# lh_msg_framer

`src/rtl/lh_msg_framer.sv`:
```
// Message framer ahead of the light_hash core: buffers one host message, validates it,
// and replays it as HEAD/body/TAIL. Define LH_FRAMER_STATS_EN to add frame counters.
module lh_msg_framer #(
  parameter int         MAX_LEN   = 32,
  parameter logic [7:0] HEAD_BYTE = 8'hFF,
  parameter logic [7:0] TAIL_BYTE = 8'h00
) (
  input  logic        clk,
  input  logic        rst,
  input  logic [7:0]  in_byte,
  input  logic        in_valid,
  input  logic        in_last,
  output logic        in_ready,
  output logic [7:0]  message_byte,
  output logic        message_valid,
  input  logic        out_ready,
  output logic        err_invalid_message,
  output logic        frame_done
`ifdef LH_FRAMER_STATS_EN
  ,
  output logic [15:0] frames_sent,
  output logic [15:0] frames_dropped
`endif
);

  localparam int CW = $clog2(MAX_LEN + 1);
  localparam int IW = $clog2(MAX_LEN);

  typedef enum logic [2:0] {
    ST_IDLE    = 3'd0,
    ST_COLLECT = 3'd1,
    ST_HEAD    = 3'd2,
    ST_BODY    = 3'd3,
    ST_TAIL    = 3'd4
  } state_e;

  state_e         state_q, state_d;
  logic [CW-1:0]  count_q, count_d;
  logic [IW-1:0]  idx_q, idx_d;
  logic           flag_q, flag_d;
  logic [7:0]     byte_q, byte_d;
  logic           valid_q, valid_d;
  logic           ready_q, ready_d;
  logic           err_q, err_d;
  logic           done_q, done_d;
  logic [7:0]     buffer_q [MAX_LEN];

  logic           host_xfer;
  logic           down_xfer;
  logic           bad_byte;
  logic           overflow;
  logic           buf_we;
  logic           last_body;

  assign host_xfer = in_valid & ready_q;
  assign down_xfer = valid_q & out_ready;
  assign bad_byte  = (in_byte < 8'h20) || (in_byte > 8'h7E);
  assign overflow  = (count_q == CW'(MAX_LEN));
  assign last_body = (CW'(idx_q) == (count_q - CW'(1)));

  // Next-state, counters and the registered-output image of the next cycle
  always_comb begin
    state_d = state_q;
    count_d = count_q;
    idx_d   = idx_q;
    flag_d  = flag_q;
    err_d   = 1'b0;
    done_d  = 1'b0;
    buf_we  = 1'b0;
    byte_d  = byte_q;

    unique case (state_q)
      ST_IDLE: begin
        state_d = ST_COLLECT;
      end
      ST_COLLECT: begin
        if (host_xfer) begin
          if (!overflow) begin
            buf_we  = 1'b1;
            count_d = count_q + CW'(1);
          end else begin
            count_d = count_q;
          end
          flag_d = flag_q | bad_byte | overflow;
          if (in_last) begin
            if (flag_d) begin
              err_d   = 1'b1;
              flag_d  = 1'b0;
              count_d = {CW{1'b0}};
            end else begin
              state_d = ST_HEAD;
            end
          end else begin
            state_d = ST_COLLECT;
          end
        end else begin
          state_d = ST_COLLECT;
        end
      end
      ST_HEAD: begin
        if (down_xfer) begin
          state_d = ST_BODY;
          idx_d   = {IW{1'b0}};
        end else begin
          state_d = ST_HEAD;
        end
      end
      ST_BODY: begin
        if (down_xfer) begin
          if (last_body) begin
            state_d = ST_TAIL;
          end else begin
            idx_d = idx_q + IW'(1);
          end
        end else begin
          state_d = ST_BODY;
        end
      end
      ST_TAIL: begin
        if (down_xfer) begin
          state_d = ST_COLLECT;
          done_d  = 1'b1;
          count_d = {CW{1'b0}};
        end else begin
          state_d = ST_TAIL;
        end
      end
      default: begin
        state_d = ST_IDLE;
      end
    endcase

    ready_d = (state_d == ST_COLLECT);
    valid_d = (state_d == ST_HEAD) || (state_d == ST_BODY) || (state_d == ST_TAIL);

    // A stalled byte is re-selected unchanged because idx and buffer are frozen outside COLLECT
    case (state_d)
      ST_HEAD: byte_d = HEAD_BYTE;
      ST_BODY: byte_d = buffer_q[idx_d];
      ST_TAIL: byte_d = TAIL_BYTE;
      default: byte_d = byte_q;
    endcase
  end

  // Control state and registered outputs
  always_ff @(posedge clk) begin
    if (rst) begin
      state_q <= ST_IDLE;
      count_q <= {CW{1'b0}};
      idx_q   <= {IW{1'b0}};
      flag_q  <= 1'b0;
      byte_q  <= 8'h00;
      valid_q <= 1'b0;
      ready_q <= 1'b0;
      err_q   <= 1'b0;
      done_q  <= 1'b0;
    end else begin
      state_q <= state_d;
      count_q <= count_d;
      idx_q   <= idx_d;
      flag_q  <= flag_d;
      byte_q  <= byte_d;
      valid_q <= valid_d;
      ready_q <= ready_d;
      err_q   <= err_d;
      done_q  <= done_d;
    end
  end

  // Message storage; stale contents are never replayed because count gates the body
  always_ff @(posedge clk) begin
    if (buf_we) begin
      buffer_q[count_q[IW-1:0]] <= in_byte;
    end
  end

  assign in_ready            = ready_q;
  assign message_byte        = byte_q;
  assign message_valid       = valid_q;
  assign err_invalid_message = err_q;
  assign frame_done          = done_q;

`ifdef LH_FRAMER_STATS_EN
  logic [15:0] sent_q;
  logic [15:0] dropped_q;

  // Wrap-around frame statistics, advanced alongside the pulses they count
  always_ff @(posedge clk) begin
    if (rst) begin
      sent_q    <= 16'd0;
      dropped_q <= 16'd0;
    end else begin
      if (done_d) begin
        sent_q <= sent_q + 16'd1;
      end
      if (err_d) begin
        dropped_q <= dropped_q + 16'd1;
      end
    end
  end

  assign frames_sent    = sent_q;
  assign frames_dropped = dropped_q;
`endif

endmodule

```
`config.mk`:
```
export PLATFORM = sky130hd
export DESIGN_NAME = lh_msg_framer
export DESIGN_NICKNAME = d
export VERILOG_FILES = /design/src/rtl/lh_msg_framer.sv
export SDC_FILE = /design/constraint.sdc
export NUM_CORES = 1
export LEC_CHECK = 0
export CAP_MARGIN = 20
export CORE_MARGIN = 2
export CORE_UTILIZATION = 59
export CTS_BUF_LIST = sky130_fd_sc_hd__clkbuf_2
export CTS_CLUSTER_DIAMETER = 120
export DETAILED_ROUTE_END_ITERATION = 8
export PLACE_DENSITY = 0.76
export SLEW_MARGIN = 0
export SYNTH_ARGS = -nofsm -noshare
export SYNTH_HDL_FRONTEND = slang
export SYNTH_SLANG_ARGS = --single-unit
```
`constraint.sdc`:
```
create_clock -name clk -period 4.25 [get_ports clk]
set_clock_uncertainty 0.05 [all_clocks]
set_input_delay 0.6375 -clock clk [delete_from_list [all_inputs] [get_ports clk]]
set_output_delay 0.6375 -clock clk [all_outputs]
set_load 0.1 [all_outputs]
```
### Routing congestion map, lh_msg_framer

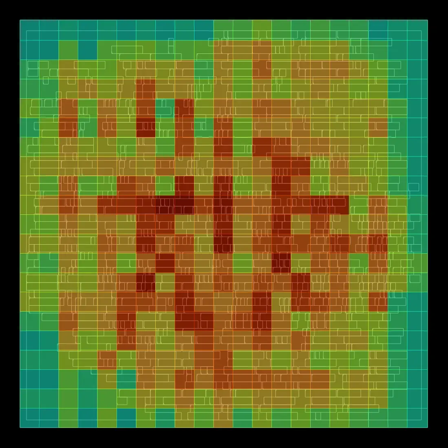
GRT met3 Usage: 0.0572
GR peak layer: met2

==> out/results.txt <==
Non-CTS buffers: 80
Area of the core: 19,500 sq um
Core Util, Final: 0.684
CP startpoint: count_q[1]$_SDFFE_PP0P_
Worst Hold Class: input port to flop
Clkbuf count: 105
Clock tree buffer depth: 3
MI comb area: 2890 sq um
Commonest Layout Cell: edfxtp_1
Drt total wl: 26,400 um
Slowest cell on crit path: mux4_2
Nonclk inv count: 133
GRT Residual Overflow: 0
PostCTS Resize Cnt: 0
Clock transition at the registers of the reported paths: 0.08 ns
Number of antenna cells inserted: 2
Int Pwr: 0.00392 W
CTS Sinks: 283
Register area: 8230 sq um
Starting DRT DRC Count: 671
Drt first pass iters: 5
Yosys top cell area share: 0.653
Tot GR Track Use: 0.256
I/O pin count: 25
Largest net degree at the start of global routing: 66
Static leakage: 5.03 nW
Switch share: 0.233
Multi-In Gates: 292
CP endpoint kind: flop
Count of library flops with an enable pin: 256
FP Util: 0.603
First-pass GRT wire length: 40,600 um
CP required: 4.93 ns
Final non-clock buffer share: 0.0525
WL met1: 10,600 um
Clock root buffer: clkbuf_2
Hold Path Stages: 3
WL/cell: 22.3 um
Synth Warn #: 0
Worst Hold End: err_invalid_message$_SDFF_PP0_
Chip width: 145 um
Pwr top: sequential cells
PortBufs: 24
GR Util met1: 0.358
Worst slack at placement: 0.108 ns
Final hold slack: 0.438 ns
Arr. time, crit path: 4.83 ns
Drt via density: 5.83
CTS tree: done
Hold Vio Cnt, Final: 0
Chip area: 21,100 sq um
Design area: 13,400 sq um
Post-CTS Setup Repair Bufs: 0
Seq/total area: 0.616
Combinational share of cell area: 0.216
Status: completed
Leading cell kind: registers
Crit path kind: flop to flop
Comb group: 0.000152 W
Worst R2R End: message_byte[2]$_SDFFE_PP0P_
Slew Limit Fails: 0
Gate power share: 0.030
Top layer reached by signal wires: met4
Floorplan row count: 51
CTS H-tree depth: 3
Clock-cell share of area: 0.0522

# command_pack_flat

### Routing congestion map, command_pack_flat

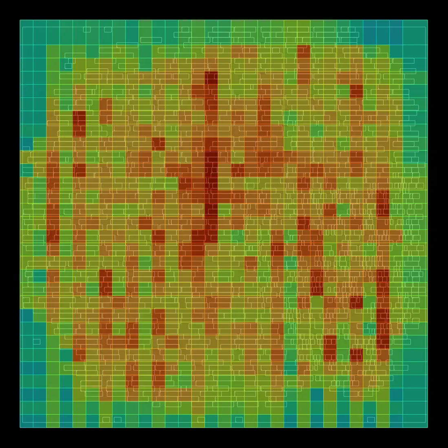
### Register map, names as in the netlist, command_pack_flat

Bar = 50 um. Other sequential cells in the stronger gray, the rest of the logic in the fainter gray.
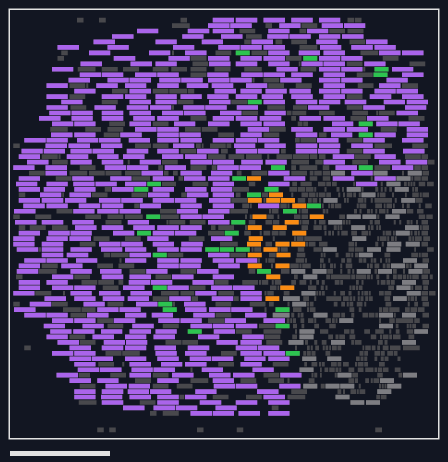
`src/rtl/command_pack_if.sv`:
```
// Message-side and link-side signal bundle for the command_pack framer.
// The master modport belongs to the upstream producer; slave belongs to the framer.
interface command_pack_if #(
  parameter int COMMAND_WIDTH = 16
);
  logic                     msg_start_i;
  logic [COMMAND_WIDTH-1:0] msg_cmd_i;
  logic [8:0]               msg_len_i;
  logic                     msg_data_vld_i;
  logic [31:0]              msg_data_i;
  logic                     msg_data_rdy_o;
  logic                     master_tx_data_vld_o;
  logic [7:0]               master_tx_data_o;
  logic                     busy_o;
  logic                     msg_done_o;
  logic                     msg_drop_o;

  modport master (
    output msg_start_i, msg_cmd_i, msg_len_i, msg_data_vld_i, msg_data_i,
    input  msg_data_rdy_o, master_tx_data_vld_o, master_tx_data_o,
    input  busy_o, msg_done_o, msg_drop_o
  );

  modport slave (
    input  msg_start_i, msg_cmd_i, msg_len_i, msg_data_vld_i, msg_data_i,
    output msg_data_rdy_o, master_tx_data_vld_o, master_tx_data_o,
    output busy_o, msg_done_o, msg_drop_o
  );
endinterface

```
`src/rtl/command_pack.sv`:
```
// Byte-wide command link framer: buffers a command plus up to MAX_WORDS words and
// emits them as one gap-free valid burst (cmd hi, cmd lo, words MSB first).
module command_pack #(
  parameter int COMMAND_WIDTH = 16,
  parameter int MAX_WORDS     = 16,
  parameter int GAP_CYCLES    = 4
) (
  input  logic          clk_sys_i,
  input  logic          rst_i,
  command_pack_if.slave link
);

  localparam int LEN_W = 9;
  localparam int AW    = $clog2(MAX_WORDS);
  localparam int GW    = (GAP_CYCLES > 1) ? $clog2(GAP_CYCLES) : 1;
  localparam logic [LEN_W-1:0] MAX_LEN  = LEN_W'(MAX_WORDS);
  localparam logic [GW-1:0]    GAP_LAST = GW'(GAP_CYCLES - 1);

  typedef enum logic [2:0] {
    ST_IDLE = 3'd0,
    ST_LOAD = 3'd1,
    ST_HDR  = 3'd2,
    ST_DATA = 3'd3,
    ST_GAP  = 3'd4
  } state_t;

  function automatic logic [7:0] byte_sel(input logic [31:0] word, input logic [1:0] idx);
    logic [7:0] b;
    case (idx)
      2'd0:    b = word[31:24];
      2'd1:    b = word[23:16];
      2'd2:    b = word[15:8];
      2'd3:    b = word[7:0];
      default: b = 8'h00;
    endcase
    return b;
  endfunction

  state_t                   state_r, state_s;
  logic [COMMAND_WIDTH-1:0] cmd_r, cmd_s;
  logic [LEN_W-1:0]         len_r, len_s;
  logic [LEN_W-1:0]         len_clamp_s;
  logic [LEN_W-1:0]         wr_cnt_r, wr_cnt_s;
  logic [LEN_W-1:0]         word_cnt_r, word_cnt_s;
  logic [AW-1:0]            rd_ptr_r, rd_ptr_s;
  logic [1:0]               byte_cnt_r, byte_cnt_s;
  logic [GW-1:0]            gap_cnt_r, gap_cnt_s;
  logic [31:0]              cur_word_r, cur_word_s;
  logic [31:0]              rd_data_r;
  logic                     rdy_r, rdy_s;
  logic                     vld_r, vld_s;
  logic [7:0]               data_r, data_s;
  logic                     busy_r, busy_s;
  logic                     done_r, done_s;
  logic                     drop_r, drop_s;
  logic                     wr_en_s;
  logic [31:0]              buf_mem [MAX_WORDS];

  // Length clamp applied silently when a start is accepted
  always_comb begin
    if (link.msg_len_i > MAX_LEN) begin
      len_clamp_s = MAX_LEN;
    end else begin
      len_clamp_s = link.msg_len_i;
    end
  end

  assign wr_en_s = (state_r == ST_LOAD) && rdy_r && link.msg_data_vld_i;

  // Word buffer with registered read; the next word is prefetched while the
  // current word's bytes go out, so words follow each other without a bubble.
  always_ff @(posedge clk_sys_i) begin
    if (wr_en_s) begin
      buf_mem[wr_cnt_r[AW-1:0]] <= link.msg_data_i;
    end
    rd_data_r <= buf_mem[rd_ptr_r];
  end

  // Next-state and next-output logic; every output is the registered copy of these
  always_comb begin
    state_s    = state_r;
    cmd_s      = cmd_r;
    len_s      = len_r;
    wr_cnt_s   = wr_cnt_r;
    word_cnt_s = word_cnt_r;
    rd_ptr_s   = rd_ptr_r;
    byte_cnt_s = byte_cnt_r;
    gap_cnt_s  = gap_cnt_r;
    cur_word_s = cur_word_r;
    rdy_s      = 1'b0;
    vld_s      = 1'b0;
    data_s     = 8'h00;
    busy_s     = busy_r;
    done_s     = 1'b0;
    drop_s     = link.msg_start_i && busy_r;

    case (state_r)
      ST_IDLE: begin
        if (link.msg_start_i) begin
          cmd_s      = link.msg_cmd_i;
          len_s      = len_clamp_s;
          wr_cnt_s   = '0;
          word_cnt_s = '0;
          rd_ptr_s   = '0;
          byte_cnt_s = 2'd0;
          busy_s     = 1'b1;
          if (len_clamp_s == '0) begin
            state_s = ST_HDR;
            vld_s   = 1'b1;
            data_s  = link.msg_cmd_i[COMMAND_WIDTH-1 -: 8];
          end else begin
            state_s = ST_LOAD;
            rdy_s   = 1'b1;
          end
        end else begin
          state_s = ST_IDLE;
        end
      end

      ST_LOAD: begin
        rdy_s = 1'b1;
        if (link.msg_data_vld_i) begin
          wr_cnt_s = wr_cnt_r + LEN_W'(1);
          if (wr_cnt_r == len_r - LEN_W'(1)) begin
            state_s    = ST_HDR;
            rdy_s      = 1'b0;
            vld_s      = 1'b1;
            data_s     = cmd_r[COMMAND_WIDTH-1 -: 8];
            byte_cnt_s = 2'd0;
          end else begin
            state_s = ST_LOAD;
          end
        end else begin
          state_s = ST_LOAD;
        end
      end

      ST_HDR: begin
        if (byte_cnt_r == 2'd0) begin
          vld_s      = 1'b1;
          data_s     = cmd_r[7:0];
          byte_cnt_s = 2'd1;
        end else if (len_r == '0) begin
          state_s   = ST_GAP;
          done_s    = 1'b1;
          gap_cnt_s = '0;
        end else begin
          state_s    = ST_DATA;
          vld_s      = 1'b1;
          data_s     = rd_data_r[31:24];
          cur_word_s = rd_data_r;
          rd_ptr_s   = rd_ptr_r + AW'(1);
          byte_cnt_s = 2'd0;
          word_cnt_s = '0;
        end
      end

      ST_DATA: begin
        if (byte_cnt_r != 2'd3) begin
          vld_s      = 1'b1;
          data_s     = byte_sel(cur_word_r, byte_cnt_r + 2'd1);
          byte_cnt_s = byte_cnt_r + 2'd1;
        end else if (word_cnt_r == len_r - LEN_W'(1)) begin
          state_s   = ST_GAP;
          done_s    = 1'b1;
          gap_cnt_s = '0;
        end else begin
          vld_s      = 1'b1;
          data_s     = rd_data_r[31:24];
          cur_word_s = rd_data_r;
          rd_ptr_s   = rd_ptr_r + AW'(1);
          word_cnt_s = word_cnt_r + LEN_W'(1);
          byte_cnt_s = 2'd0;
        end
      end

      ST_GAP: begin
        if (gap_cnt_r == GAP_LAST) begin
          state_s = ST_IDLE;
          busy_s  = 1'b0;
        end else begin
          gap_cnt_s = gap_cnt_r + GW'(1);
        end
      end

      default: begin
        state_s = ST_IDLE;
        busy_s  = 1'b0;
      end
    endcase
  end

  // State, counters and output registers with synchronous reset
  always_ff @(posedge clk_sys_i) begin
    if (rst_i) begin
      state_r    <= ST_IDLE;
      cmd_r      <= '0;
      len_r      <= '0;
      wr_cnt_r   <= '0;
      word_cnt_r <= '0;
      rd_ptr_r   <= '0;
      byte_cnt_r <= 2'd0;
      gap_cnt_r  <= '0;
      cur_word_r <= 32'h0000_0000;
      rdy_r      <= 1'b0;
      vld_r      <= 1'b0;
      data_r     <= 8'h00;
      busy_r     <= 1'b0;
      done_r     <= 1'b0;
      drop_r     <= 1'b0;
    end else begin
      state_r    <= state_s;
      cmd_r      <= cmd_s;
      len_r      <= len_s;
      wr_cnt_r   <= wr_cnt_s;
      word_cnt_r <= word_cnt_s;
      rd_ptr_r   <= rd_ptr_s;
      byte_cnt_r <= byte_cnt_s;
      gap_cnt_r  <= gap_cnt_s;
      cur_word_r <= cur_word_s;
      rdy_r      <= rdy_s;
      vld_r      <= vld_s;
      data_r     <= data_s;
      busy_r     <= busy_s;
      done_r     <= done_s;
      drop_r     <= drop_s;
    end
  end

  assign link.msg_data_rdy_o       = rdy_r;
  assign link.master_tx_data_vld_o = vld_r;
  assign link.master_tx_data_o     = data_r;
  assign link.busy_o               = busy_r;
  assign link.msg_done_o           = done_r;
  assign link.msg_drop_o           = drop_r;

endmodule

```
`src/flat_wrapper.sv`:
```
// flat-port wrapper written by rule: the top's interface ports become plain ports
module command_pack_flat 
#(
  parameter int COMMAND_WIDTH = 16,
  parameter int MAX_WORDS     = 16,
  parameter int GAP_CYCLES    = 4
)
  (clk_sys_i, rst_i, link_msg_start_i, link_msg_cmd_i, link_msg_len_i, link_msg_data_vld_i, link_msg_data_i, link_msg_data_rdy_o, link_master_tx_data_vld_o, link_master_tx_data_o, link_busy_o, link_msg_done_o, link_msg_drop_o);
  command_pack_if #(.COMMAND_WIDTH(COMMAND_WIDTH)) link_i ();
  input  logic clk_sys_i;
  input  logic rst_i;
  input wire logic [$bits(link_i.msg_start_i)-1:0] link_msg_start_i;
  input wire logic [$bits(link_i.msg_cmd_i)-1:0] link_msg_cmd_i;
  input wire logic [$bits(link_i.msg_len_i)-1:0] link_msg_len_i;
  input wire logic [$bits(link_i.msg_data_vld_i)-1:0] link_msg_data_vld_i;
  input wire logic [$bits(link_i.msg_data_i)-1:0] link_msg_data_i;
  output wire logic [$bits(link_i.msg_data_rdy_o)-1:0] link_msg_data_rdy_o;
  output wire logic [$bits(link_i.master_tx_data_vld_o)-1:0] link_master_tx_data_vld_o;
  output wire logic [$bits(link_i.master_tx_data_o)-1:0] link_master_tx_data_o;
  output wire logic [$bits(link_i.busy_o)-1:0] link_busy_o;
  output wire logic [$bits(link_i.msg_done_o)-1:0] link_msg_done_o;
  output wire logic [$bits(link_i.msg_drop_o)-1:0] link_msg_drop_o;
  assign link_i.msg_start_i = link_msg_start_i;
  assign link_i.msg_cmd_i = link_msg_cmd_i;
  assign link_i.msg_len_i = link_msg_len_i;
  assign link_i.msg_data_vld_i = link_msg_data_vld_i;
  assign link_i.msg_data_i = link_msg_data_i;
  assign link_msg_data_rdy_o = link_i.msg_data_rdy_o;
  assign link_master_tx_data_vld_o = link_i.master_tx_data_vld_o;
  assign link_master_tx_data_o = link_i.master_tx_data_o;
  assign link_busy_o = link_i.busy_o;
  assign link_msg_done_o = link_i.msg_done_o;
  assign link_msg_drop_o = link_i.msg_drop_o;
  command_pack #(.COMMAND_WIDTH(COMMAND_WIDTH), .MAX_WORDS(MAX_WORDS), .GAP_CYCLES(GAP_CYCLES)) u_core (.clk_sys_i(clk_sys_i), .rst_i(rst_i), .link(link_i));
endmodule
```
`config.mk`:
```
export PLATFORM = sky130hd
export DESIGN_NAME = command_pack_flat
export DESIGN_NICKNAME = d
export VERILOG_FILES = /design/src/rtl/command_pack_if.sv /design/src/rtl/command_pack.sv /design/src/flat_wrapper.sv
export SDC_FILE = /design/constraint.sdc
export NUM_CORES = 1
export LEC_CHECK = 0
export CORE_UTILIZATION = 55
export CTS_CLUSTER_DIAMETER = 200
export CTS_CLUSTER_SIZE = 24
export DETAILED_ROUTE_END_ITERATION = 10
export HOLD_SLACK_MARGIN = 0.08
export MAX_ROUTING_LAYER = met4
export PLACE_DENSITY = 0.75
export SLEW_MARGIN = 30
export SYNTH_ARGS = -nofsm -noshare
export SYNTH_HDL_FRONTEND = slang
export SYNTH_SLANG_ARGS = --single-unit
```
`constraint.sdc`:
```
create_clock -name clk_sys_i -period 4.3 [get_ports clk_sys_i]
set_clock_uncertainty 0.1 [all_clocks]
set_input_delay 0.43 -clock clk_sys_i [delete_from_list [all_inputs] [get_ports clk_sys_i]]
set_output_delay 0.43 -clock clk_sys_i [all_outputs]
set_load 0.02 [all_outputs]
```
==> out/results.txt <==
Power Density: 382 nW/um^2
Slowest cell on crit path: nor3b_1
Setup_tns: 0 ns
Top Layout Cells: edfxtp_1 (512), mux4_2 (160), dfxtp_1 (119), nand2_1 (84), clkdlybuf4s50_1 (72)
Well Taps: 585
DIE HEIGHT: 213 um
Asr flop ratio synth: 0
HP Start: rst_i
WL met1: 21,000 um
Top logic family: multiplexers
Number of antenna cells inserted: 1
Final hold slack: 0.154 ns
Clkbuf count: 53
Seq/total area: 0.661
FP Util: 0.563
Combinational share of cell area: 0.236
Cell Area, Synth: 24,500 sq um
Simple-Gate Area Share: 0.0460
DP Cell Count: 1,940
Seq share, synth: 0.728
Reg2reg path depth: 10
Endpoints failing setup: 0
CP startpoint: u_core.len_r[0]$_SDFFE_PP0P_
Seq group: 0.00671 W
Drt total wl: 49,800 um
Fin cells: 1,996
Crit path kind: flop to flop
Buffers & Inverters on Critical Path: 2
Drt first pass iters: 5
Adder Area Share: 0.00664
Most used cell, CP: nor2_1
CTS H-tree depth: 1
CP required: 4.67 ns
Switch share: 0.202
Log Warnings: 33
Cells in synth_stat.txt: 1,314
Main flop type: edfxtp_1
XOR Share, Synth: 0.0117
Max reg flops: 512
Most common cell in the netlist: edfxtp_1
CP endpoint kind: flop
Worst R2R End: u_core.cur_word_r[17]$_SDFFE_PP0P_
Most frequent cells after synthesis: edfxtp_1 (512), mux4_2 (160), dfxtp_1 (123)
Vias in the first global route: 12,300
Area of the core: 43,600 sq um
Starting DRT DRC Count: 1,398
Post-synth area hogs: edfxtp_1 (63%), mux4_2 (15%), dfxtp_1 (10%), nand2_1 (1.3%), nor2_1 (1.2%)
Area leader, netlist: edfxtp_1
I/O pin count: 74
Gate power share: 0.045
Skew-Pair Late Insertion Delay: 0.62 ns
GRT Residual Overflow: 0
WL/cell: 25.0 um
Initial antenna violation count: 1
Non-CTS buffers: 113
Pwr top: sequential cells
Drt via density: 6.13
Critical path depth: 10
Int Pwr: 0.00823 W
Design area: 27,000 sq um
Flops after synth: 635
Crit-path max cell delay: 0.49 ns
Cts hold-fix bufs: 0
CTS tree: done
Power share of the clock group: 0.304
Chip area: 45,400 sq um
Status: completed
Notes on 'Routing congestion map' of command_pack_flat above:
Tot GR Track Use: 0.234
Core Util, Final: 0.620
GRT met3 Usage: 0.0332

Notes on 'Register map, names as in the netlist' of command_pack_flat above:
[`u_core.buf_mem`] purple | placed flops: 512 | where: all over the die
[`u_core.cur_word_r`] orange | placed flops: 24
[`u_core.rd_data_r`] green | placed flops: 32
not colored: 67


# instr_fetch

### I/O nets highlighted, instr_fetch

Bar = 20 um.
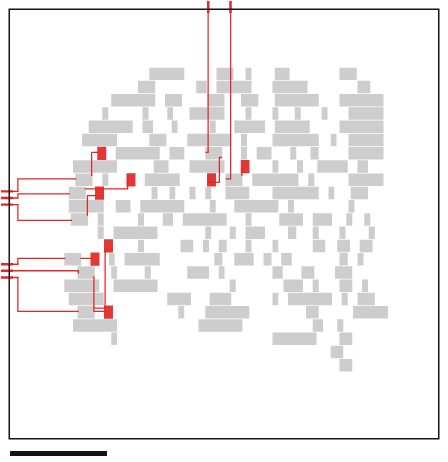
### Routing congestion map, instr_fetch

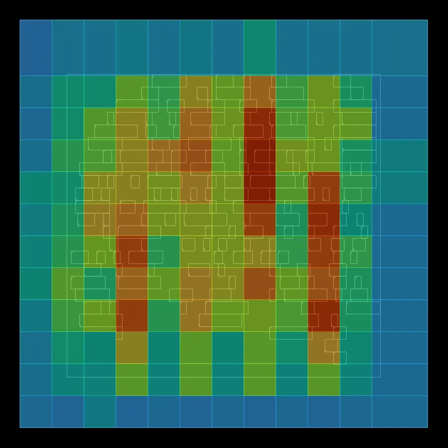
### Register map, names as in the netlist, instr_fetch

Bar = 20 um. Other sequential cells in the stronger gray, the rest of the logic in the fainter gray.
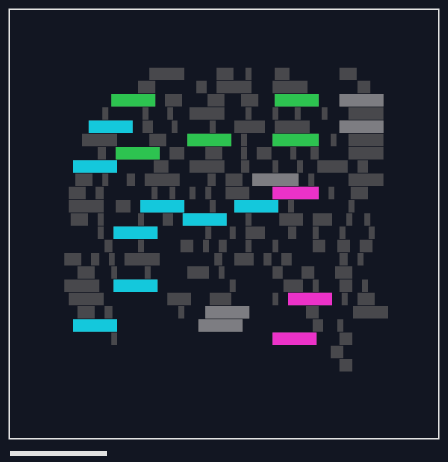
## src/rtl/instr_fetch.sv

```systemverilog
// Instruction fetch sequencer: reads program memory at the PC, hands each word to the
// decoder over valid/ready, then steps or branches the PC; stops for good after PC wrap.
module instr_fetch #(
    parameter int ADDR_W  = 5,
    parameter int INSTR_W = 8,
    parameter int MEM_LAT = 1
) (
    input  logic               clk,
    input  logic               rstn,
    input  logic [ADDR_W-1:0]  pc_val,
    input  logic               pc_max_reached,
    output logic               pc_inc,
    output logic [ADDR_W-1:0]  pc_inc_val,
    output logic               mem_rd,
    output logic [ADDR_W-1:0]  mem_addr,
    input  logic [INSTR_W-1:0] mem_rdata,
    output logic [INSTR_W-1:0] instr,
    output logic               instr_valid,
    input  logic               instr_ready,
    input  logic               branch_en,
    input  logic [ADDR_W-1:0]  branch_off,
    output logic               halted
);

    typedef enum logic [2:0] {
        S_IDLE,
        S_REQ,
        S_WAIT,
        S_HOLD,
        S_ADV,
        S_HALT
    } state_t;

    localparam logic [1:0] WAIT_LAST = 2'(MEM_LAT - 1);

    state_t              r_state;
    logic [1:0]          r_wait_cnt;
    logic                r_pc_inc;
    logic [ADDR_W-1:0]   r_pc_inc_val;
    logic [INSTR_W-1:0]  r_instr;
    logic                r_instr_valid;
    logic                r_halted;
    logic                w_handshake;
    logic                w_mem_rd;

    // The wrap flag only becomes visible in REQ itself, so the read strobe is gated here
    // rather than registered; otherwise a read would leak out on the halting REQ.
    assign w_mem_rd    = (r_state == S_REQ) && !pc_max_reached;
    assign w_handshake = r_instr_valid && instr_ready;

    always_ff @(posedge clk or negedge rstn) begin
        if (!rstn) begin
            r_state       <= S_IDLE;
            r_wait_cnt    <= '0;
            r_pc_inc      <= 1'b0;
            r_pc_inc_val  <= ADDR_W'(1);
            r_instr       <= '0;
            r_instr_valid <= 1'b0;
            r_halted      <= 1'b0;
        end else begin
            r_pc_inc <= 1'b0;
            case (r_state)
                S_IDLE: r_state <= S_REQ;
                S_REQ: begin
                    if (pc_max_reached) begin
                        r_state  <= S_HALT;
                        r_halted <= 1'b1;
                    end else begin
                        r_state    <= S_WAIT;
                        r_wait_cnt <= '0;
                    end
                end
                S_WAIT: begin
                    if (r_wait_cnt == WAIT_LAST) begin
                        r_instr       <= mem_rdata;
                        r_instr_valid <= 1'b1;
                        r_wait_cnt    <= '0;
                        r_state       <= S_HOLD;
                    end else begin
                        r_wait_cnt <= r_wait_cnt + 2'd1;
                    end
                end
                S_HOLD: begin
                    if (w_handshake) begin
                        r_instr_valid <= 1'b0;
                        r_pc_inc      <= 1'b1;
                        r_pc_inc_val  <= branch_en ? branch_off : ADDR_W'(1);
                        r_state       <= S_ADV;
                    end
                end
                S_ADV:  r_state <= S_REQ;
                S_HALT: r_state <= S_HALT;
                default: r_state <= S_IDLE;
            endcase
        end
    end

    assign pc_inc      = r_pc_inc;
    assign pc_inc_val  = r_pc_inc_val;
    assign mem_rd      = w_mem_rd;
    assign mem_addr    = pc_val;
    assign instr       = r_instr;
    assign instr_valid = r_instr_valid;
    assign halted      = r_halted;

endmodule
```

## config.mk

```make
export PLATFORM = sky130hd
export DESIGN_NAME = instr_fetch
export DESIGN_NICKNAME = d
export VERILOG_FILES = /design/src/rtl/instr_fetch.sv
export SDC_FILE = /design/constraint.sdc
export NUM_CORES = 1
export LEC_CHECK = 0
export ABC_AREA = 1
export CAP_MARGIN = 20
export CELL_PAD_IN_SITES_DETAIL_PLACEMENT = 2
export CELL_PAD_IN_SITES_GLOBAL_PLACEMENT = 2
export CORE_MARGIN = 10
export CORE_UTILIZATION = 22
export CTS_CLUSTER_DIAMETER = 30
export CTS_CLUSTER_SIZE = 25
export DETAILED_ROUTE_END_ITERATION = 12
export PLACE_DENSITY = 0.83
export SETUP_SLACK_MARGIN = 0.02
export SKIP_LAST_GASP = 1
export SYNTH_ARGS = -nofsm -noshare
export SYNTH_HDL_FRONTEND = slang
export SYNTH_SLANG_ARGS = --single-unit
```

## constraint.sdc

```tcl
create_clock -name clk -period 1.4 [get_ports clk]
set_input_delay 0.14 -clock clk [delete_from_list [all_inputs] [get_ports clk]]
set_output_delay 0.14 -clock clk [all_outputs]
set_load 0.1 [all_outputs]
```

==> out/results.txt <==
Status: completed
CTS buffer count: 3
Layout area overhead: 67.9%
Worst slack at placement: 0.0555 ns
Drt total wl: 3680 um
Multi-In Gates: 76
DRT antenna net count: 0
Tot GR Track Use: 0.0974
Final net count: 184
Yosys top cell area share: 0.493
Endpoints failing setup: 0
Combinational share of cell area: 0.246
Tmin final: 1.39 ns
Setup crit end: mem_rd
Reg2reg path depth: 7
Main flop type: dfrtp_1
CTS H-tree depth: 1
Max reg flops: 8
Area post-placement: 1550 sq um
MaxCap Viol Count: 0
Clkbuf count: 4
Design area: 1700 sq um
Chip width: 87.9 um
Starting DRT DRC Count: 37
CP required: 1.26 ns
MI comb area: 419 sq um
Non-CTS buffers: 45
Largest net degree at the start of global routing: 22
MUX area fraction: 0
Post-CTS Setup Repair Bufs: 3
Seq/total area: 0.311
Buffers & Inverters on Critical Path: 3
Skew-Pair Late Insertion Delay: 0.26 ns
Number of antenna cells inserted: 0
Commonest Layout Cell: nand2_1
CTS Sinks: 21
CP cell instances: inv_1 -> nor2_2 -> nand3_2 -> clkinvlp_4 -> buf_12
Drt first pass iters: 4
Core Util, Final: 0.386
CP top delay family: flip-flops
Met2 WL: 2100 um
Yosys Chip Area: 1010 sq um
Most frequent cells after synthesis: nand2_1 (38), dfrtp_1 (20), nand3_1 (14)
Well Taps: 52
CTS tree: done
GR peak layer: met2
GRT Residual Overflow: 0
Count of library flops with an enable pin: 0
Worst Hold Class: input port to async pin
XOR Share, Synth: 0
Post-Syn Area per Cell: 8.75 sq um
Drt via density: 4.50
## Picture notes: 'I/O nets highlighted' of instr_fetch
[`mem_rdata`] red | bits: 8 | direction: input | end cells: 8 | buffers: 8 | wire: 214 um
PortBufs: 34
I/O pin count: 45

## Picture notes: 'Routing congestion map' of instr_fetch
WL/cell: 17.5 um
met2 Use GR: 0.187
GRT met3 Usage: 0.0306
GR Util met1: 0.0954

## Picture notes: 'Register map, names as in the netlist' of instr_fetch
[`instr`] cyan | placed flops: 8
[`r_state`] magenta | placed flops: 3
[`pc_inc_val`] green | placed flops: 5


# systolic_feeder

### I/O nets highlighted, systolic_feeder

Bar = 20 um.
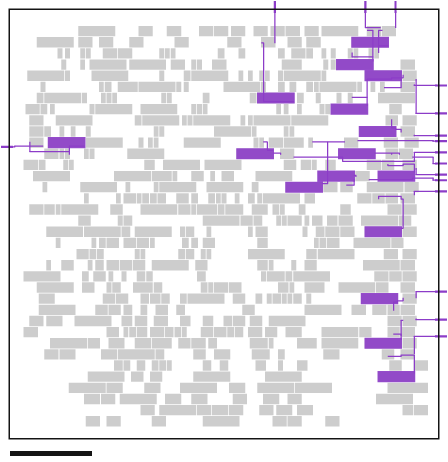
### Signal wires by layer, systolic_feeder

Only two layers are drawn.
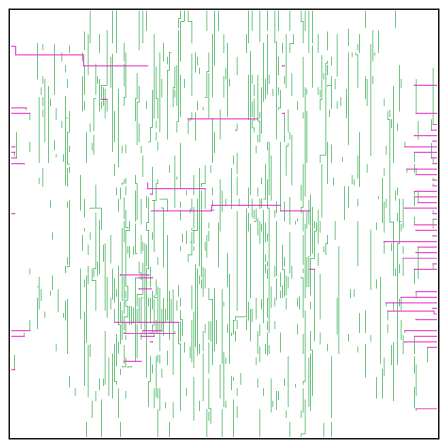
==> src/rtl/systolic_pkg.sv <==
// rtl/systolic_pkg.sv - shared types and constants for the systolic feeder
package systolic_pkg;

  localparam int LANE_W = 8;

  typedef enum logic [2:0] {
    ST_IDLE,
    ST_CLEAR,
    ST_FEED,
    ST_FLUSH,
    ST_DONE
  } feeder_state_e;

  // Zero-input advances needed after the last beat until every product has reached its PE.
  function automatic int flush_cycles(input int n_rows, input int n_cols, input int pipe_lat);
    return n_rows + n_cols - 2 + pipe_lat;
  endfunction

endpackage

==> src/rtl/skew_line.sv <==
// rtl/skew_line.sv - one INT8 lane delayed by DEPTH advances
module skew_line
  import systolic_pkg::*;
#(
  parameter int DEPTH = 1
) (
  input  logic              clk,
  input  logic              rst_n,
  input  logic              sclr,
  input  logic              adv,
  input  logic [LANE_W-1:0] din,
  output logic [LANE_W-1:0] dout
);

  if (DEPTH == 0) begin : g_wire
    logic unused_ctrl;
    assign unused_ctrl = ^{clk, rst_n, sclr, adv};
    assign dout = din;
  end else begin : g_shift
    logic [LANE_W-1:0] sr_q [DEPTH];

    always_ff @(posedge clk or negedge rst_n) begin
      if (!rst_n) begin
        for (int i = 0; i < DEPTH; i++) sr_q[i] <= '0;
      end else if (sclr) begin
        for (int i = 0; i < DEPTH; i++) sr_q[i] <= '0;
      end else if (adv) begin
        sr_q[0] <= din;
        for (int i = 1; i < DEPTH; i++) sr_q[i] <= sr_q[i-1];
      end
    end

    assign dout = sr_q[DEPTH-1];
  end

endmodule

==> src/rtl/systolic_feeder.sv <==
// rtl/systolic_feeder.sv - skews tile K-slices into a systolic array and sequences clear/flush/done
module systolic_feeder
  import systolic_pkg::*;
#(
  parameter int N_ROWS   = 2,
  parameter int N_COLS   = 2,
  parameter int KW       = 16,
  parameter int PIPE_LAT = 1
) (
  input  logic                     clk,
  input  logic                     rst_n,
  input  logic                     start,
  input  logic [KW-1:0]            tk,
  input  logic                     s_valid,
  output logic                     s_ready,
  input  logic [N_ROWS*LANE_W-1:0] s_a,
  input  logic [N_COLS*LANE_W-1:0] s_b,
  output logic [N_ROWS*LANE_W-1:0] a_in_flat,
  output logic [N_COLS*LANE_W-1:0] b_in_flat,
  output logic                     en,
  output logic                     clr,
  output logic                     busy,
  output logic                     done
);

  localparam int FLUSH_CYC = flush_cycles(N_ROWS, N_COLS, PIPE_LAT);
  localparam int FW        = (FLUSH_CYC > 1) ? $clog2(FLUSH_CYC) : 1;
  localparam logic [FW-1:0] FLUSH_LAST = FW'((FLUSH_CYC > 0) ? FLUSH_CYC - 1 : 0);

  feeder_state_e state_q, state_d;
  logic [KW-1:0] tk_q, tk_d;
  logic [KW-1:0] beat_q, beat_d;
  logic [FW-1:0] flush_q, flush_d;
  logic          en_q, done_q;
  logic [N_ROWS*LANE_W-1:0] a_q, a_skew, a_feed;
  logic [N_COLS*LANE_W-1:0] b_q, b_skew, b_feed;
  logic accept, advance, sclr;

  assign s_ready = (state_q == ST_FEED);
  assign clr     = (state_q == ST_CLEAR);
  assign busy    = (state_q != ST_IDLE);
  assign accept  = s_valid & s_ready;
  assign advance = accept | (state_q == ST_FLUSH);
  assign sclr    = clr;
  assign a_feed  = s_ready ? s_a : '0;
  assign b_feed  = s_ready ? s_b : '0;

  for (genvar r = 0; r < N_ROWS; r++) begin : g_a
    skew_line #(.DEPTH(r)) u_skew (
      .clk  (clk),
      .rst_n(rst_n),
      .sclr (sclr),
      .adv  (advance),
      .din  (a_feed[r*LANE_W +: LANE_W]),
      .dout (a_skew[r*LANE_W +: LANE_W])
    );
  end

  for (genvar c = 0; c < N_COLS; c++) begin : g_b
    skew_line #(.DEPTH(c)) u_skew (
      .clk  (clk),
      .rst_n(rst_n),
      .sclr (sclr),
      .adv  (advance),
      .din  (b_feed[c*LANE_W +: LANE_W]),
      .dout (b_skew[c*LANE_W +: LANE_W])
    );
  end

  always_comb begin
    state_d = state_q;
    tk_d    = tk_q;
    beat_d  = beat_q;
    flush_d = flush_q;
    case (state_q)
      ST_IDLE: begin
        // done trails the DONE state by a cycle; a start alongside it still belongs to the old tile
        if (start && !done_q) begin
          tk_d    = tk;
          state_d = ST_CLEAR;
        end
      end
      ST_CLEAR: begin
        beat_d  = '0;
        flush_d = '0;
        state_d = (tk_q == '0) ? ST_DONE : ST_FEED;
      end
      ST_FEED: begin
        if (accept) begin
          beat_d = beat_q + KW'(1);
          if (beat_q == tk_q - KW'(1)) state_d = (FLUSH_CYC > 0) ? ST_FLUSH : ST_DONE;
        end
      end
      ST_FLUSH: begin
        flush_d = flush_q + FW'(1);
        if (flush_q == FLUSH_LAST) state_d = ST_DONE;
      end
      ST_DONE:  state_d = ST_IDLE;
      default:  state_d = ST_IDLE;
    endcase
  end

  always_ff @(posedge clk or negedge rst_n) begin
    if (!rst_n) begin
      state_q <= ST_IDLE;
      tk_q    <= '0;
      beat_q  <= '0;
      flush_q <= '0;
      en_q    <= 1'b0;
      done_q  <= 1'b0;
      a_q     <= '0;
      b_q     <= '0;
    end else begin
      state_q <= state_d;
      tk_q    <= tk_d;
      beat_q  <= beat_d;
      flush_q <= flush_d;
      en_q    <= advance;
      done_q  <= (state_q == ST_DONE);
      if (advance) begin
        a_q <= a_skew;
        b_q <= b_skew;
      end
    end
  end

  assign en        = en_q;
  assign done      = done_q;
  assign a_in_flat = a_q;
  assign b_in_flat = b_q;

endmodule
==> config.mk <==
export PLATFORM = sky130hd
export DESIGN_NAME = systolic_feeder
export DESIGN_NICKNAME = d
export VERILOG_FILES = /design/src/rtl/systolic_pkg.sv /design/src/rtl/skew_line.sv /design/src/rtl/systolic_feeder.sv
export SDC_FILE = /design/constraint.sdc
export NUM_CORES = 1
export LEC_CHECK = 0
export CAP_MARGIN = 20
export CORE_MARGIN = 2
export CORE_UTILIZATION = 40
export CTS_BUF_LIST = sky130_fd_sc_hd__clkbuf_2 sky130_fd_sc_hd__clkbuf_4 sky130_fd_sc_hd__clkbuf_8
export DETAILED_ROUTE_END_ITERATION = 10
export PLACE_DENSITY_LB_ADDON = 0.08
export SYNTH_ARGS = -nofsm -noshare
export SYNTH_HDL_FRONTEND = slang
export SYNTH_SLANG_ARGS = --single-unit
==> constraint.sdc <==
create_clock -name clk -period 3.2 [get_ports clk]
set_input_delay 0.48 -clock clk [delete_from_list [all_inputs] [get_ports clk]]
set_output_delay 0.48 -clock clk [all_outputs]
set_load 0.01 [all_outputs]
==> out/results.txt <==
Fin cells: 632
Combinational share of cell area: 0.331
GR peak layer: met2
Worst Hold End: a_in_flat[15]$_DFFE_PN0P_
CP Max Fanout: 17
Slew Limit Fails: 0
Worst Tran Pin Value: 0.696 ns
Final net count: 550
Leading cell kind: registers
Setup slack after layout: 0.626 ns
HP Start: g_a[1].u_skew.dout[7]$_DFFE_PN0P_
Clk_skew: 0.0100 ns
Fill cells: 912
Worst slack at placement: 0.753 ns
CP required: 2.72 ns
Seq pwr share: 0.416
Metal3 WL: 379 um
Simple-Gate Area Share: 0.222
Cell Type Count: 48
Initial antenna violation count: 0
PortBufs: 88
Post-Synth AOI/OAI Area: 0.0763
Multi-In Gates: 289
Clock transition at the registers of the reported paths: 0.10 ns
Comb group: 0.00198 W
FP Util: 0.413
Most common cell in the netlist: nand2_1
Startpoint Class: flop
Well Taps: 133
Arr. time, crit path: 2.09 ns
Endpoints failing setup: 0
Tmin final: 2.57 ns
Chip area: 10,900 sq um
Tcrit/Tclk final: 0.804
MUX area fraction: 0.0549
Synth Warn #: 0
Cell Area, Synth: 4040 sq um
R2r startpoint: tk_q[8]$_DFFE_PN0P_
Met2 Use GR: 0.276
Number of antenna cells inserted: 0
Adder Area Share: 0.0124
Hold Path Stages: 2
CP endpoint kind: output port
Seq/total area: 0.412
Fraction of layout cells with a size suffix above 1: 0.0862
Clkbuf count: 9
Non-CTS buffers: 97
Gate power share: 0.428
CTS tree: done
NetSw: 0.00180 W
R2r setup slk: 0.73 ns
Status: completed
Most frequent cells after synthesis: nand2_1 (95), dfrtp_1 (87), nand3_1 (26)
MI comb area: 1750 sq um
P_clk: 0.000721 W
Skew-Pair Late Insertion Delay: 0.37 ns
DP Cell Count: 614
Hold Vio Cnt, Final: 0
Register area: 2180 sq um
Cells in synth_stat.txt: 403
## Picture notes: 'I/O nets highlighted' of systolic_feeder
[`a_in_flat`] purple | bits: 16 | direction: output | end cells: 16 | buffers: 16 | wire: 347 um

## Picture notes: 'Signal wires by layer' of systolic_feeder
[metal 3] magenta | wire length: 380 um
[metal 2] green | wire length: 4,140 um
drt total wl: 9000 um
Tot GR Track Use: 0.176
vias post-DR: 3,164
WL/cell: 14.2 um


# ip_ingress_arbiter

### Signal wires on met1, ip_ingress_arbiter

Bar = 20 um. Supply wires on this layer in gray.
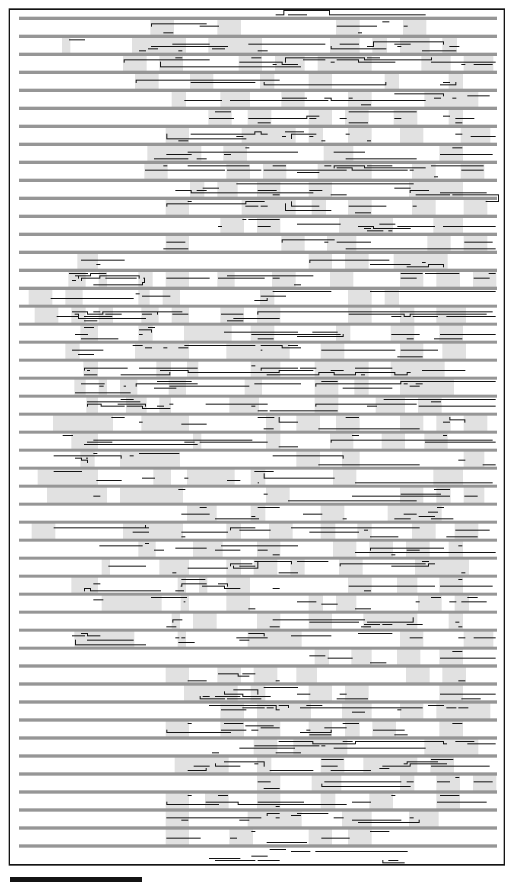
### Signal wires by layer, ip_ingress_arbiter

Only two layers are drawn.
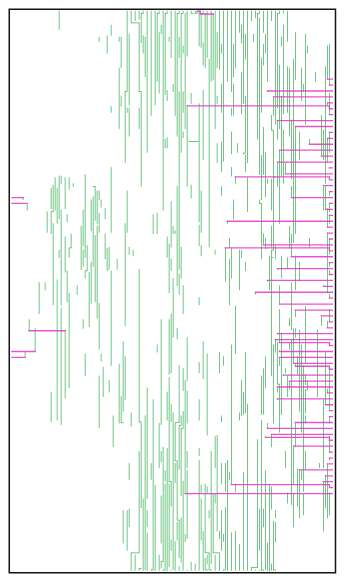
### I/O nets highlighted, ip_ingress_arbiter

Bar = 20 um.
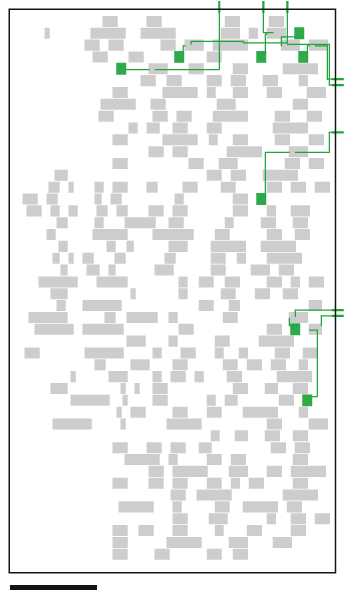
$ cat src/rtl/ip_ingress_arbiter.sv
// ip_ingress_arbiter
//   Packet-level round-robin arbiter feeding one byte-wide IP parser from
//   NUM_PORTS AXI-Stream sources. A grant is held from the first beat
//   through the tlast handshake. While a port is granted, its data, last and
//   user fields pass combinationally to the master side.
//
//   Optional build macro ARB_TIMEOUT_EN adds a starvation watchdog. When a
//   granted source stalls mid-frame for TIMEOUT_CYCLES, the block emits one
//   synthetic abort beat. It then silently drains the rest of that frame.
//
// Ports
//   clk, rst_n      clock, async active-low reset
//   s_axis_*        per-port slave streams, port i at [i*W +: W]
//   m_axis_*        master stream to the IP parser; tid = granted port,
//                   tabort marks the synthetic abort beat
//   grant           one-hot grant, zero while idle
module ip_ingress_arbiter #(
  parameter int DATA_WIDTH     = 8,
  parameter int NUM_PORTS      = 4,
  parameter int USER_WIDTH     = 18,
  parameter int TIMEOUT_CYCLES = 256,
  localparam int IDX_W         = (NUM_PORTS > 1) ? $clog2(NUM_PORTS) : 1
) (
  input  logic                            clk,
  input  logic                            rst_n,
  input  logic [NUM_PORTS*DATA_WIDTH-1:0] s_axis_tdata,
  input  logic [NUM_PORTS-1:0]            s_axis_tvalid,
  input  logic [NUM_PORTS-1:0]            s_axis_tlast,
  input  logic [NUM_PORTS*USER_WIDTH-1:0] s_axis_tuser,
  output logic [NUM_PORTS-1:0]            s_axis_tready,
  output logic [DATA_WIDTH-1:0]           m_axis_tdata,
  output logic                            m_axis_tvalid,
  output logic                            m_axis_tlast,
  output logic [USER_WIDTH-1:0]           m_axis_tuser,
  output logic [IDX_W-1:0]                m_axis_tid,
  output logic                            m_axis_tabort,
  input  logic                            m_axis_tready,
  output logic [NUM_PORTS-1:0]            grant
);

  typedef enum logic [1:0] {IDLE, XFER, ABORT, DRAIN} state_e;

  state_e           state_q, state_d;
  logic [IDX_W-1:0] rr_ptr_q, rr_ptr_d;
  logic [IDX_W-1:0] gnt_idx_q, gnt_idx_d;

  logic [NUM_PORTS-1:0][DATA_WIDTH-1:0] tdata_a;
  logic [NUM_PORTS-1:0][USER_WIDTH-1:0] tuser_a;
  assign tdata_a = s_axis_tdata;
  assign tuser_a = s_axis_tuser;

  logic sel_valid, sel_last, sel_beat;
  assign sel_valid = s_axis_tvalid[gnt_idx_q];
  assign sel_last  = s_axis_tlast[gnt_idx_q];
  assign sel_beat  = sel_valid & m_axis_tready;

  function automatic logic [IDX_W-1:0] next_idx(input logic [IDX_W-1:0] i);
    return (i == IDX_W'(NUM_PORTS - 1)) ? '0 : i + 1'b1;
  endfunction

  // Rotating priority scan. Walk the offsets downward so that the smallest
  // offset from rr_ptr is the last write and therefore wins.
  logic             pick_vld;
  logic [IDX_W-1:0] pick_idx;
  logic [IDX_W:0]   cand;
  always_comb begin
    pick_vld = 1'b0;
    pick_idx = rr_ptr_q;
    cand     = '0;
    for (int k = NUM_PORTS - 1; k >= 0; k--) begin
      cand = {1'b0, rr_ptr_q} + (IDX_W+1)'(k);
      if (cand >= (IDX_W+1)'(NUM_PORTS)) cand = cand - (IDX_W+1)'(NUM_PORTS);
      if (s_axis_tvalid[cand[IDX_W-1:0]]) begin
        pick_vld = 1'b1;
        pick_idx = cand[IDX_W-1:0];
      end
    end
  end

`ifdef ARB_TIMEOUT_EN
  localparam int TW = $clog2(TIMEOUT_CYCLES + 1);
  logic [TW-1:0] timer_q, timer_d;
`else
  // The watchdog limit has no effect in this build.
  logic unused_cfg;
  assign unused_cfg = (TIMEOUT_CYCLES < 2);
`endif

  // Output steering. All outputs are forced to zero in IDLE, which reset
  // also selects.
  always_comb begin
    s_axis_tready = '0;
    grant         = '0;
    m_axis_tdata  = '0;
    m_axis_tvalid = 1'b0;
    m_axis_tlast  = 1'b0;
    m_axis_tuser  = '0;
    m_axis_tid    = '0;
    m_axis_tabort = 1'b0;
    unique case (state_q)
      XFER: begin
        grant[gnt_idx_q]         = 1'b1;
        s_axis_tready[gnt_idx_q] = m_axis_tready;
        m_axis_tdata             = tdata_a[gnt_idx_q];
        m_axis_tvalid            = sel_valid;
        m_axis_tlast             = sel_last;
        m_axis_tuser             = tuser_a[gnt_idx_q];
        m_axis_tid               = gnt_idx_q;
      end
`ifdef ARB_TIMEOUT_EN
      ABORT: begin
        grant[gnt_idx_q] = 1'b1;
        m_axis_tvalid    = 1'b1;
        m_axis_tlast     = 1'b1;
        m_axis_tabort    = 1'b1;
        m_axis_tid       = gnt_idx_q;
      end
      DRAIN: begin
        // Sink the rest of the aborted frame without forwarding it.
        grant[gnt_idx_q]         = 1'b1;
        s_axis_tready[gnt_idx_q] = 1'b1;
        m_axis_tid               = gnt_idx_q;
      end
`endif
      default: ;
    endcase
  end

  // Next-state logic
  always_comb begin
    state_d   = state_q;
    rr_ptr_d  = rr_ptr_q;
    gnt_idx_d = gnt_idx_q;
`ifdef ARB_TIMEOUT_EN
    timer_d   = '0;
`endif
    unique case (state_q)
      IDLE: begin
        if (pick_vld) begin
          gnt_idx_d = pick_idx;
          state_d   = XFER;
        end
      end
      XFER: begin
        if (sel_beat && sel_last) begin
          state_d  = IDLE;
          rr_ptr_d = next_idx(gnt_idx_q);
        end
`ifdef ARB_TIMEOUT_EN
        // The timer holds while a valid beat waits on the master side.
        // Only a starved source advances it.
        else if (sel_beat) timer_d = '0;
        else if (!sel_valid) begin
          if (timer_q == TW'(TIMEOUT_CYCLES - 1)) state_d = ABORT;
          else                                    timer_d = timer_q + 1'b1;
        end else timer_d = timer_q;
`endif
      end
`ifdef ARB_TIMEOUT_EN
      ABORT: if (m_axis_tready) state_d = DRAIN;
      DRAIN: begin
        if (sel_valid && sel_last) begin
          state_d  = IDLE;
          rr_ptr_d = next_idx(gnt_idx_q);
        end
      end
`endif
      default: state_d = IDLE;
    endcase
  end

  always_ff @(posedge clk or negedge rst_n) begin
    if (!rst_n) begin
      state_q   <= IDLE;
      rr_ptr_q  <= '0;
      gnt_idx_q <= '0;
`ifdef ARB_TIMEOUT_EN
      timer_q   <= '0;
`endif
    end else begin
      state_q   <= state_d;
      rr_ptr_q  <= rr_ptr_d;
      gnt_idx_q <= gnt_idx_d;
`ifdef ARB_TIMEOUT_EN
      timer_q   <= timer_d;
`endif
    end
  end

endmodule

$ cat config.mk
export PLATFORM = sky130hd
export DESIGN_NAME = ip_ingress_arbiter
export DESIGN_NICKNAME = d
export VERILOG_FILES = /design/src/rtl/ip_ingress_arbiter.sv
export SDC_FILE = /design/constraint.sdc
export NUM_CORES = 1
export LEC_CHECK = 0
export CAP_MARGIN = 25
export CELL_PAD_IN_SITES_DETAIL_PLACEMENT = 2
export CELL_PAD_IN_SITES_GLOBAL_PLACEMENT = 2
export CORE_ASPECT_RATIO = 1.75
export CORE_UTILIZATION = 14
export CTS_CLUSTER_DIAMETER = 100
export CTS_CLUSTER_SIZE = 24
export DETAILED_ROUTE_END_ITERATION = 12
export PLACE_DENSITY_LB_ADDON = 0.25
export SYNTH_ARGS = -nofsm -noshare
export SYNTH_HDL_FRONTEND = slang
export SYNTH_SLANG_ARGS = --single-unit
$ cat constraint.sdc
create_clock -name clk -period 2.35 [get_ports clk]
set_input_delay 0.235 -clock clk [delete_from_list [all_inputs] [get_ports clk]]
set_output_delay 0.235 -clock clk [all_outputs]
set_load 0.02 [all_outputs]
==> out/results.txt <==
Status: completed
Most common cell in the netlist: and2_1
Seq/total area: 0.0402
Clk_skew: 0.00138 ns
Final hold slack: 0.244 ns
CTS Sinks: 5
Int Pwr: 0.00167 W
Seq share, synth: 0.0968
Well Taps: 120
Setup slack after layout: 0.0893 ns
Yosys Chip Area: 1290 sq um
Pwr top: combinational cells
Top logic family: multiplexers
Slew Limit Fails: 0
Crit-path max cell delay: 0.52 ns
Largest registers: gnt_idx_q x2, rr_ptr_q x2, state_q x1
MI comb area: 1090 sq um
CP cell instances: buf_4 -> mux4_2 -> and2_1 -> clkdlybuf4s50_1
Skew-Pair Late Insertion Delay: 0.22 ns
Max-slew headroom: 0.646
Initial antenna violation count: 0
Multi-In Gates: 96
Detailed placement HPWL: 6450 um
Mapped Nets: 235
Fin cells: 392
Drt first pass iters: 4
Area post-placement: 3020 sq um
Asr flop ratio synth: 1.00
Critical path depth: 4
Adder Area Share: 0.0387
Number of antenna cells inserted: 0
GR Util met1: 0.155
CP top delay family: buffers and inverters
Clock-cell share of area: 0.0251
Nonclk inv count: 4
Clock tree buffer depth: 2
Met2 Use GR: 0.292
Tmin final: 2.26 ns
Yosys top cell area share: 0.470
GRT Residual Overflow: 0
Design area: 3140 sq um
CTS buffer count: 3
Final non-clock buffer share: 0.534
Top layer reached by signal wires: met3
CP required: 2.12 ns
Power share of the clock group: 0.096
Crit path kind: flop to output port
Leading cell kind: buffers
PostCTS Resize Cnt: 7
MaxCap Viol Count: 0
CP endpoint kind: output port
CP Max Fanout: 6
Post-Synthesis Cells: 116
DP Cell Count: 387
Post-Synth AOI/OAI Area: 0.0561
Notes on 'Signal wires on met1' of ip_ingress_arbiter above:
nets with wire on the layer: 355
longest straight run: 35.4 um
main direction: horizontal
share of all routed wire: 35%
wire length on this layer: 2,600 um

Notes on 'Signal wires by layer' of ip_ingress_arbiter above:
[metal 3] magenta | wire length: 617 um
[metal 2] green | wire length: 4,230 um
drt total wl: 7450 um
WL/cell: 19.0 um
vias post-DR: 1,656

Notes on 'I/O nets highlighted' of ip_ingress_arbiter above:
[`m_axis_tdata`] green | bits: 8 | direction: output | end cells: 8 | buffers: 8 | wire: 185 um
PortBufs: 152
I/O pin count: 154


# mem_access_unit_flat

==> src/rtl/mem_pkg.sv <==
`default_nettype none
// +--------------------------------------------------------------------------+
// | mem_pkg : shared funct3/ld_type encodings, FSM states, decode helpers    |
// | Revision: 1.0                                                            |
// +--------------------------------------------------------------------------+
package mem_pkg;

    localparam logic [2:0] F3_B  = 3'b000;
    localparam logic [2:0] F3_H  = 3'b001;
    localparam logic [2:0] F3_W  = 3'b010;
    localparam logic [2:0] F3_BU = 3'b100;
    localparam logic [2:0] F3_HU = 3'b101;

    localparam logic [2:0] LD_LB  = 3'b000;
    localparam logic [2:0] LD_LH  = 3'b001;
    localparam logic [2:0] LD_LW  = 3'b010;
    localparam logic [2:0] LD_LBU = 3'b011;
    localparam logic [2:0] LD_LHU = 3'b100;

    localparam int DEFAULT_TIMEOUT_CYCLES = 255;

    typedef enum logic [1:0] {
        ST_IDLE = 2'd0,
        ST_REQ  = 2'd1,
        ST_WAIT = 2'd2,
        ST_DONE = 2'd3
    } state_e;

    function automatic logic type_illegal(input logic is_store, input logic [2:0] f3);
        logic ill;
        if (is_store) ill = (f3 >= 3'b011);
        else          ill = (f3 == 3'b011) || (f3 == 3'b110) || (f3 == 3'b111);
        return ill;
    endfunction

    function automatic logic [2:0] ld_type_map(input logic [2:0] f3);
        logic [2:0] t;
        case (f3)
            F3_BU:   t = LD_LBU;
            F3_HU:   t = LD_LHU;
            F3_H:    t = LD_LH;
            F3_W:    t = LD_LW;
            default: t = LD_LB;
        endcase
        return t;
    endfunction

endpackage
`default_nettype wire

==> src/rtl/mem_access_unit_if.sv <==
`default_nettype none
// +--------------------------------------------------------------------------+
// | mem_access_unit_if : request, memory bus and load-hand-off signals       |
// | Revision: 1.0                                                            |
// +--------------------------------------------------------------------------+
interface mem_access_unit_if;
    logic        req_valid;
    logic        req_ready;
    logic        req_is_store;
    logic [2:0]  req_type;
    logic [31:0] req_addr;
    logic [31:0] req_wdata;
    logic        mem_req_valid;
    logic        mem_req_ready;
    logic [31:0] mem_addr;
    logic        mem_we;
    logic [3:0]  mem_be;
    logic [31:0] mem_wdata;
    logic        mem_rsp_valid;
    logic [31:0] mem_rsp_rdata;
    logic        ld_valid;
    logic [2:0]  ld_type;
    logic [31:0] ld_addr;
    logic [31:0] ld_data;
    logic        st_done;
    logic        err;

    // The unit itself is the slave; the pipeline/memory environment is the master.
    modport slave (
        input  req_valid, req_is_store, req_type, req_addr, req_wdata,
               mem_req_ready, mem_rsp_valid, mem_rsp_rdata,
        output req_ready, mem_req_valid, mem_addr, mem_we, mem_be, mem_wdata,
               ld_valid, ld_type, ld_addr, ld_data, st_done, err
    );

    modport master (
        output req_valid, req_is_store, req_type, req_addr, req_wdata,
               mem_req_ready, mem_rsp_valid, mem_rsp_rdata,
        input  req_ready, mem_req_valid, mem_addr, mem_we, mem_be, mem_wdata,
               ld_valid, ld_type, ld_addr, ld_data, st_done, err
    );
endinterface
`default_nettype wire

==> src/rtl/mem_access_unit_store_lane_gen.sv <==
`default_nettype none
// +--------------------------------------------------------------------------+
// | store_lane_gen : byte enables and lane-replicated data for a store       |
// | Revision: 1.0                                                            |
// +--------------------------------------------------------------------------+
module store_lane_gen
    import mem_pkg::*;
(
    input  wire logic [2:0]  st_type,
    input  wire logic [1:0]  addr_lo,
    input  wire logic [31:0] wdata,
    output logic      [3:0]  be,
    output logic      [31:0] lane_wdata
);

    always_comb begin
        be         = 4'b1111;
        lane_wdata = wdata;
        case (st_type)
            F3_B: begin
                be         = 4'b0001 << addr_lo;
                lane_wdata = {4{wdata[7:0]}};
            end
            F3_H: begin
                be         = addr_lo[1] ? 4'b1100 : 4'b0011;
                lane_wdata = {2{wdata[15:0]}};
            end
            default: ;
        endcase
    end

endmodule
`default_nettype wire

==> src/rtl/mem_access_unit.sv <==
`default_nettype none
// +--------------------------------------------------------------------------+
// | mem_access_unit : single-outstanding load/store memory request sequencer |
// | Option MEM_MISALIGN_TRAP_EN: trap misaligned accesses instead of align.  |
// | Revision: 1.0                                                            |
// +--------------------------------------------------------------------------+
module mem_access_unit
    import mem_pkg::*;
#(
    parameter int          TIMEOUT_CYCLES       = DEFAULT_TIMEOUT_CYCLES,
    parameter logic [31:0] RESET_PC_UNUSED_ADDR = 32'h0000_0000
) (
    input  wire logic         clk,
    input  wire logic         rst_n,
    mem_access_unit_if.slave  bus
);

    localparam logic [7:0] C_TIMEOUT = 8'(TIMEOUT_CYCLES);

    state_e      state_q, state_d;
    logic        is_store_q, is_store_d;
    logic [2:0]  f3_q, f3_d;
    logic [31:0] addr_q, addr_d;
    logic [31:0] wdata_q, wdata_d;
    logic [31:0] rdata_q, rdata_d;
    logic        err_q, err_d;
    logic [7:0]  cnt_q, cnt_d;

    logic [31:0] req_addr_aligned;
    logic [3:0]  lane_be;
    logic [31:0] lane_wdata;

    always_comb begin
        req_addr_aligned = bus.req_addr;
        if (bus.req_type[1:0] == 2'b01)  req_addr_aligned[0]   = 1'b0;
        else if (bus.req_type == F3_W)   req_addr_aligned[1:0] = 2'b00;
    end

    always_comb begin
        state_d    = state_q;
        is_store_d = is_store_q;
        f3_d       = f3_q;
        addr_d     = addr_q;
        wdata_d    = wdata_q;
        rdata_d    = rdata_q;
        err_d      = err_q;
        cnt_d      = cnt_q;
        case (state_q)
            ST_IDLE: begin
                if (bus.req_valid) begin
                    is_store_d = bus.req_is_store;
                    f3_d       = bus.req_type;
                    addr_d     = req_addr_aligned;
                    wdata_d    = bus.req_wdata;
`ifdef MEM_MISALIGN_TRAP_EN
                    err_d      = type_illegal(bus.req_is_store, bus.req_type) ||
                                 (req_addr_aligned != bus.req_addr);
`else
                    err_d      = type_illegal(bus.req_is_store, bus.req_type);
`endif
                    state_d    = err_d ? ST_DONE : ST_REQ;
                end
            end
            ST_REQ: begin
                if (bus.mem_req_ready) begin
                    cnt_d   = 8'd0;
                    state_d = is_store_q ? ST_DONE : ST_WAIT;
                end
            end
            ST_WAIT: begin
                cnt_d = cnt_q + 8'd1;
                // A response in the timeout cycle still completes the load.
                if (bus.mem_rsp_valid) begin
                    rdata_d = bus.mem_rsp_rdata;
                    state_d = ST_DONE;
                end else if (cnt_q + 8'd1 == C_TIMEOUT) begin
                    err_d   = 1'b1;
                    state_d = ST_DONE;
                end
            end
            default: state_d = ST_IDLE;
        endcase
    end

    always_ff @(posedge clk or negedge rst_n) begin
        if (!rst_n) begin
            state_q    <= ST_IDLE;
            is_store_q <= 1'b0;
            f3_q       <= 3'b000;
            addr_q     <= RESET_PC_UNUSED_ADDR;
            wdata_q    <= 32'h0;
            rdata_q    <= 32'h0;
            err_q      <= 1'b0;
            cnt_q      <= 8'd0;
        end else begin
            state_q    <= state_d;
            is_store_q <= is_store_d;
            f3_q       <= f3_d;
            addr_q     <= addr_d;
            wdata_q    <= wdata_d;
            rdata_q    <= rdata_d;
            err_q      <= err_d;
            cnt_q      <= cnt_d;
        end
    end

    store_lane_gen u_store_lane_gen (
        .st_type    (f3_q),
        .addr_lo    (addr_q[1:0]),
        .wdata      (wdata_q),
        .be         (lane_be),
        .lane_wdata (lane_wdata)
    );

    assign bus.req_ready     = (state_q == ST_IDLE);
    assign bus.mem_req_valid = (state_q == ST_REQ);
    assign bus.mem_addr      = {addr_q[31:2], 2'b00};
    assign bus.mem_we        = (state_q == ST_REQ) && is_store_q;
    assign bus.mem_be        = (state_q != ST_REQ) ? 4'b0000 : (is_store_q ? lane_be : 4'b1111);
    assign bus.mem_wdata     = ((state_q == ST_REQ) && is_store_q) ? lane_wdata : 32'h0;
    assign bus.ld_valid      = (state_q == ST_DONE) && !err_q && !is_store_q;
    assign bus.ld_type       = ld_type_map(f3_q);
    assign bus.ld_addr       = addr_q;
    assign bus.ld_data       = rdata_q;
    assign bus.st_done       = (state_q == ST_DONE) && !err_q && is_store_q;
    assign bus.err           = (state_q == ST_DONE) && err_q;

endmodule
`default_nettype wire

==> src/flat_wrapper.sv <==
// flat-port wrapper written by rule: the top's interface ports become plain ports
module mem_access_unit_flat import mem_pkg::*;
#(
    parameter int          TIMEOUT_CYCLES       = DEFAULT_TIMEOUT_CYCLES,
    parameter logic [31:0] RESET_PC_UNUSED_ADDR = 32'h0000_0000
)
  (clk, rst_n, bus_req_valid, bus_req_is_store, bus_req_type, bus_req_addr, bus_req_wdata, bus_mem_req_ready, bus_mem_rsp_valid, bus_mem_rsp_rdata, bus_req_ready, bus_mem_req_valid, bus_mem_addr, bus_mem_we, bus_mem_be, bus_mem_wdata, bus_ld_valid, bus_ld_type, bus_ld_addr, bus_ld_data, bus_st_done, bus_err);
  mem_access_unit_if bus_i ();
  input  wire logic clk;
  input  wire logic rst_n;
  input wire logic [$bits(bus_i.req_valid)-1:0] bus_req_valid;
  input wire logic [$bits(bus_i.req_is_store)-1:0] bus_req_is_store;
  input wire logic [$bits(bus_i.req_type)-1:0] bus_req_type;
  input wire logic [$bits(bus_i.req_addr)-1:0] bus_req_addr;
  input wire logic [$bits(bus_i.req_wdata)-1:0] bus_req_wdata;
  input wire logic [$bits(bus_i.mem_req_ready)-1:0] bus_mem_req_ready;
  input wire logic [$bits(bus_i.mem_rsp_valid)-1:0] bus_mem_rsp_valid;
  input wire logic [$bits(bus_i.mem_rsp_rdata)-1:0] bus_mem_rsp_rdata;
  output wire logic [$bits(bus_i.req_ready)-1:0] bus_req_ready;
  output wire logic [$bits(bus_i.mem_req_valid)-1:0] bus_mem_req_valid;
  output wire logic [$bits(bus_i.mem_addr)-1:0] bus_mem_addr;
  output wire logic [$bits(bus_i.mem_we)-1:0] bus_mem_we;
  output wire logic [$bits(bus_i.mem_be)-1:0] bus_mem_be;
  output wire logic [$bits(bus_i.mem_wdata)-1:0] bus_mem_wdata;
  output wire logic [$bits(bus_i.ld_valid)-1:0] bus_ld_valid;
  output wire logic [$bits(bus_i.ld_type)-1:0] bus_ld_type;
  output wire logic [$bits(bus_i.ld_addr)-1:0] bus_ld_addr;
  output wire logic [$bits(bus_i.ld_data)-1:0] bus_ld_data;
  output wire logic [$bits(bus_i.st_done)-1:0] bus_st_done;
  output wire logic [$bits(bus_i.err)-1:0] bus_err;
  assign bus_i.req_valid = bus_req_valid;
  assign bus_i.req_is_store = bus_req_is_store;
  assign bus_i.req_type = bus_req_type;
  assign bus_i.req_addr = bus_req_addr;
  assign bus_i.req_wdata = bus_req_wdata;
  assign bus_i.mem_req_ready = bus_mem_req_ready;
  assign bus_i.mem_rsp_valid = bus_mem_rsp_valid;
  assign bus_i.mem_rsp_rdata = bus_mem_rsp_rdata;
  assign bus_req_ready = bus_i.req_ready;
  assign bus_mem_req_valid = bus_i.mem_req_valid;
  assign bus_mem_addr = bus_i.mem_addr;
  assign bus_mem_we = bus_i.mem_we;
  assign bus_mem_be = bus_i.mem_be;
  assign bus_mem_wdata = bus_i.mem_wdata;
  assign bus_ld_valid = bus_i.ld_valid;
  assign bus_ld_type = bus_i.ld_type;
  assign bus_ld_addr = bus_i.ld_addr;
  assign bus_ld_data = bus_i.ld_data;
  assign bus_st_done = bus_i.st_done;
  assign bus_err = bus_i.err;
  mem_access_unit #(.TIMEOUT_CYCLES(TIMEOUT_CYCLES), .RESET_PC_UNUSED_ADDR(RESET_PC_UNUSED_ADDR)) u_core (.clk(clk), .rst_n(rst_n), .bus(bus_i));
endmodule
==> config.mk <==
export PLATFORM = sky130hd
export DESIGN_NAME = mem_access_unit_flat
export DESIGN_NICKNAME = d
export VERILOG_FILES = /design/src/rtl/mem_pkg.sv /design/src/rtl/mem_access_unit_if.sv /design/src/rtl/mem_access_unit_store_lane_gen.sv /design/src/rtl/mem_access_unit.sv /design/src/flat_wrapper.sv
export SDC_FILE = /design/constraint.sdc
export NUM_CORES = 1
export LEC_CHECK = 0
export CAP_MARGIN = 20
export CORE_MARGIN = 1.5
export CORE_UTILIZATION = 30
export CTS_CLUSTER_SIZE = 10
export DETAILED_ROUTE_END_ITERATION = 8
export GPL_TIMING_DRIVEN = 0
export PLACE_DENSITY_LB_ADDON = 0.1
export SYNTH_ARGS = -nofsm -noshare
export SYNTH_HDL_FRONTEND = slang
export SYNTH_SLANG_ARGS = --single-unit
==> constraint.sdc <==
create_clock -name clk -period 2.7 [get_ports clk]
set_input_delay 0.405 -clock clk [delete_from_list [all_inputs] [get_ports clk]]
set_output_delay 0.405 -clock clk [all_outputs]
set_load 0.01 [all_outputs]
==> out/results.txt <==
Fraction of layout cells with a size suffix above 1: 0.243
XOR Share, Synth: 0.00632
Final non-clock buffer share: 0.330
CTS H-tree depth: 3
Clock transition at the registers of the reported paths: 0.08 ns
Max-slew headroom: 0.520
Tmin final: 2.61 ns
Adder Area Share: 0.0158
Setup slack after layout: 0.0932 ns
NetSw: 0.00366 W
Status: completed
CP Max Fanout: 8
Floorplan row count: 49
Slowest cell on crit path: clkdlybuf4s50_1
Well Taps: 229
Area leader, netlist: dfrtp_1
Critical path depth: 5
### Signal wires on met1, mem_access_unit_flat

Bar = 50 um. Supply wires on this layer in gray.
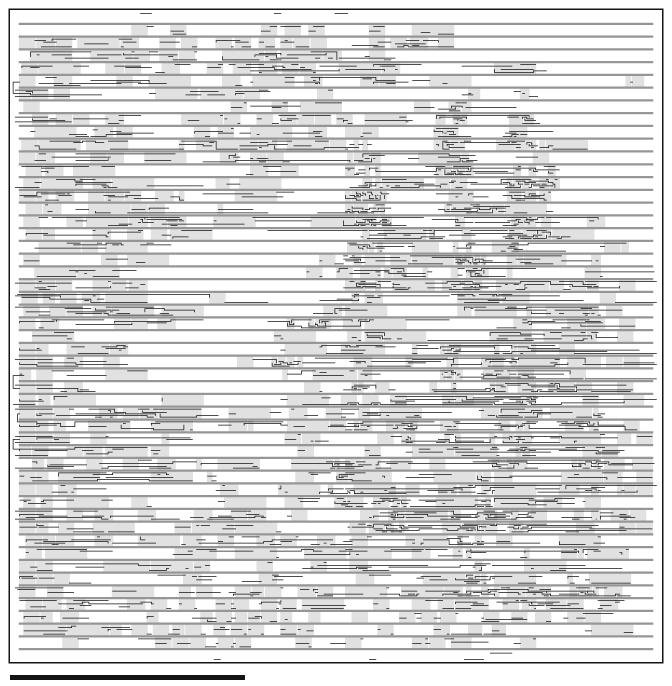
nets with wire on the layer: 729
longest straight run: 40.9 um
GR Util met1: 0.214
vias post-DR: 4,665
drt total wl: 17,100 um

### Signal wires by layer, mem_access_unit_flat

Only two layers are drawn.
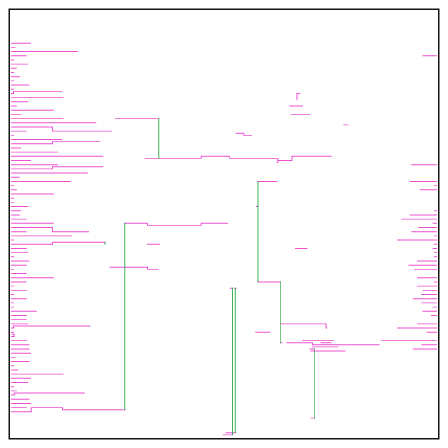
[metal 3] magenta | wire length: 1,230 um
[metal 4] green | wire length: 243 um

### Register map, names as in the netlist, mem_access_unit_flat

Bar = 50 um. Other sequential cells in the stronger gray, the rest of the logic in the fainter gray.
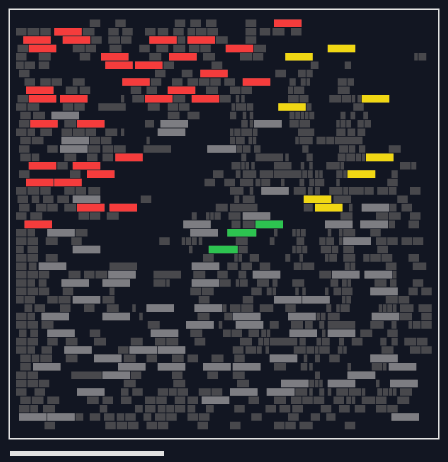
[`u_core.bus.ld_data`] red | placed flops: 32
[`u_core.cnt_q`] yellow | placed flops: 8
[`u_core.f3_q`] green | placed flops: 3
not colored: 68
Core Util, Final: 0.481
Seq/total area: 0.321
Seq group: 0.00320 W


# dff_edge_detect_bank

### Signal wires on met1, dff_edge_detect_bank

Bar = 20 um. Supply wires on this layer in gray.
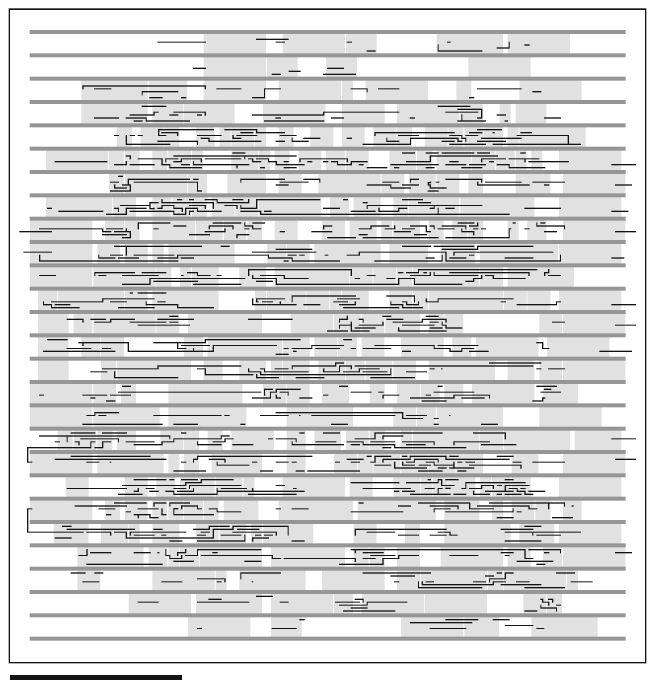
==> src/rtl/dff_edge_detect_bank.sv <==
// Multi-channel input conditioner: synchroniser chain, edge detect, saturating edge counters.
// Latency: inD -> outQ in SYNC_STAGES-1 edges after capture; outEdge rises with the new outQ.
// Backpressure: none; every channel is evaluated every cycle, no stall path.
//
// Ports:
//   inClk    - clock, all state updates on the rising edge
//   inRstN   - synchronous active-low reset
//   inD      - raw (possibly asynchronous) per-channel inputs
//   inEn     - detection enable; low suppresses pulses and counting
//   inMode   - 00 none, 01 rising, 10 falling, 11 both
//   inClrCnt - synchronous clear of all counters (wins over a simultaneous edge)
//   outQ     - synchronised data (last chain flop)
//   outEdge  - registered one-cycle edge pulse per channel
//   outCnt   - per-channel saturating counts, channel i at [i*CNT_W +: CNT_W]
//   outAny   - OR of outEdge
module dff_edge_detect_bank #(
  parameter int CH          = 4,
  parameter int SYNC_STAGES = 2,
  parameter int CNT_W       = 8
) (
  input  logic                inClk,
  input  logic                inRstN,
  input  logic [CH-1:0]       inD,
  input  logic                inEn,
  input  logic [1:0]          inMode,
  input  logic                inClrCnt,
  output logic [CH-1:0]       outQ,
  output logic [CH-1:0]       outEdge,
  output logic [CH*CNT_W-1:0] outCnt,
  output logic                outAny
);

  localparam logic [CNT_W-1:0] CNT_MAX = '1;

  // sync_q[k] is stage k of every channel's chain; stage SYNC_STAGES-1 is outQ.
  logic [SYNC_STAGES-1:0][CH-1:0] sync_q, sync_d;
  logic [CH-1:0]                  edge_q, edge_d;
  logic [CH-1:0]                  rise, fall;
  logic [CH-1:0][CNT_W-1:0]       cnt_q, cnt_d;

  always_comb begin
    sync_d    = sync_q;
    sync_d[0] = inD;
    for (int k = 1; k < SYNC_STAGES; k++) begin
      sync_d[k] = sync_q[k-1];
    end
  end

  // Compare the value about to enter the output flop with the one it holds now,
  // so the pulse appears in the same cycle outQ shows the new level.
  assign rise = sync_q[SYNC_STAGES-2] & ~sync_q[SYNC_STAGES-1];
  assign fall = ~sync_q[SYNC_STAGES-2] & sync_q[SYNC_STAGES-1];

  always_comb begin
    edge_d = {CH{inEn}} & (({CH{inMode[0]}} & rise) | ({CH{inMode[1]}} & fall));
  end

  always_comb begin
    cnt_d = cnt_q;
    for (int i = 0; i < CH; i++) begin
      if (inClrCnt) begin
        cnt_d[i] = '0;
      end else if (edge_d[i] && (cnt_q[i] != CNT_MAX)) begin
        cnt_d[i] = cnt_q[i] + CNT_W'(1);
      end
    end
  end

  always_ff @(posedge inClk) begin
    if (!inRstN) begin
      sync_q <= '0;
      edge_q <= '0;
      cnt_q  <= '0;
    end else begin
      sync_q <= sync_d;
      edge_q <= edge_d;
      cnt_q  <= cnt_d;
    end
  end

  assign outQ    = sync_q[SYNC_STAGES-1];
  assign outEdge = edge_q;
  assign outCnt  = cnt_q;
  assign outAny  = |edge_q;

endmodule

==> config.mk <==
export PLATFORM = sky130hd
export DESIGN_NAME = dff_edge_detect_bank
export DESIGN_NICKNAME = d
export VERILOG_FILES = /design/src/rtl/dff_edge_detect_bank.sv
export SDC_FILE = /design/constraint.sdc
export NUM_CORES = 1
export LEC_CHECK = 0
export CAP_MARGIN = 5
export CORE_AREA = 2 2 72 74
export DETAILED_ROUTE_END_ITERATION = 8
export DIE_AREA = 0 0 74 76
export PLACE_DENSITY = 0.7
export SLEW_MARGIN = 15
export SYNTH_ARGS = -nofsm -noshare
export SYNTH_HDL_FRONTEND = slang
export SYNTH_SLANG_ARGS = --single-unit
==> constraint.sdc <==
create_clock -name inClk -period 1.65 [get_ports inClk]
set_clock_uncertainty 0.1 [all_clocks]
set_input_delay 0.33 -clock inClk [delete_from_list [all_inputs] [get_ports inClk]]
set_output_delay 0.33 -clock inClk [all_outputs]
set_load 0.05 [all_outputs]
==> out/results.txt <==
Status: complete, but fails checks
Failing checks: setup timing
Final hold slack: 0.388 ns
Top Layout Cells: buf_4 (41), buf_12 (40), dfxtp_2 (23), nand3_1 (15), a21oi_1 (15)
Fill cells: 350
Max reg flops: 32
Post-Synth AOI/OAI Area: 0.216
Pwr Total: 0.00194 W
Simple-Gate Area Share: 0.275
Pwr top: sequential cells
RSZ-0062 raised after global routing: yes
Met2 WL: 2830 um
WL met1: 2360 um
Post-CTS Setup Repair Bufs: 6
Critical path depth: 2
Mapped Nets: 246
Drt first pass iters: 4
Number of antenna cells inserted: 0
Detailed-route DRC error count: 0
P_clk: 0.000645 W
Setup slack after layout: -0.0908 ns
Fmax: 0.574 GHz
PostCTS Resize Cnt: 13
Area leader, netlist: dfxtp_1
CP startpoint: outEdge[0]$_SDFF_PN0_
I/O pin count: 51
XOR Share, Synth: 0
Clock tree buffer depth: 2
CP top delay family: simple AND/OR/NAND/NOR gates
GR Util met1: 0.256
Crit path kind: flop to output port
Top layer reached by signal wires: met4
Asr flop ratio synth: 0
Seq/total area: 0.261
Design area: 3610 sq um
Detailed placement HPWL: 3960 um
Core Util, Final: 0.736
Worst Tran Pin Value: 0.332 ns
Endpoints failing setup: 3
Final net count: 334
Seq pwr share: 0.556
Arr. time, crit path: 1.31 ns
Slew Limit Fails: 0
Yosys top cell area share: 0.429
Floorplan row count: 26
About 'Signal wires on met1' of dff_edge_detect_bank:
share of all routed wire: 43%
wire length on this layer: 2,360 um
nets with wire on the layer: 295


# tt_um_power_check_flat

### Signal wires by layer, tt_um_power_check_flat

Only two layers are drawn.
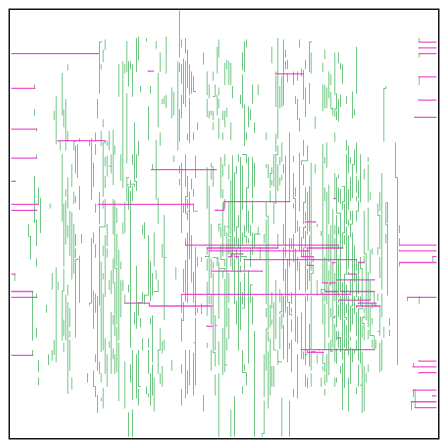
### Routing congestion map, tt_um_power_check_flat

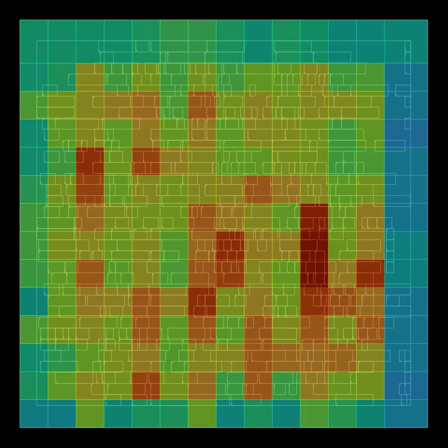
## config.mk

```make
export PLATFORM = sky130hd
export DESIGN_NAME = tt_um_power_check_flat
export DESIGN_NICKNAME = d
export VERILOG_FILES = /design/src/rtl/power_check_pkg.sv /design/src/rtl/power_check_if.sv /design/src/rtl/power_check_core.sv /design/src/rtl/tt_um_power_check.sv /design/src/flat_wrapper.sv
export SDC_FILE = /design/constraint.sdc
export NUM_CORES = 1
export LEC_CHECK = 0
export ABC_CLOCK_PERIOD_IN_PS = 2320
export CAP_MARGIN = 20
export CORE_MARGIN = 4
export CORE_UTILIZATION = 52
export CTS_CLUSTER_SIZE = 14
export DETAILED_ROUTE_END_ITERATION = 6
export PLACE_DENSITY_LB_ADDON = 0.08
export SYNTH_ARGS = -nofsm -noshare
export SYNTH_HDL_FRONTEND = slang
export SYNTH_HIERARCHICAL = 1
export SYNTH_SLANG_ARGS = --single-unit
```

## constraint.sdc

```tcl
create_clock -name clk -period 2.32 [get_ports clk]
set_input_delay 0.58 -clock clk [delete_from_list [all_inputs] [get_ports clk]]
set_output_delay 0.58 -clock clk [all_outputs]
set_load 0.02 [all_outputs]
```

## src/rtl/power_check_pkg.sv

```systemverilog
// Shared types and constants for the power-test counter checker tile.
package power_check_pkg;

  typedef enum logic [1:0] {
    HUNT = 2'd0,
    ACQ  = 2'd1,
    LOCK = 2'd2
  } state_e;

  localparam logic [1:0] SEL_ERR_LO = 2'b00;
  localparam logic [1:0] SEL_ERR_HI = 2'b01;
  localparam logic [1:0] SEL_BAD    = 2'b10;
  localparam logic [1:0] SEL_LOSS   = 2'b11;

  localparam int ERR_W  = 16;
  localparam int LOSS_W = 8;
  localparam int HB_W   = 24;

  localparam logic [7:0] UIO_OE_VAL = 8'hF0;

endpackage

```

## src/rtl/power_check_if.sv

```systemverilog
// TinyTapeout user-pin bundle: enable, count stream, control and status pins.
interface power_check_if;
  logic       ena;
  logic [7:0] ui_in;
  logic [7:0] uio_in;
  logic [7:0] uo_out;
  logic [7:0] uio_out;
  logic [7:0] uio_oe;

  modport master (output ena, ui_in, uio_in, input uo_out, uio_out, uio_oe);
  modport slave  (input ena, ui_in, uio_in, output uo_out, uio_out, uio_oe);
endinterface

```

## src/rtl/power_check_core.sv

```systemverilog
// Input register, HUNT/ACQ/LOCK tracker, saturating error/loss counters and
// capture of the last bad sample.
module power_check_core
  import power_check_pkg::*;
#(
  parameter int LOCK_N = 4,
  parameter int LOSS_N = 4
) (
  input  logic              clk,
  input  logic              rst_n,
  input  logic              ena,
  input  logic [7:0]        ui_in,
  input  logic              chk_en,
  input  logic              clr,
  output logic              locked,
  output logic              err_pulse,
  output logic [ERR_W-1:0]  err_cnt,
  output logic [LOSS_W-1:0] loss_cnt,
  output logic [7:0]        bad_q
);

  localparam int RUN_W  = (LOCK_N > 1) ? $clog2(LOCK_N) : 1;
  localparam int MISS_W = (LOSS_N > 1) ? $clog2(LOSS_N) : 1;
  localparam logic [RUN_W-1:0]  RUN_LAST  = RUN_W'(LOCK_N - 1);
  localparam logic [MISS_W-1:0] MISS_LAST = MISS_W'(LOSS_N - 1);

  state_e              state_q, state_d;
  logic [7:0]          d_q, exp_q;
  logic [RUN_W-1:0]    run_q, run_d;
  logic [MISS_W-1:0]   miss_q, miss_d;
  logic [ERR_W-1:0]    err_d;
  logic [LOSS_W-1:0]   loss_d;
  logic [7:0]          bad_d;
  logic                match, err_hit, loss_hit, acq_done;

  // Every state reloads the expectation from the sample just compared, so
  // exp is simply the previous sample plus one.
  assign match    = (d_q == exp_q);
  assign err_hit  = (state_q == LOCK) && !match;
  assign loss_hit = err_hit && (miss_q == MISS_LAST);
  assign acq_done = (state_q == ACQ) && match && (run_q == RUN_LAST);

  // NOTE: sequential state uses non-blocking (<=) so all flops update together.
  always_ff @(posedge clk or negedge rst_n) begin
    if (!rst_n)   state_q <= HUNT;
    else if (ena) state_q <= state_d;
  end

  // NOTE: every always_comb output gets a default first so no latch is inferred.
  always_comb begin
    state_d = state_q;
    unique case (state_q)
      HUNT:    state_d = ACQ;
      ACQ:     if (acq_done) state_d = LOCK;
      LOCK:    if (loss_hit) state_d = HUNT;
      default: state_d = HUNT;
    endcase
    if (!chk_en) state_d = HUNT;
  end

  always_comb begin
    locked = (state_q == LOCK);
  end

  always_comb begin
    run_d  = '0;
    miss_d = '0;
    if (state_q == ACQ && match && !acq_done) run_d = run_q + RUN_W'(1);
    if (err_hit && !loss_hit)                 miss_d = miss_q + MISS_W'(1);

    err_d  = err_cnt;
    loss_d = loss_cnt;
    bad_d  = bad_q;
    if (err_hit) begin
      bad_d = d_q;
      if (err_cnt != '1) err_d = err_cnt + ERR_W'(1);
    end
    if (loss_hit && loss_cnt != '1) loss_d = loss_cnt + LOSS_W'(1);
    // Clearing takes priority over a same-cycle increment.
    if (clr) begin
      err_d  = '0;
      loss_d = '0;
      bad_d  = '0;
    end
  end

  always_ff @(posedge clk or negedge rst_n) begin
    if (!rst_n) begin
      d_q       <= '0;
      exp_q     <= '0;
      run_q     <= '0;
      miss_q    <= '0;
      err_cnt   <= '0;
      loss_cnt  <= '0;
      bad_q     <= '0;
      err_pulse <= 1'b0;
    end else if (ena) begin
      d_q       <= ui_in;
      exp_q     <= d_q + 8'd1;
      run_q     <= run_d;
      miss_q    <= miss_d;
      err_cnt   <= err_d;
      loss_cnt  <= loss_d;
      bad_q     <= bad_d;
      err_pulse <= err_hit;
    end
  end

endmodule

```

## src/rtl/tt_um_power_check.sv

```systemverilog
// Top level: reset synchronizer, heartbeat, result mux and TinyTapeout pin map.
module tt_um_power_check
  import power_check_pkg::*;
#(
  parameter int LOCK_N = 4,
  parameter int LOSS_N = 4
) (
  input logic          clk,
  input logic          rst_n,
  power_check_if.slave bus
);

  logic [1:0]        rst_sync;
  logic              rst_n_sync;
  logic [HB_W-1:0]   hb_q;
  logic              locked, err_pulse, err_sat;
  logic [ERR_W-1:0]  err_cnt;
  logic [LOSS_W-1:0] loss_cnt;
  logic [7:0]        bad_q;
  logic [7:0]        uo_mux;
  logic [1:0]        sel;
  logic              unused_uio;

  // Asserts immediately with rst_n, releases two clocks later on clk.
  always_ff @(posedge clk or negedge rst_n) begin
    if (!rst_n) rst_sync <= '0;
    else        rst_sync <= {rst_sync[0], 1'b1};
  end
  assign rst_n_sync = rst_sync[1];

  always_ff @(posedge clk or negedge rst_n_sync) begin
    if (!rst_n_sync)  hb_q <= '0;
    else if (bus.ena) hb_q <= hb_q + HB_W'(1);
  end

  power_check_core #(
    .LOCK_N (LOCK_N),
    .LOSS_N (LOSS_N)
  ) u_core (
    .clk       (clk),
    .rst_n     (rst_n_sync),
    .ena       (bus.ena),
    .ui_in     (bus.ui_in),
    .chk_en    (bus.uio_in[0]),
    .clr       (bus.uio_in[1]),
    .locked    (locked),
    .err_pulse (err_pulse),
    .err_cnt   (err_cnt),
    .loss_cnt  (loss_cnt),
    .bad_q     (bad_q)
  );

  assign sel     = bus.uio_in[3:2];
  assign err_sat = (err_cnt == '1);

  always_comb begin
    uo_mux = '0;
    unique case (sel)
      SEL_ERR_LO: uo_mux = err_cnt[7:0];
      SEL_ERR_HI: uo_mux = err_cnt[15:8];
      SEL_BAD:    uo_mux = bad_q;
      SEL_LOSS:   uo_mux = loss_cnt;
      default:    uo_mux = '0;
    endcase
  end

  assign bus.uo_out  = uo_mux;
  assign bus.uio_out = {hb_q[HB_W-1], err_sat, err_pulse, locked, 4'b0000};
  assign bus.uio_oe  = UIO_OE_VAL;

  assign unused_uio = &{1'b0, bus.uio_in[7:4]};

endmodule

```

## src/flat_wrapper.sv

```systemverilog
// flat-port wrapper written by rule: the top's interface ports become plain ports
module tt_um_power_check_flat import power_check_pkg::*;
#(
  parameter int LOCK_N = 4,
  parameter int LOSS_N = 4
)
  (clk, rst_n, bus_ena, bus_ui_in, bus_uio_in, bus_uo_out, bus_uio_out, bus_uio_oe);
  power_check_if bus_i ();
  input logic clk;
  input logic rst_n;
  input wire logic [$bits(bus_i.ena)-1:0] bus_ena;
  input wire logic [$bits(bus_i.ui_in)-1:0] bus_ui_in;
  input wire logic [$bits(bus_i.uio_in)-1:0] bus_uio_in;
  output wire logic [$bits(bus_i.uo_out)-1:0] bus_uo_out;
  output wire logic [$bits(bus_i.uio_out)-1:0] bus_uio_out;
  output wire logic [$bits(bus_i.uio_oe)-1:0] bus_uio_oe;
  assign bus_i.ena = bus_ena;
  assign bus_i.ui_in = bus_ui_in;
  assign bus_i.uio_in = bus_uio_in;
  assign bus_uo_out = bus_i.uo_out;
  assign bus_uio_out = bus_i.uio_out;
  assign bus_uio_oe = bus_i.uio_oe;
  tt_um_power_check #(.LOCK_N(LOCK_N), .LOSS_N(LOSS_N)) u_core (.clk(clk), .rst_n(rst_n), .bus(bus_i));
endmodule
```

==> out/results.txt <==
MI comb area: 2190 sq um
MaxCap Viol Count: 0
Adder Area Share: 0.0169
Top Layout Cells: dfrtp_1 (79), buf_4 (32), nand2_1 (30), nor2_1 (23)
Vias in the first global route: 3,276
Final net count: 485
Largest registers: u_core/hb_q x24, u_core/u_core/err_cnt x16
Leading cell kind: logic gates
Status: completed
Combinational share of cell area: 0.425
CP required: 1.74 ns
PostCTS Resize Cnt: 35
CP top delay family: buffers and inverters
Skew-Pair Late Insertion Delay: 0.35 ns
Clkbuf count: 11
CP Max Fanout: 8
P_clk: 0.00134 W
Layout area overhead: 16.3%
WL met1: 4380 um
Max-slew headroom: 0.602
Post-Syn Area per Cell: 10.7 sq um
CTS Sinks: 81
Main flop type: dfrtp_1
Chip area: 10,100 sq um
Simple-Gate Area Share: 0.191
Largest net degree at the start of global routing: 46
Count of library flops with an enable pin: 0
Static leakage: 2.28 nW
Area post-placement: 4930 sq um
DP Cell Count: 554
Final non-clock buffer share: 0.0995
Non-CTS buffers: 60
Switch share: 0.256
PortBufs: 26
Post-CTS Setup Repair Bufs: 0
Log Warnings: 30
Crit path kind: input port to output port
CTS buffer count: 9
R2r startpoint: u_core/u_core/err_cnt[0]$_DFFE_PN0P_
Drt first pass iters: 4
Fin cells: 570
Starting DRT DRC Count: 180
RD Place Congestion: 0.922
Setup_tns: 0 ns
Drt via density: 5.85
Arr. time, crit path: 1.69 ns
Slew Limit Fails: 0
Worst vdd ir: 419 uV
Chip width: 100 um
Fraction of layout cells with a size suffix above 1: 0.187
Setup slack after layout: 0.0534 ns
Well Taps: 105
Worst Tran Pin Value: 0.593 ns
Seq group: 0.00170 W
CP endpoint kind: output port
Met2 WL: 4360 um
Post-Synthesis Cells: 413
Notes on 'Signal wires by layer' of tt_um_power_check_flat above:
[metal 3] magenta | wire length: 488 um
[metal 2] green | wire length: 4,360 um
WL/cell: 16.4 um
Tot GR Track Use: 0.200
drt total wl: 9350 um
vias post-DR: 3,336

Notes on 'Routing congestion map' of tt_um_power_check_flat above:
GR Util met1: 0.278
met2 Use GR: 0.322
GRT met3 Usage: 0.0382
Core Util, Final: 0.624
GR peak layer: met2


# frame_sequencer

### config.mk
export PLATFORM = sky130hd
export DESIGN_NAME = frame_sequencer
export DESIGN_NICKNAME = d
export VERILOG_FILES = /design/src/rtl/frame_sequencer.sv
export SDC_FILE = /design/constraint.sdc
export NUM_CORES = 1
export LEC_CHECK = 0
export CAP_MARGIN = 20
export CORE_AREA = 5 5 62 64
export CTS_CLUSTER_SIZE = 12
export DETAILED_ROUTE_END_ITERATION = 6
export DIE_AREA = 0 0 67 69
export GPL_TIMING_DRIVEN = 0
export PLACE_DENSITY = 0.67
export SYNTH_ARGS = -nofsm -noshare
export SYNTH_HDL_FRONTEND = slang
export SYNTH_SLANG_ARGS = --single-unit
### constraint.sdc
create_clock -name apu_clk -period 1.7 [get_ports apu_clk]
set_clock_uncertainty 0.05 [all_clocks]
set_input_delay 0.34 -clock apu_clk [delete_from_list [all_inputs] [get_ports apu_clk]]
set_output_delay 0.34 -clock apu_clk [all_outputs]
set_load 0.01 [all_outputs]
### src/rtl/frame_sequencer.sv
// -----------------------------------------------------------------------------
// frame_sequencer
// Counts apu_clk cycles and emits single-cycle quarter/half-frame strobes at
// the frame-counter step points (4-step or 5-step mode). Latches the frame
// control register and raises the frame IRQ.
// Optional feature macro: FRAME_IRQ_EN (IRQ / inhibit / irq_ack logic present
// when defined; frame_irq tied low otherwise).
// -----------------------------------------------------------------------------
module frame_sequencer #(
   parameter int Q1 = 3728,
   parameter int Q2 = 7456,
   parameter int Q3 = 11185,
   parameter int Q4 = 14914,
   parameter int Q5 = 18640
) (
   input  logic       apu_clk,
   input  logic       rst_n,
   input  logic       frame_we,
   input  logic [7:0] frame_data,
   input  logic       irq_ack,
   output logic       qtr_clk,
   output logic       hlf_clk,
   output logic       frame_irq,
   output logic [2:0] frame_step
);

   // Step positions narrowed to the counter width (Q5 fits in 15 bits).
   localparam logic [14:0] C_Q1 = 15'(Q1);
   localparam logic [14:0] C_Q2 = 15'(Q2);
   localparam logic [14:0] C_Q3 = 15'(Q3);
   localparam logic [14:0] C_Q4 = 15'(Q4);
   localparam logic [14:0] C_Q5 = 15'(Q5);

   logic [14:0] r_cnt;
   logic        r_mode;
   logic        r_qtr;
   logic        r_hlf;
   logic [2:0]  r_step;

   logic        w_hit1;
   logic        w_hit2;
   logic        w_hit3;
   logic        w_hit4;
   logic        w_hit5;
   logic        w_end;
   logic        w_qtr_hit;
   logic        w_hlf_hit;
   logic [14:0] w_cnt_next;
   logic [2:0]  w_step_next;

   // Step-point comparisons on the registered counter.
   assign w_hit1 = (r_cnt == C_Q1);
   assign w_hit2 = (r_cnt == C_Q2);
   assign w_hit3 = (r_cnt == C_Q3);
   assign w_hit4 = (r_cnt == C_Q4);
   assign w_hit5 = (r_cnt == C_Q5);

   // Last step of the frame: Q4 in 4-step mode, Q5 in 5-step mode. In 5-step
   // mode Q4 is a silent step (advances frame_step only).
   assign w_end     = r_mode ? w_hit5 : w_hit4;
   assign w_qtr_hit = w_hit1 | w_hit2 | w_hit3 | w_end;
   assign w_hlf_hit = w_hit2 | w_end;

   // Next counter value: a register write restarts the frame, the last step wraps.
   always_comb begin
      w_cnt_next = r_cnt + 15'd1;
      if (frame_we || w_end) begin
         w_cnt_next = '0;
      end
   end

   // Next debug step index: holds the last matched step, cleared when a new
   // frame begins (counter back at zero) or on a write.
   always_comb begin
      w_step_next = r_step;
      if (frame_we) begin
         w_step_next = 3'd0;
      end else if (r_cnt == 15'd0) begin
         w_step_next = 3'd0;
      end else if (w_hit1) begin
         w_step_next = 3'd1;
      end else if (w_hit2) begin
         w_step_next = 3'd2;
      end else if (w_hit3) begin
         w_step_next = 3'd3;
      end else if (w_hit4) begin
         w_step_next = 3'd4;
      end else if (w_hit5 && r_mode) begin
         w_step_next = 3'd5;
      end
   end

   // Counter, step index and mode bit.
   always_ff @(posedge apu_clk or negedge rst_n) begin
      if (!rst_n) begin
         r_cnt  <= '0;
         r_step <= 3'd0;
         r_mode <= 1'b0;
      end else begin
         r_cnt  <= w_cnt_next;
         r_step <= w_step_next;
         if (frame_we) begin
            r_mode <= frame_data[7];
         end
      end
   end

   // Registered strobes; a write overrides any step match in the same cycle
   // and fires both strobes at once when entering 5-step mode.
   always_ff @(posedge apu_clk or negedge rst_n) begin
      if (!rst_n) begin
         r_qtr <= 1'b0;
         r_hlf <= 1'b0;
      end else if (frame_we) begin
         r_qtr <= frame_data[7];
         r_hlf <= frame_data[7];
      end else begin
         r_qtr <= w_qtr_hit;
         r_hlf <= w_hlf_hit;
      end
   end

   assign qtr_clk    = r_qtr;
   assign hlf_clk    = r_hlf;
   assign frame_step = r_step;

`ifdef FRAME_IRQ_EN
   logic r_inhibit;
   logic r_irq;
   logic w_irq_set;
   logic w_unused;

   // IRQ is raised only at the 4-step Q4 point, never when a write lands on it.
   assign w_irq_set = !frame_we && !r_mode && w_hit4 && !r_inhibit;

   // IRQ inhibit bit follows the control register.
   always_ff @(posedge apu_clk or negedge rst_n) begin
      if (!rst_n) begin
         r_inhibit <= 1'b0;
      end else if (frame_we) begin
         r_inhibit <= frame_data[6];
      end
   end

   // IRQ flag: set wins over acknowledge; inhibit-write or ack clears.
   always_ff @(posedge apu_clk or negedge rst_n) begin
      if (!rst_n) begin
         r_irq <= 1'b0;
      end else if (w_irq_set) begin
         r_irq <= 1'b1;
      end else if (frame_we && frame_data[6]) begin
         r_irq <= 1'b0;
      end else if (irq_ack) begin
         r_irq <= 1'b0;
      end
   end

   assign frame_irq = r_irq;
   assign w_unused  = &{1'b0, frame_data[5:0]};
`else
   logic w_unused;

   assign frame_irq = 1'b0;
   assign w_unused  = &{1'b0, frame_data[6:0], irq_ack};
`endif

endmodule
### I/O nets highlighted, frame_sequencer

Bar = 20 um.
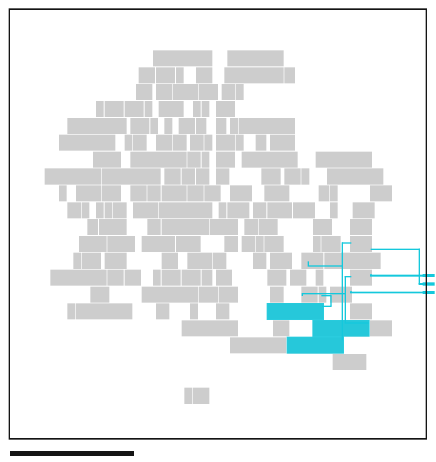
[`frame_step`] cyan | bits: 3 | direction: output | end cells: 3 | buffers: 3 | wire: 81.8 um

### Signal wires on met1, frame_sequencer

Bar = 20 um. Supply wires on this layer in gray.
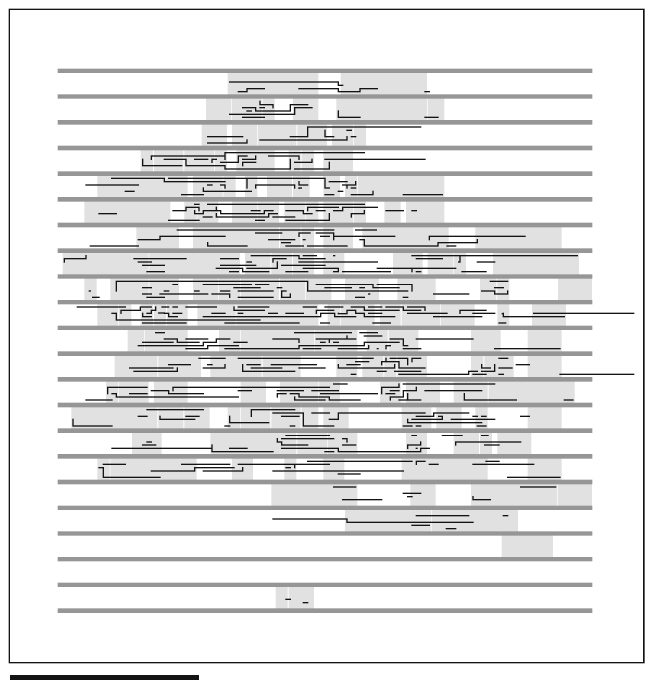
longest straight run: 20.2 um
nets with wire on the layer: 144
main direction: horizontal
share of all routed wire: 44%

==> out/results.txt <==
Yosys Chip Area: 1230 sq um
Top layer reached by signal wires: met4
Failing checks: setup timing
Cts hold-fix bufs: 0
RD Place Congestion: 0.934
Fin cells: 198
Worst Hold Class: input port to async pin
Reg2reg path depth: 8
Setup slack after layout: -0.200 ns
Buffers & Inverters on Critical Path: 3
Chip width: 67 um
Log Warnings: 40
Area post-placement: 1380 sq um
Flops after synth: 21
Final hold slack: 0.196 ns
Final non-clock buffer share: 0.173
Status: complete, but fails checks
CP cell instances: inv_1 -> ha_1 -> nor4b_4 -> and4_4 -> a211o_2 -> buf_6 -> buf_6 -> nor2_1
P_clk: 0.000246 W
Met2 Use GR: 0.193
Vias in the first global route: 958
Post-synth area hogs: dfrtp_1 (43%), xnor2_1 (6.4%), nor2_1 (6.1%), nand4_1 (4.6%), ha_1 (4.1%)
GRT met3 Usage: 0.0244
Multi-In Gates: 89
MaxCap Viol Count: 0
Register area: 531 sq um
Final net count: 169
Fraction of layout cells with a size suffix above 1: 0.303
Post-Synthesis Cells: 126
Area leader, netlist: dfrtp_1
Arr. time, crit path: 2.09 ns
Drt total wl: 2890 um
Clock tree buffer depth: 2
Simple-Gate Area Share: 0.310
Endpoints failing setup: 20
Number of antenna cells inserted: 0
Power share of the clock group: 0.279
Cell Type Count: 36
Most frequent cells after synthesis: dfrtp_1 (21), nor2_1 (20), nand4_1 (9), xnor2_1 (9), inv_1 (7)
Vias post-DR: 1,055
Area of the core: 3230 sq um
First-pass GRT wire length: 4520 um
Clock root buffer: clkbuf_4
Clock-cell share of area: 0.0174
Count of library flops with an enable pin: 0
Combinational share of cell area: 0.422
Seq/total area: 0.335
Cells in synth_stat.txt: 126
R2r setup slk: -0.20 ns
PortBufs: 8
WL met1: 1290 um
DIE HEIGHT: 69 um
Gate power share: 0.129
PostCTS Resize Cnt: 10
Design area: 1580 sq um
Int Pwr: 0.000655 W
Fill cells: 308
Static leakage: 0.698 nW
CP endpoint kind: flop
Clock transition at the registers of the reported paths: 0.12 ns
RSZ-0062 raised after global routing: yes
Fmax: 0.526 GHz
Largest net degree at the start of global routing: 22
Initial antenna violation count: 0
Setup crit end: r_cnt[5]$_DFF_PN0_
I/O pin count: 18
Tcrit/Tclk final: 1.12
Seq share, synth: 0.426

# logo_writer

### config.mk
export PLATFORM = sky130hd
export DESIGN_NAME = logo_writer
export DESIGN_NICKNAME = d
export VERILOG_FILES = /design/src/rtl/logo_writer.sv
export SDC_FILE = /design/constraint.sdc
export NUM_CORES = 1
export LEC_CHECK = 0
export ABC_CLOCK_PERIOD_IN_PS = 1700
export CAP_MARGIN = 20
export CORE_MARGIN = 1.5
export CORE_UTILIZATION = 41
export DETAILED_ROUTE_END_ITERATION = 10
export GPL_ROUTABILITY_DRIVEN = 0
export PLACE_DENSITY = 0.68
export SLEW_MARGIN = 20
export SYNTH_ARGS = -nofsm -noshare
export SYNTH_HDL_FRONTEND = slang
export SYNTH_SLANG_ARGS = --single-unit
### constraint.sdc
create_clock -name clk -period 1.7 [get_ports clk]
set_input_delay 0.51 -clock clk [delete_from_list [all_inputs] [get_ports clk]]
set_output_delay 0.51 -clock clk [all_outputs]
set_load 0.01 [all_outputs]
### src/rtl/logo_writer.sv
//==============================================================================
// Module   : logo_writer
// Purpose  : Unpacks a stream of 1-bit-per-pixel logo bytes (MSB = leftmost
//            pixel) into single-pixel writes into a 128x128 image memory.
//            Each accepted byte yields eight consecutive write cycles.
// Option   : define LOGO_WRITER_CHECKSUM_EN to add an 8-bit XOR checksum of
//            every accepted byte on output port 'checksum'.
// Revision : 1.0 - initial release
//==============================================================================
`default_nettype none

module logo_writer #(
    parameter int WIDTH_LOGO  = 80,
    parameter int HEIGHT_LOGO = 96
) (
    input  logic       clk,
    input  logic       clr,
    input  logic       start,
    input  logic       abort,
    input  logic [7:0] byte_in,
    input  logic       byte_valid,
    output logic       byte_ready,
    output logic       wr_en,
    output logic [6:0] wr_x,
    output logic [6:0] wr_y,
    output logic       wr_pixel,
    output logic       busy,
    output logic       done
`ifdef LOGO_WRITER_CHECKSUM_EN
    ,
    output logic [7:0] checksum
`endif
);

    localparam logic [6:0] X_LAST = 7'(WIDTH_LOGO - 1);
    localparam logic [6:0] Y_LAST = 7'(HEIGHT_LOGO - 1);

    typedef enum logic [1:0] {
        S_IDLE      = 2'd0,
        S_WAIT_BYTE = 2'd1,
        S_SHIFT     = 2'd2,
        S_DONE      = 2'd3
    } state_t;

    state_t     state_q, state_d;
    logic [6:0] x_q, x_d;
    logic [6:0] y_q, y_d;
    logic [7:0] shift_q, shift_d;
    logic [2:0] cnt_q, cnt_d;
`ifdef LOGO_WRITER_CHECKSUM_EN
    logic [7:0] cks_q, cks_d;
`endif

    // State and datapath registers, cleared asynchronously by clr
    always_ff @(posedge clk or posedge clr) begin
        if (clr) begin
            state_q <= S_IDLE;
            x_q     <= 7'd0;
            y_q     <= 7'd0;
            shift_q <= 8'd0;
            cnt_q   <= 3'd0;
`ifdef LOGO_WRITER_CHECKSUM_EN
            cks_q   <= 8'd0;
`endif
        end else begin
            state_q <= state_d;
            x_q     <= x_d;
            y_q     <= y_d;
            shift_q <= shift_d;
            cnt_q   <= cnt_d;
`ifdef LOGO_WRITER_CHECKSUM_EN
            cks_q   <= cks_d;
`endif
        end
    end

    // Next-state logic: byte capture, bit shifting and raster coordinate walk
    always_comb begin
        state_d = state_q;
        x_d     = x_q;
        y_d     = y_q;
        shift_d = shift_q;
        cnt_d   = cnt_q;
`ifdef LOGO_WRITER_CHECKSUM_EN
        cks_d   = cks_q;
`endif
        case (state_q)
            S_IDLE: begin
                if (start) begin
                    state_d = S_WAIT_BYTE;
                    x_d     = 7'd0;
                    y_d     = 7'd0;
`ifdef LOGO_WRITER_CHECKSUM_EN
                    cks_d   = 8'd0;
`endif
                end
            end
            S_WAIT_BYTE: begin
                // abort wins over a byte offered in the same cycle
                if (abort) begin
                    state_d = S_IDLE;
                end else if (byte_valid) begin
                    shift_d = byte_in;
                    cnt_d   = 3'd0;
                    state_d = S_SHIFT;
`ifdef LOGO_WRITER_CHECKSUM_EN
                    cks_d   = cks_q ^ byte_in;
`endif
                end
            end
            S_SHIFT: begin
                if (abort) begin
                    state_d = S_IDLE;
                end else begin
                    shift_d = {shift_q[6:0], 1'b0};
                    cnt_d   = cnt_q + 3'd1;
                    if ((x_q == X_LAST) && (y_q == Y_LAST)) begin
                        // Final pixel: leftover bits of this byte are dropped and
                        // the coordinates stay on the last written pixel.
                        state_d = S_DONE;
                    end else begin
                        if (x_q == X_LAST) begin
                            x_d = 7'd0;
                            y_d = y_q + 7'd1;
                        end else begin
                            x_d = x_q + 7'd1;
                        end
                        if (cnt_q == 3'd7) begin
                            state_d = S_WAIT_BYTE;
                        end
                    end
                end
            end
            S_DONE: begin
                state_d = S_IDLE;
            end
            default: begin
                state_d = S_IDLE;
            end
        endcase
    end

    // Outputs are pure decodes of registered state, no input-to-output paths
    assign byte_ready = (state_q == S_WAIT_BYTE);
    assign wr_en      = (state_q == S_SHIFT);
    assign wr_pixel   = shift_q[7];
    assign wr_x       = x_q;
    assign wr_y       = y_q;
    assign busy       = (state_q != S_IDLE);
    assign done       = (state_q == S_DONE);
`ifdef LOGO_WRITER_CHECKSUM_EN
    assign checksum   = cks_q;
`endif

endmodule

`default_nettype wire

==> out/results.txt <==
Status: complete, but fails checks
Failing checks: setup timing
Setup slack after layout: -0.0777 ns
Nonclk inv count: 7
Flops: 27
R2r setup slk: -0.01 ns
Critical path depth: 3
Worst vdd ir: 467 uV
Starting DRT DRC Count: 114
First-pass GRT wire length: 6440 um
Endpoints failing setup: 3
DP Cell Count: 262
Tmin final: 1.78 ns
Max-slew headroom: 0.769
Drt total wl: 3970 um
Floorplan row count: 21
Detailed placement HPWL: 2550 um
Register area: 679 sq um
Cells in synth_stat.txt: 165
GRT Residual Overflow: 0
Crit-path max cell delay: 0.44 ns
Cts hold-fix bufs: 0
Power Density: 724 nW/um^2
Seq/total area: 0.290
Top logic family: simple AND/OR/NAND/NOR gates
Hold Vio Cnt, Final: 0
### Routing congestion map, logo_writer

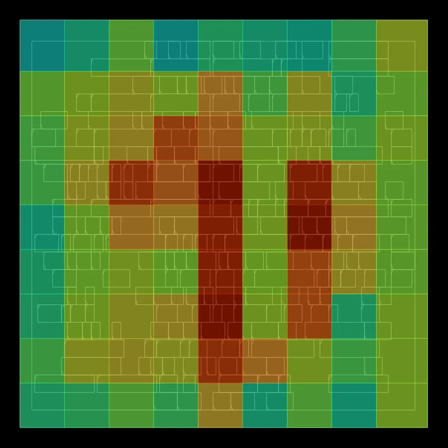
GRT met3 Usage: 0.0339
met2 Use GR: 0.390

### Signal wires on met1, logo_writer

Bar = 20 um. Supply wires on this layer in gray.
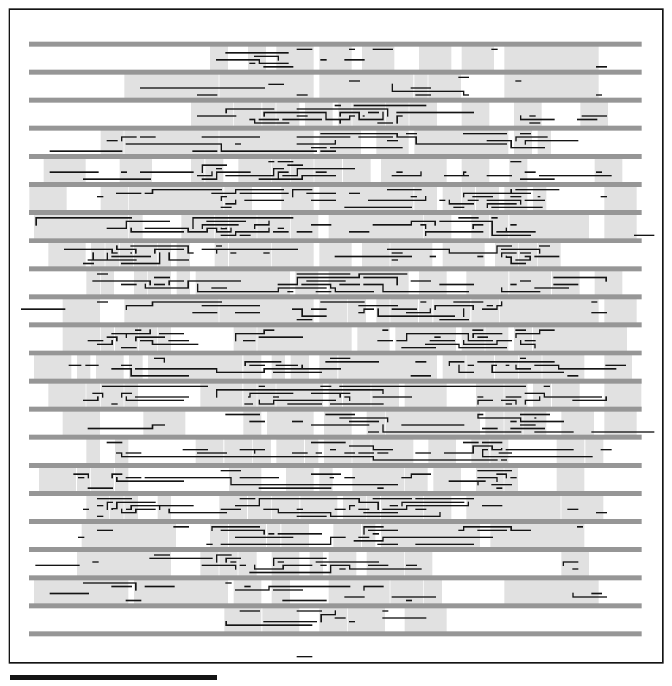
main direction: horizontal
longest straight run: 24.4 um
wire length on this layer: 1,590 um
share of all routed wire: 40%

### Signal wires by layer, logo_writer

Only two layers are drawn.
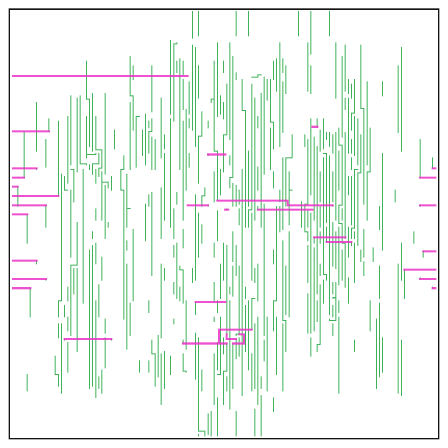
[metal 2] green | wire length: 2,180 um
[metal 3] magenta | wire length: 146 um



==> notes/layouts.md <==
Pictures saved along the way, in no particular order.

Routing congestion map.
panel A
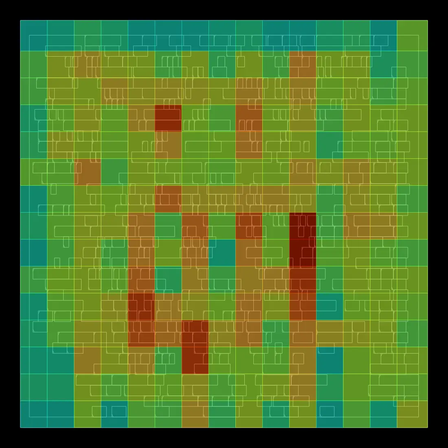
panel B
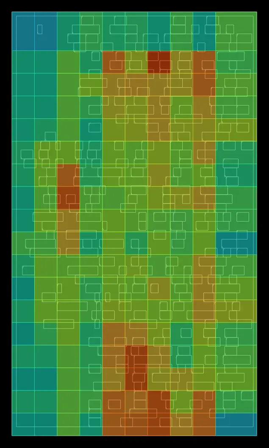
panel C
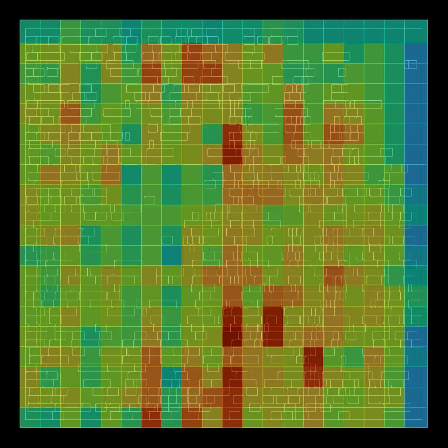
panel D
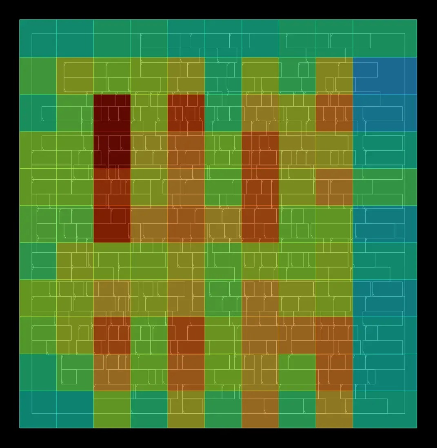
systolic_feeder is panel A.
ip_ingress_arbiter is panel B.
dff_edge_detect_bank is panel D.
mem_access_unit_flat is panel C.
- lowest utilization: panel B
- highest utilization: panel D


==> notes/layouts.md <==
Pictures saved along the way, in no particular order.

Register map, names as in the netlist.
picture 1
Bar = 20 um. Other sequential cells in the stronger gray, the rest of the logic in the fainter gray.
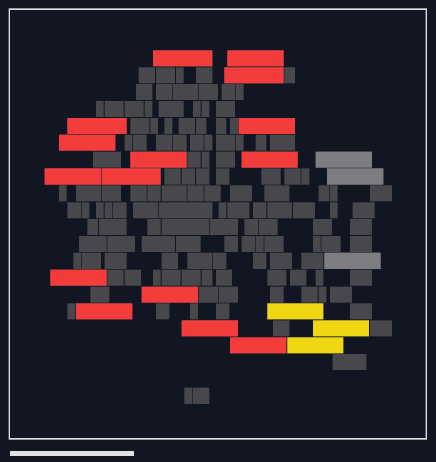
picture 2
Bar = 50 um. Other sequential cells in the stronger gray, the rest of the logic in the fainter gray.
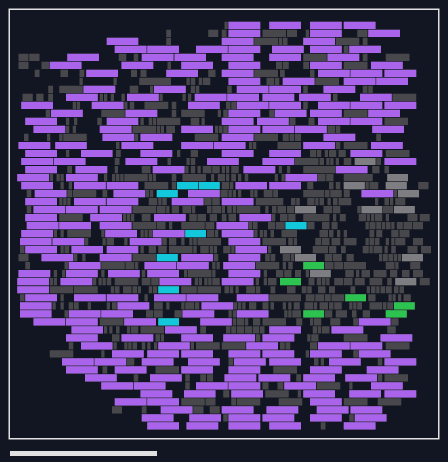
picture 3
Bar = 20 um. Other sequential cells in the stronger gray, the rest of the logic in the fainter gray.
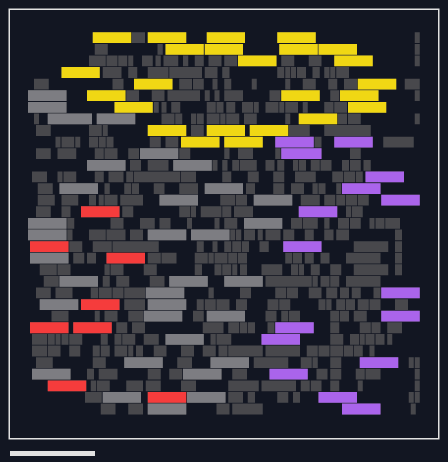
picture 4
Bar = 20 um. Other sequential cells in the stronger gray, the rest of the logic in the fainter gray.
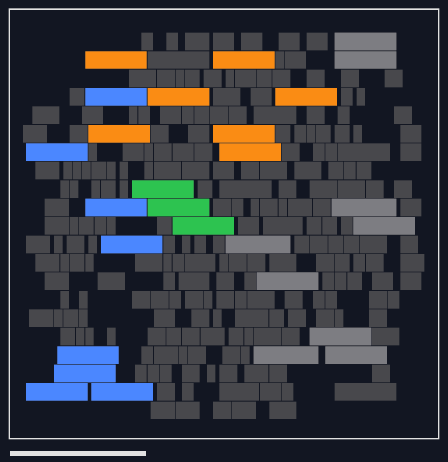
picture 5
Bar = 20 um. Other sequential cells in the stronger gray, the rest of the logic in the fainter gray.
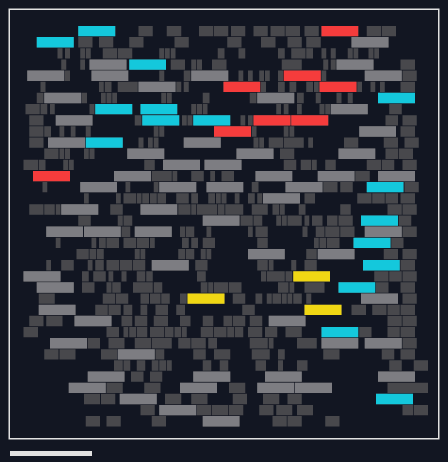
picture 6
Bar = 20 um. Other sequential cells in the stronger gray, the rest of the logic in the fainter gray.
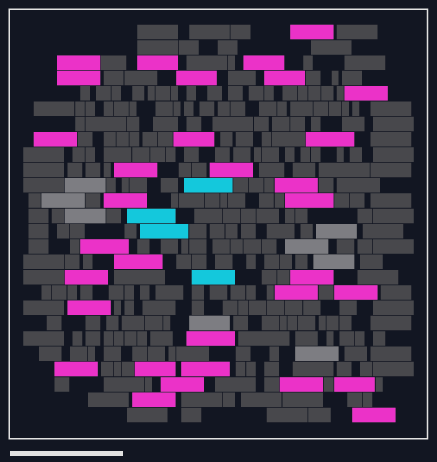
| from | picture |
|---|---|
| logo_writer | picture 4 |
| lh_msg_framer | picture 2 |
| dff_edge_detect_bank | picture 6 |
| systolic_feeder | picture 5 |
| tt_um_power_check_flat | picture 3 |
| frame_sequencer | picture 1 |

Key to picture 6:
[`outCnt`] magenta | placed flops: 32 | where: all over the die
[`outQ`] cyan | placed flops: 4 | where: center
not colored: 8

Power figures rest on the tool's default switching activity, not on a simulated workload.
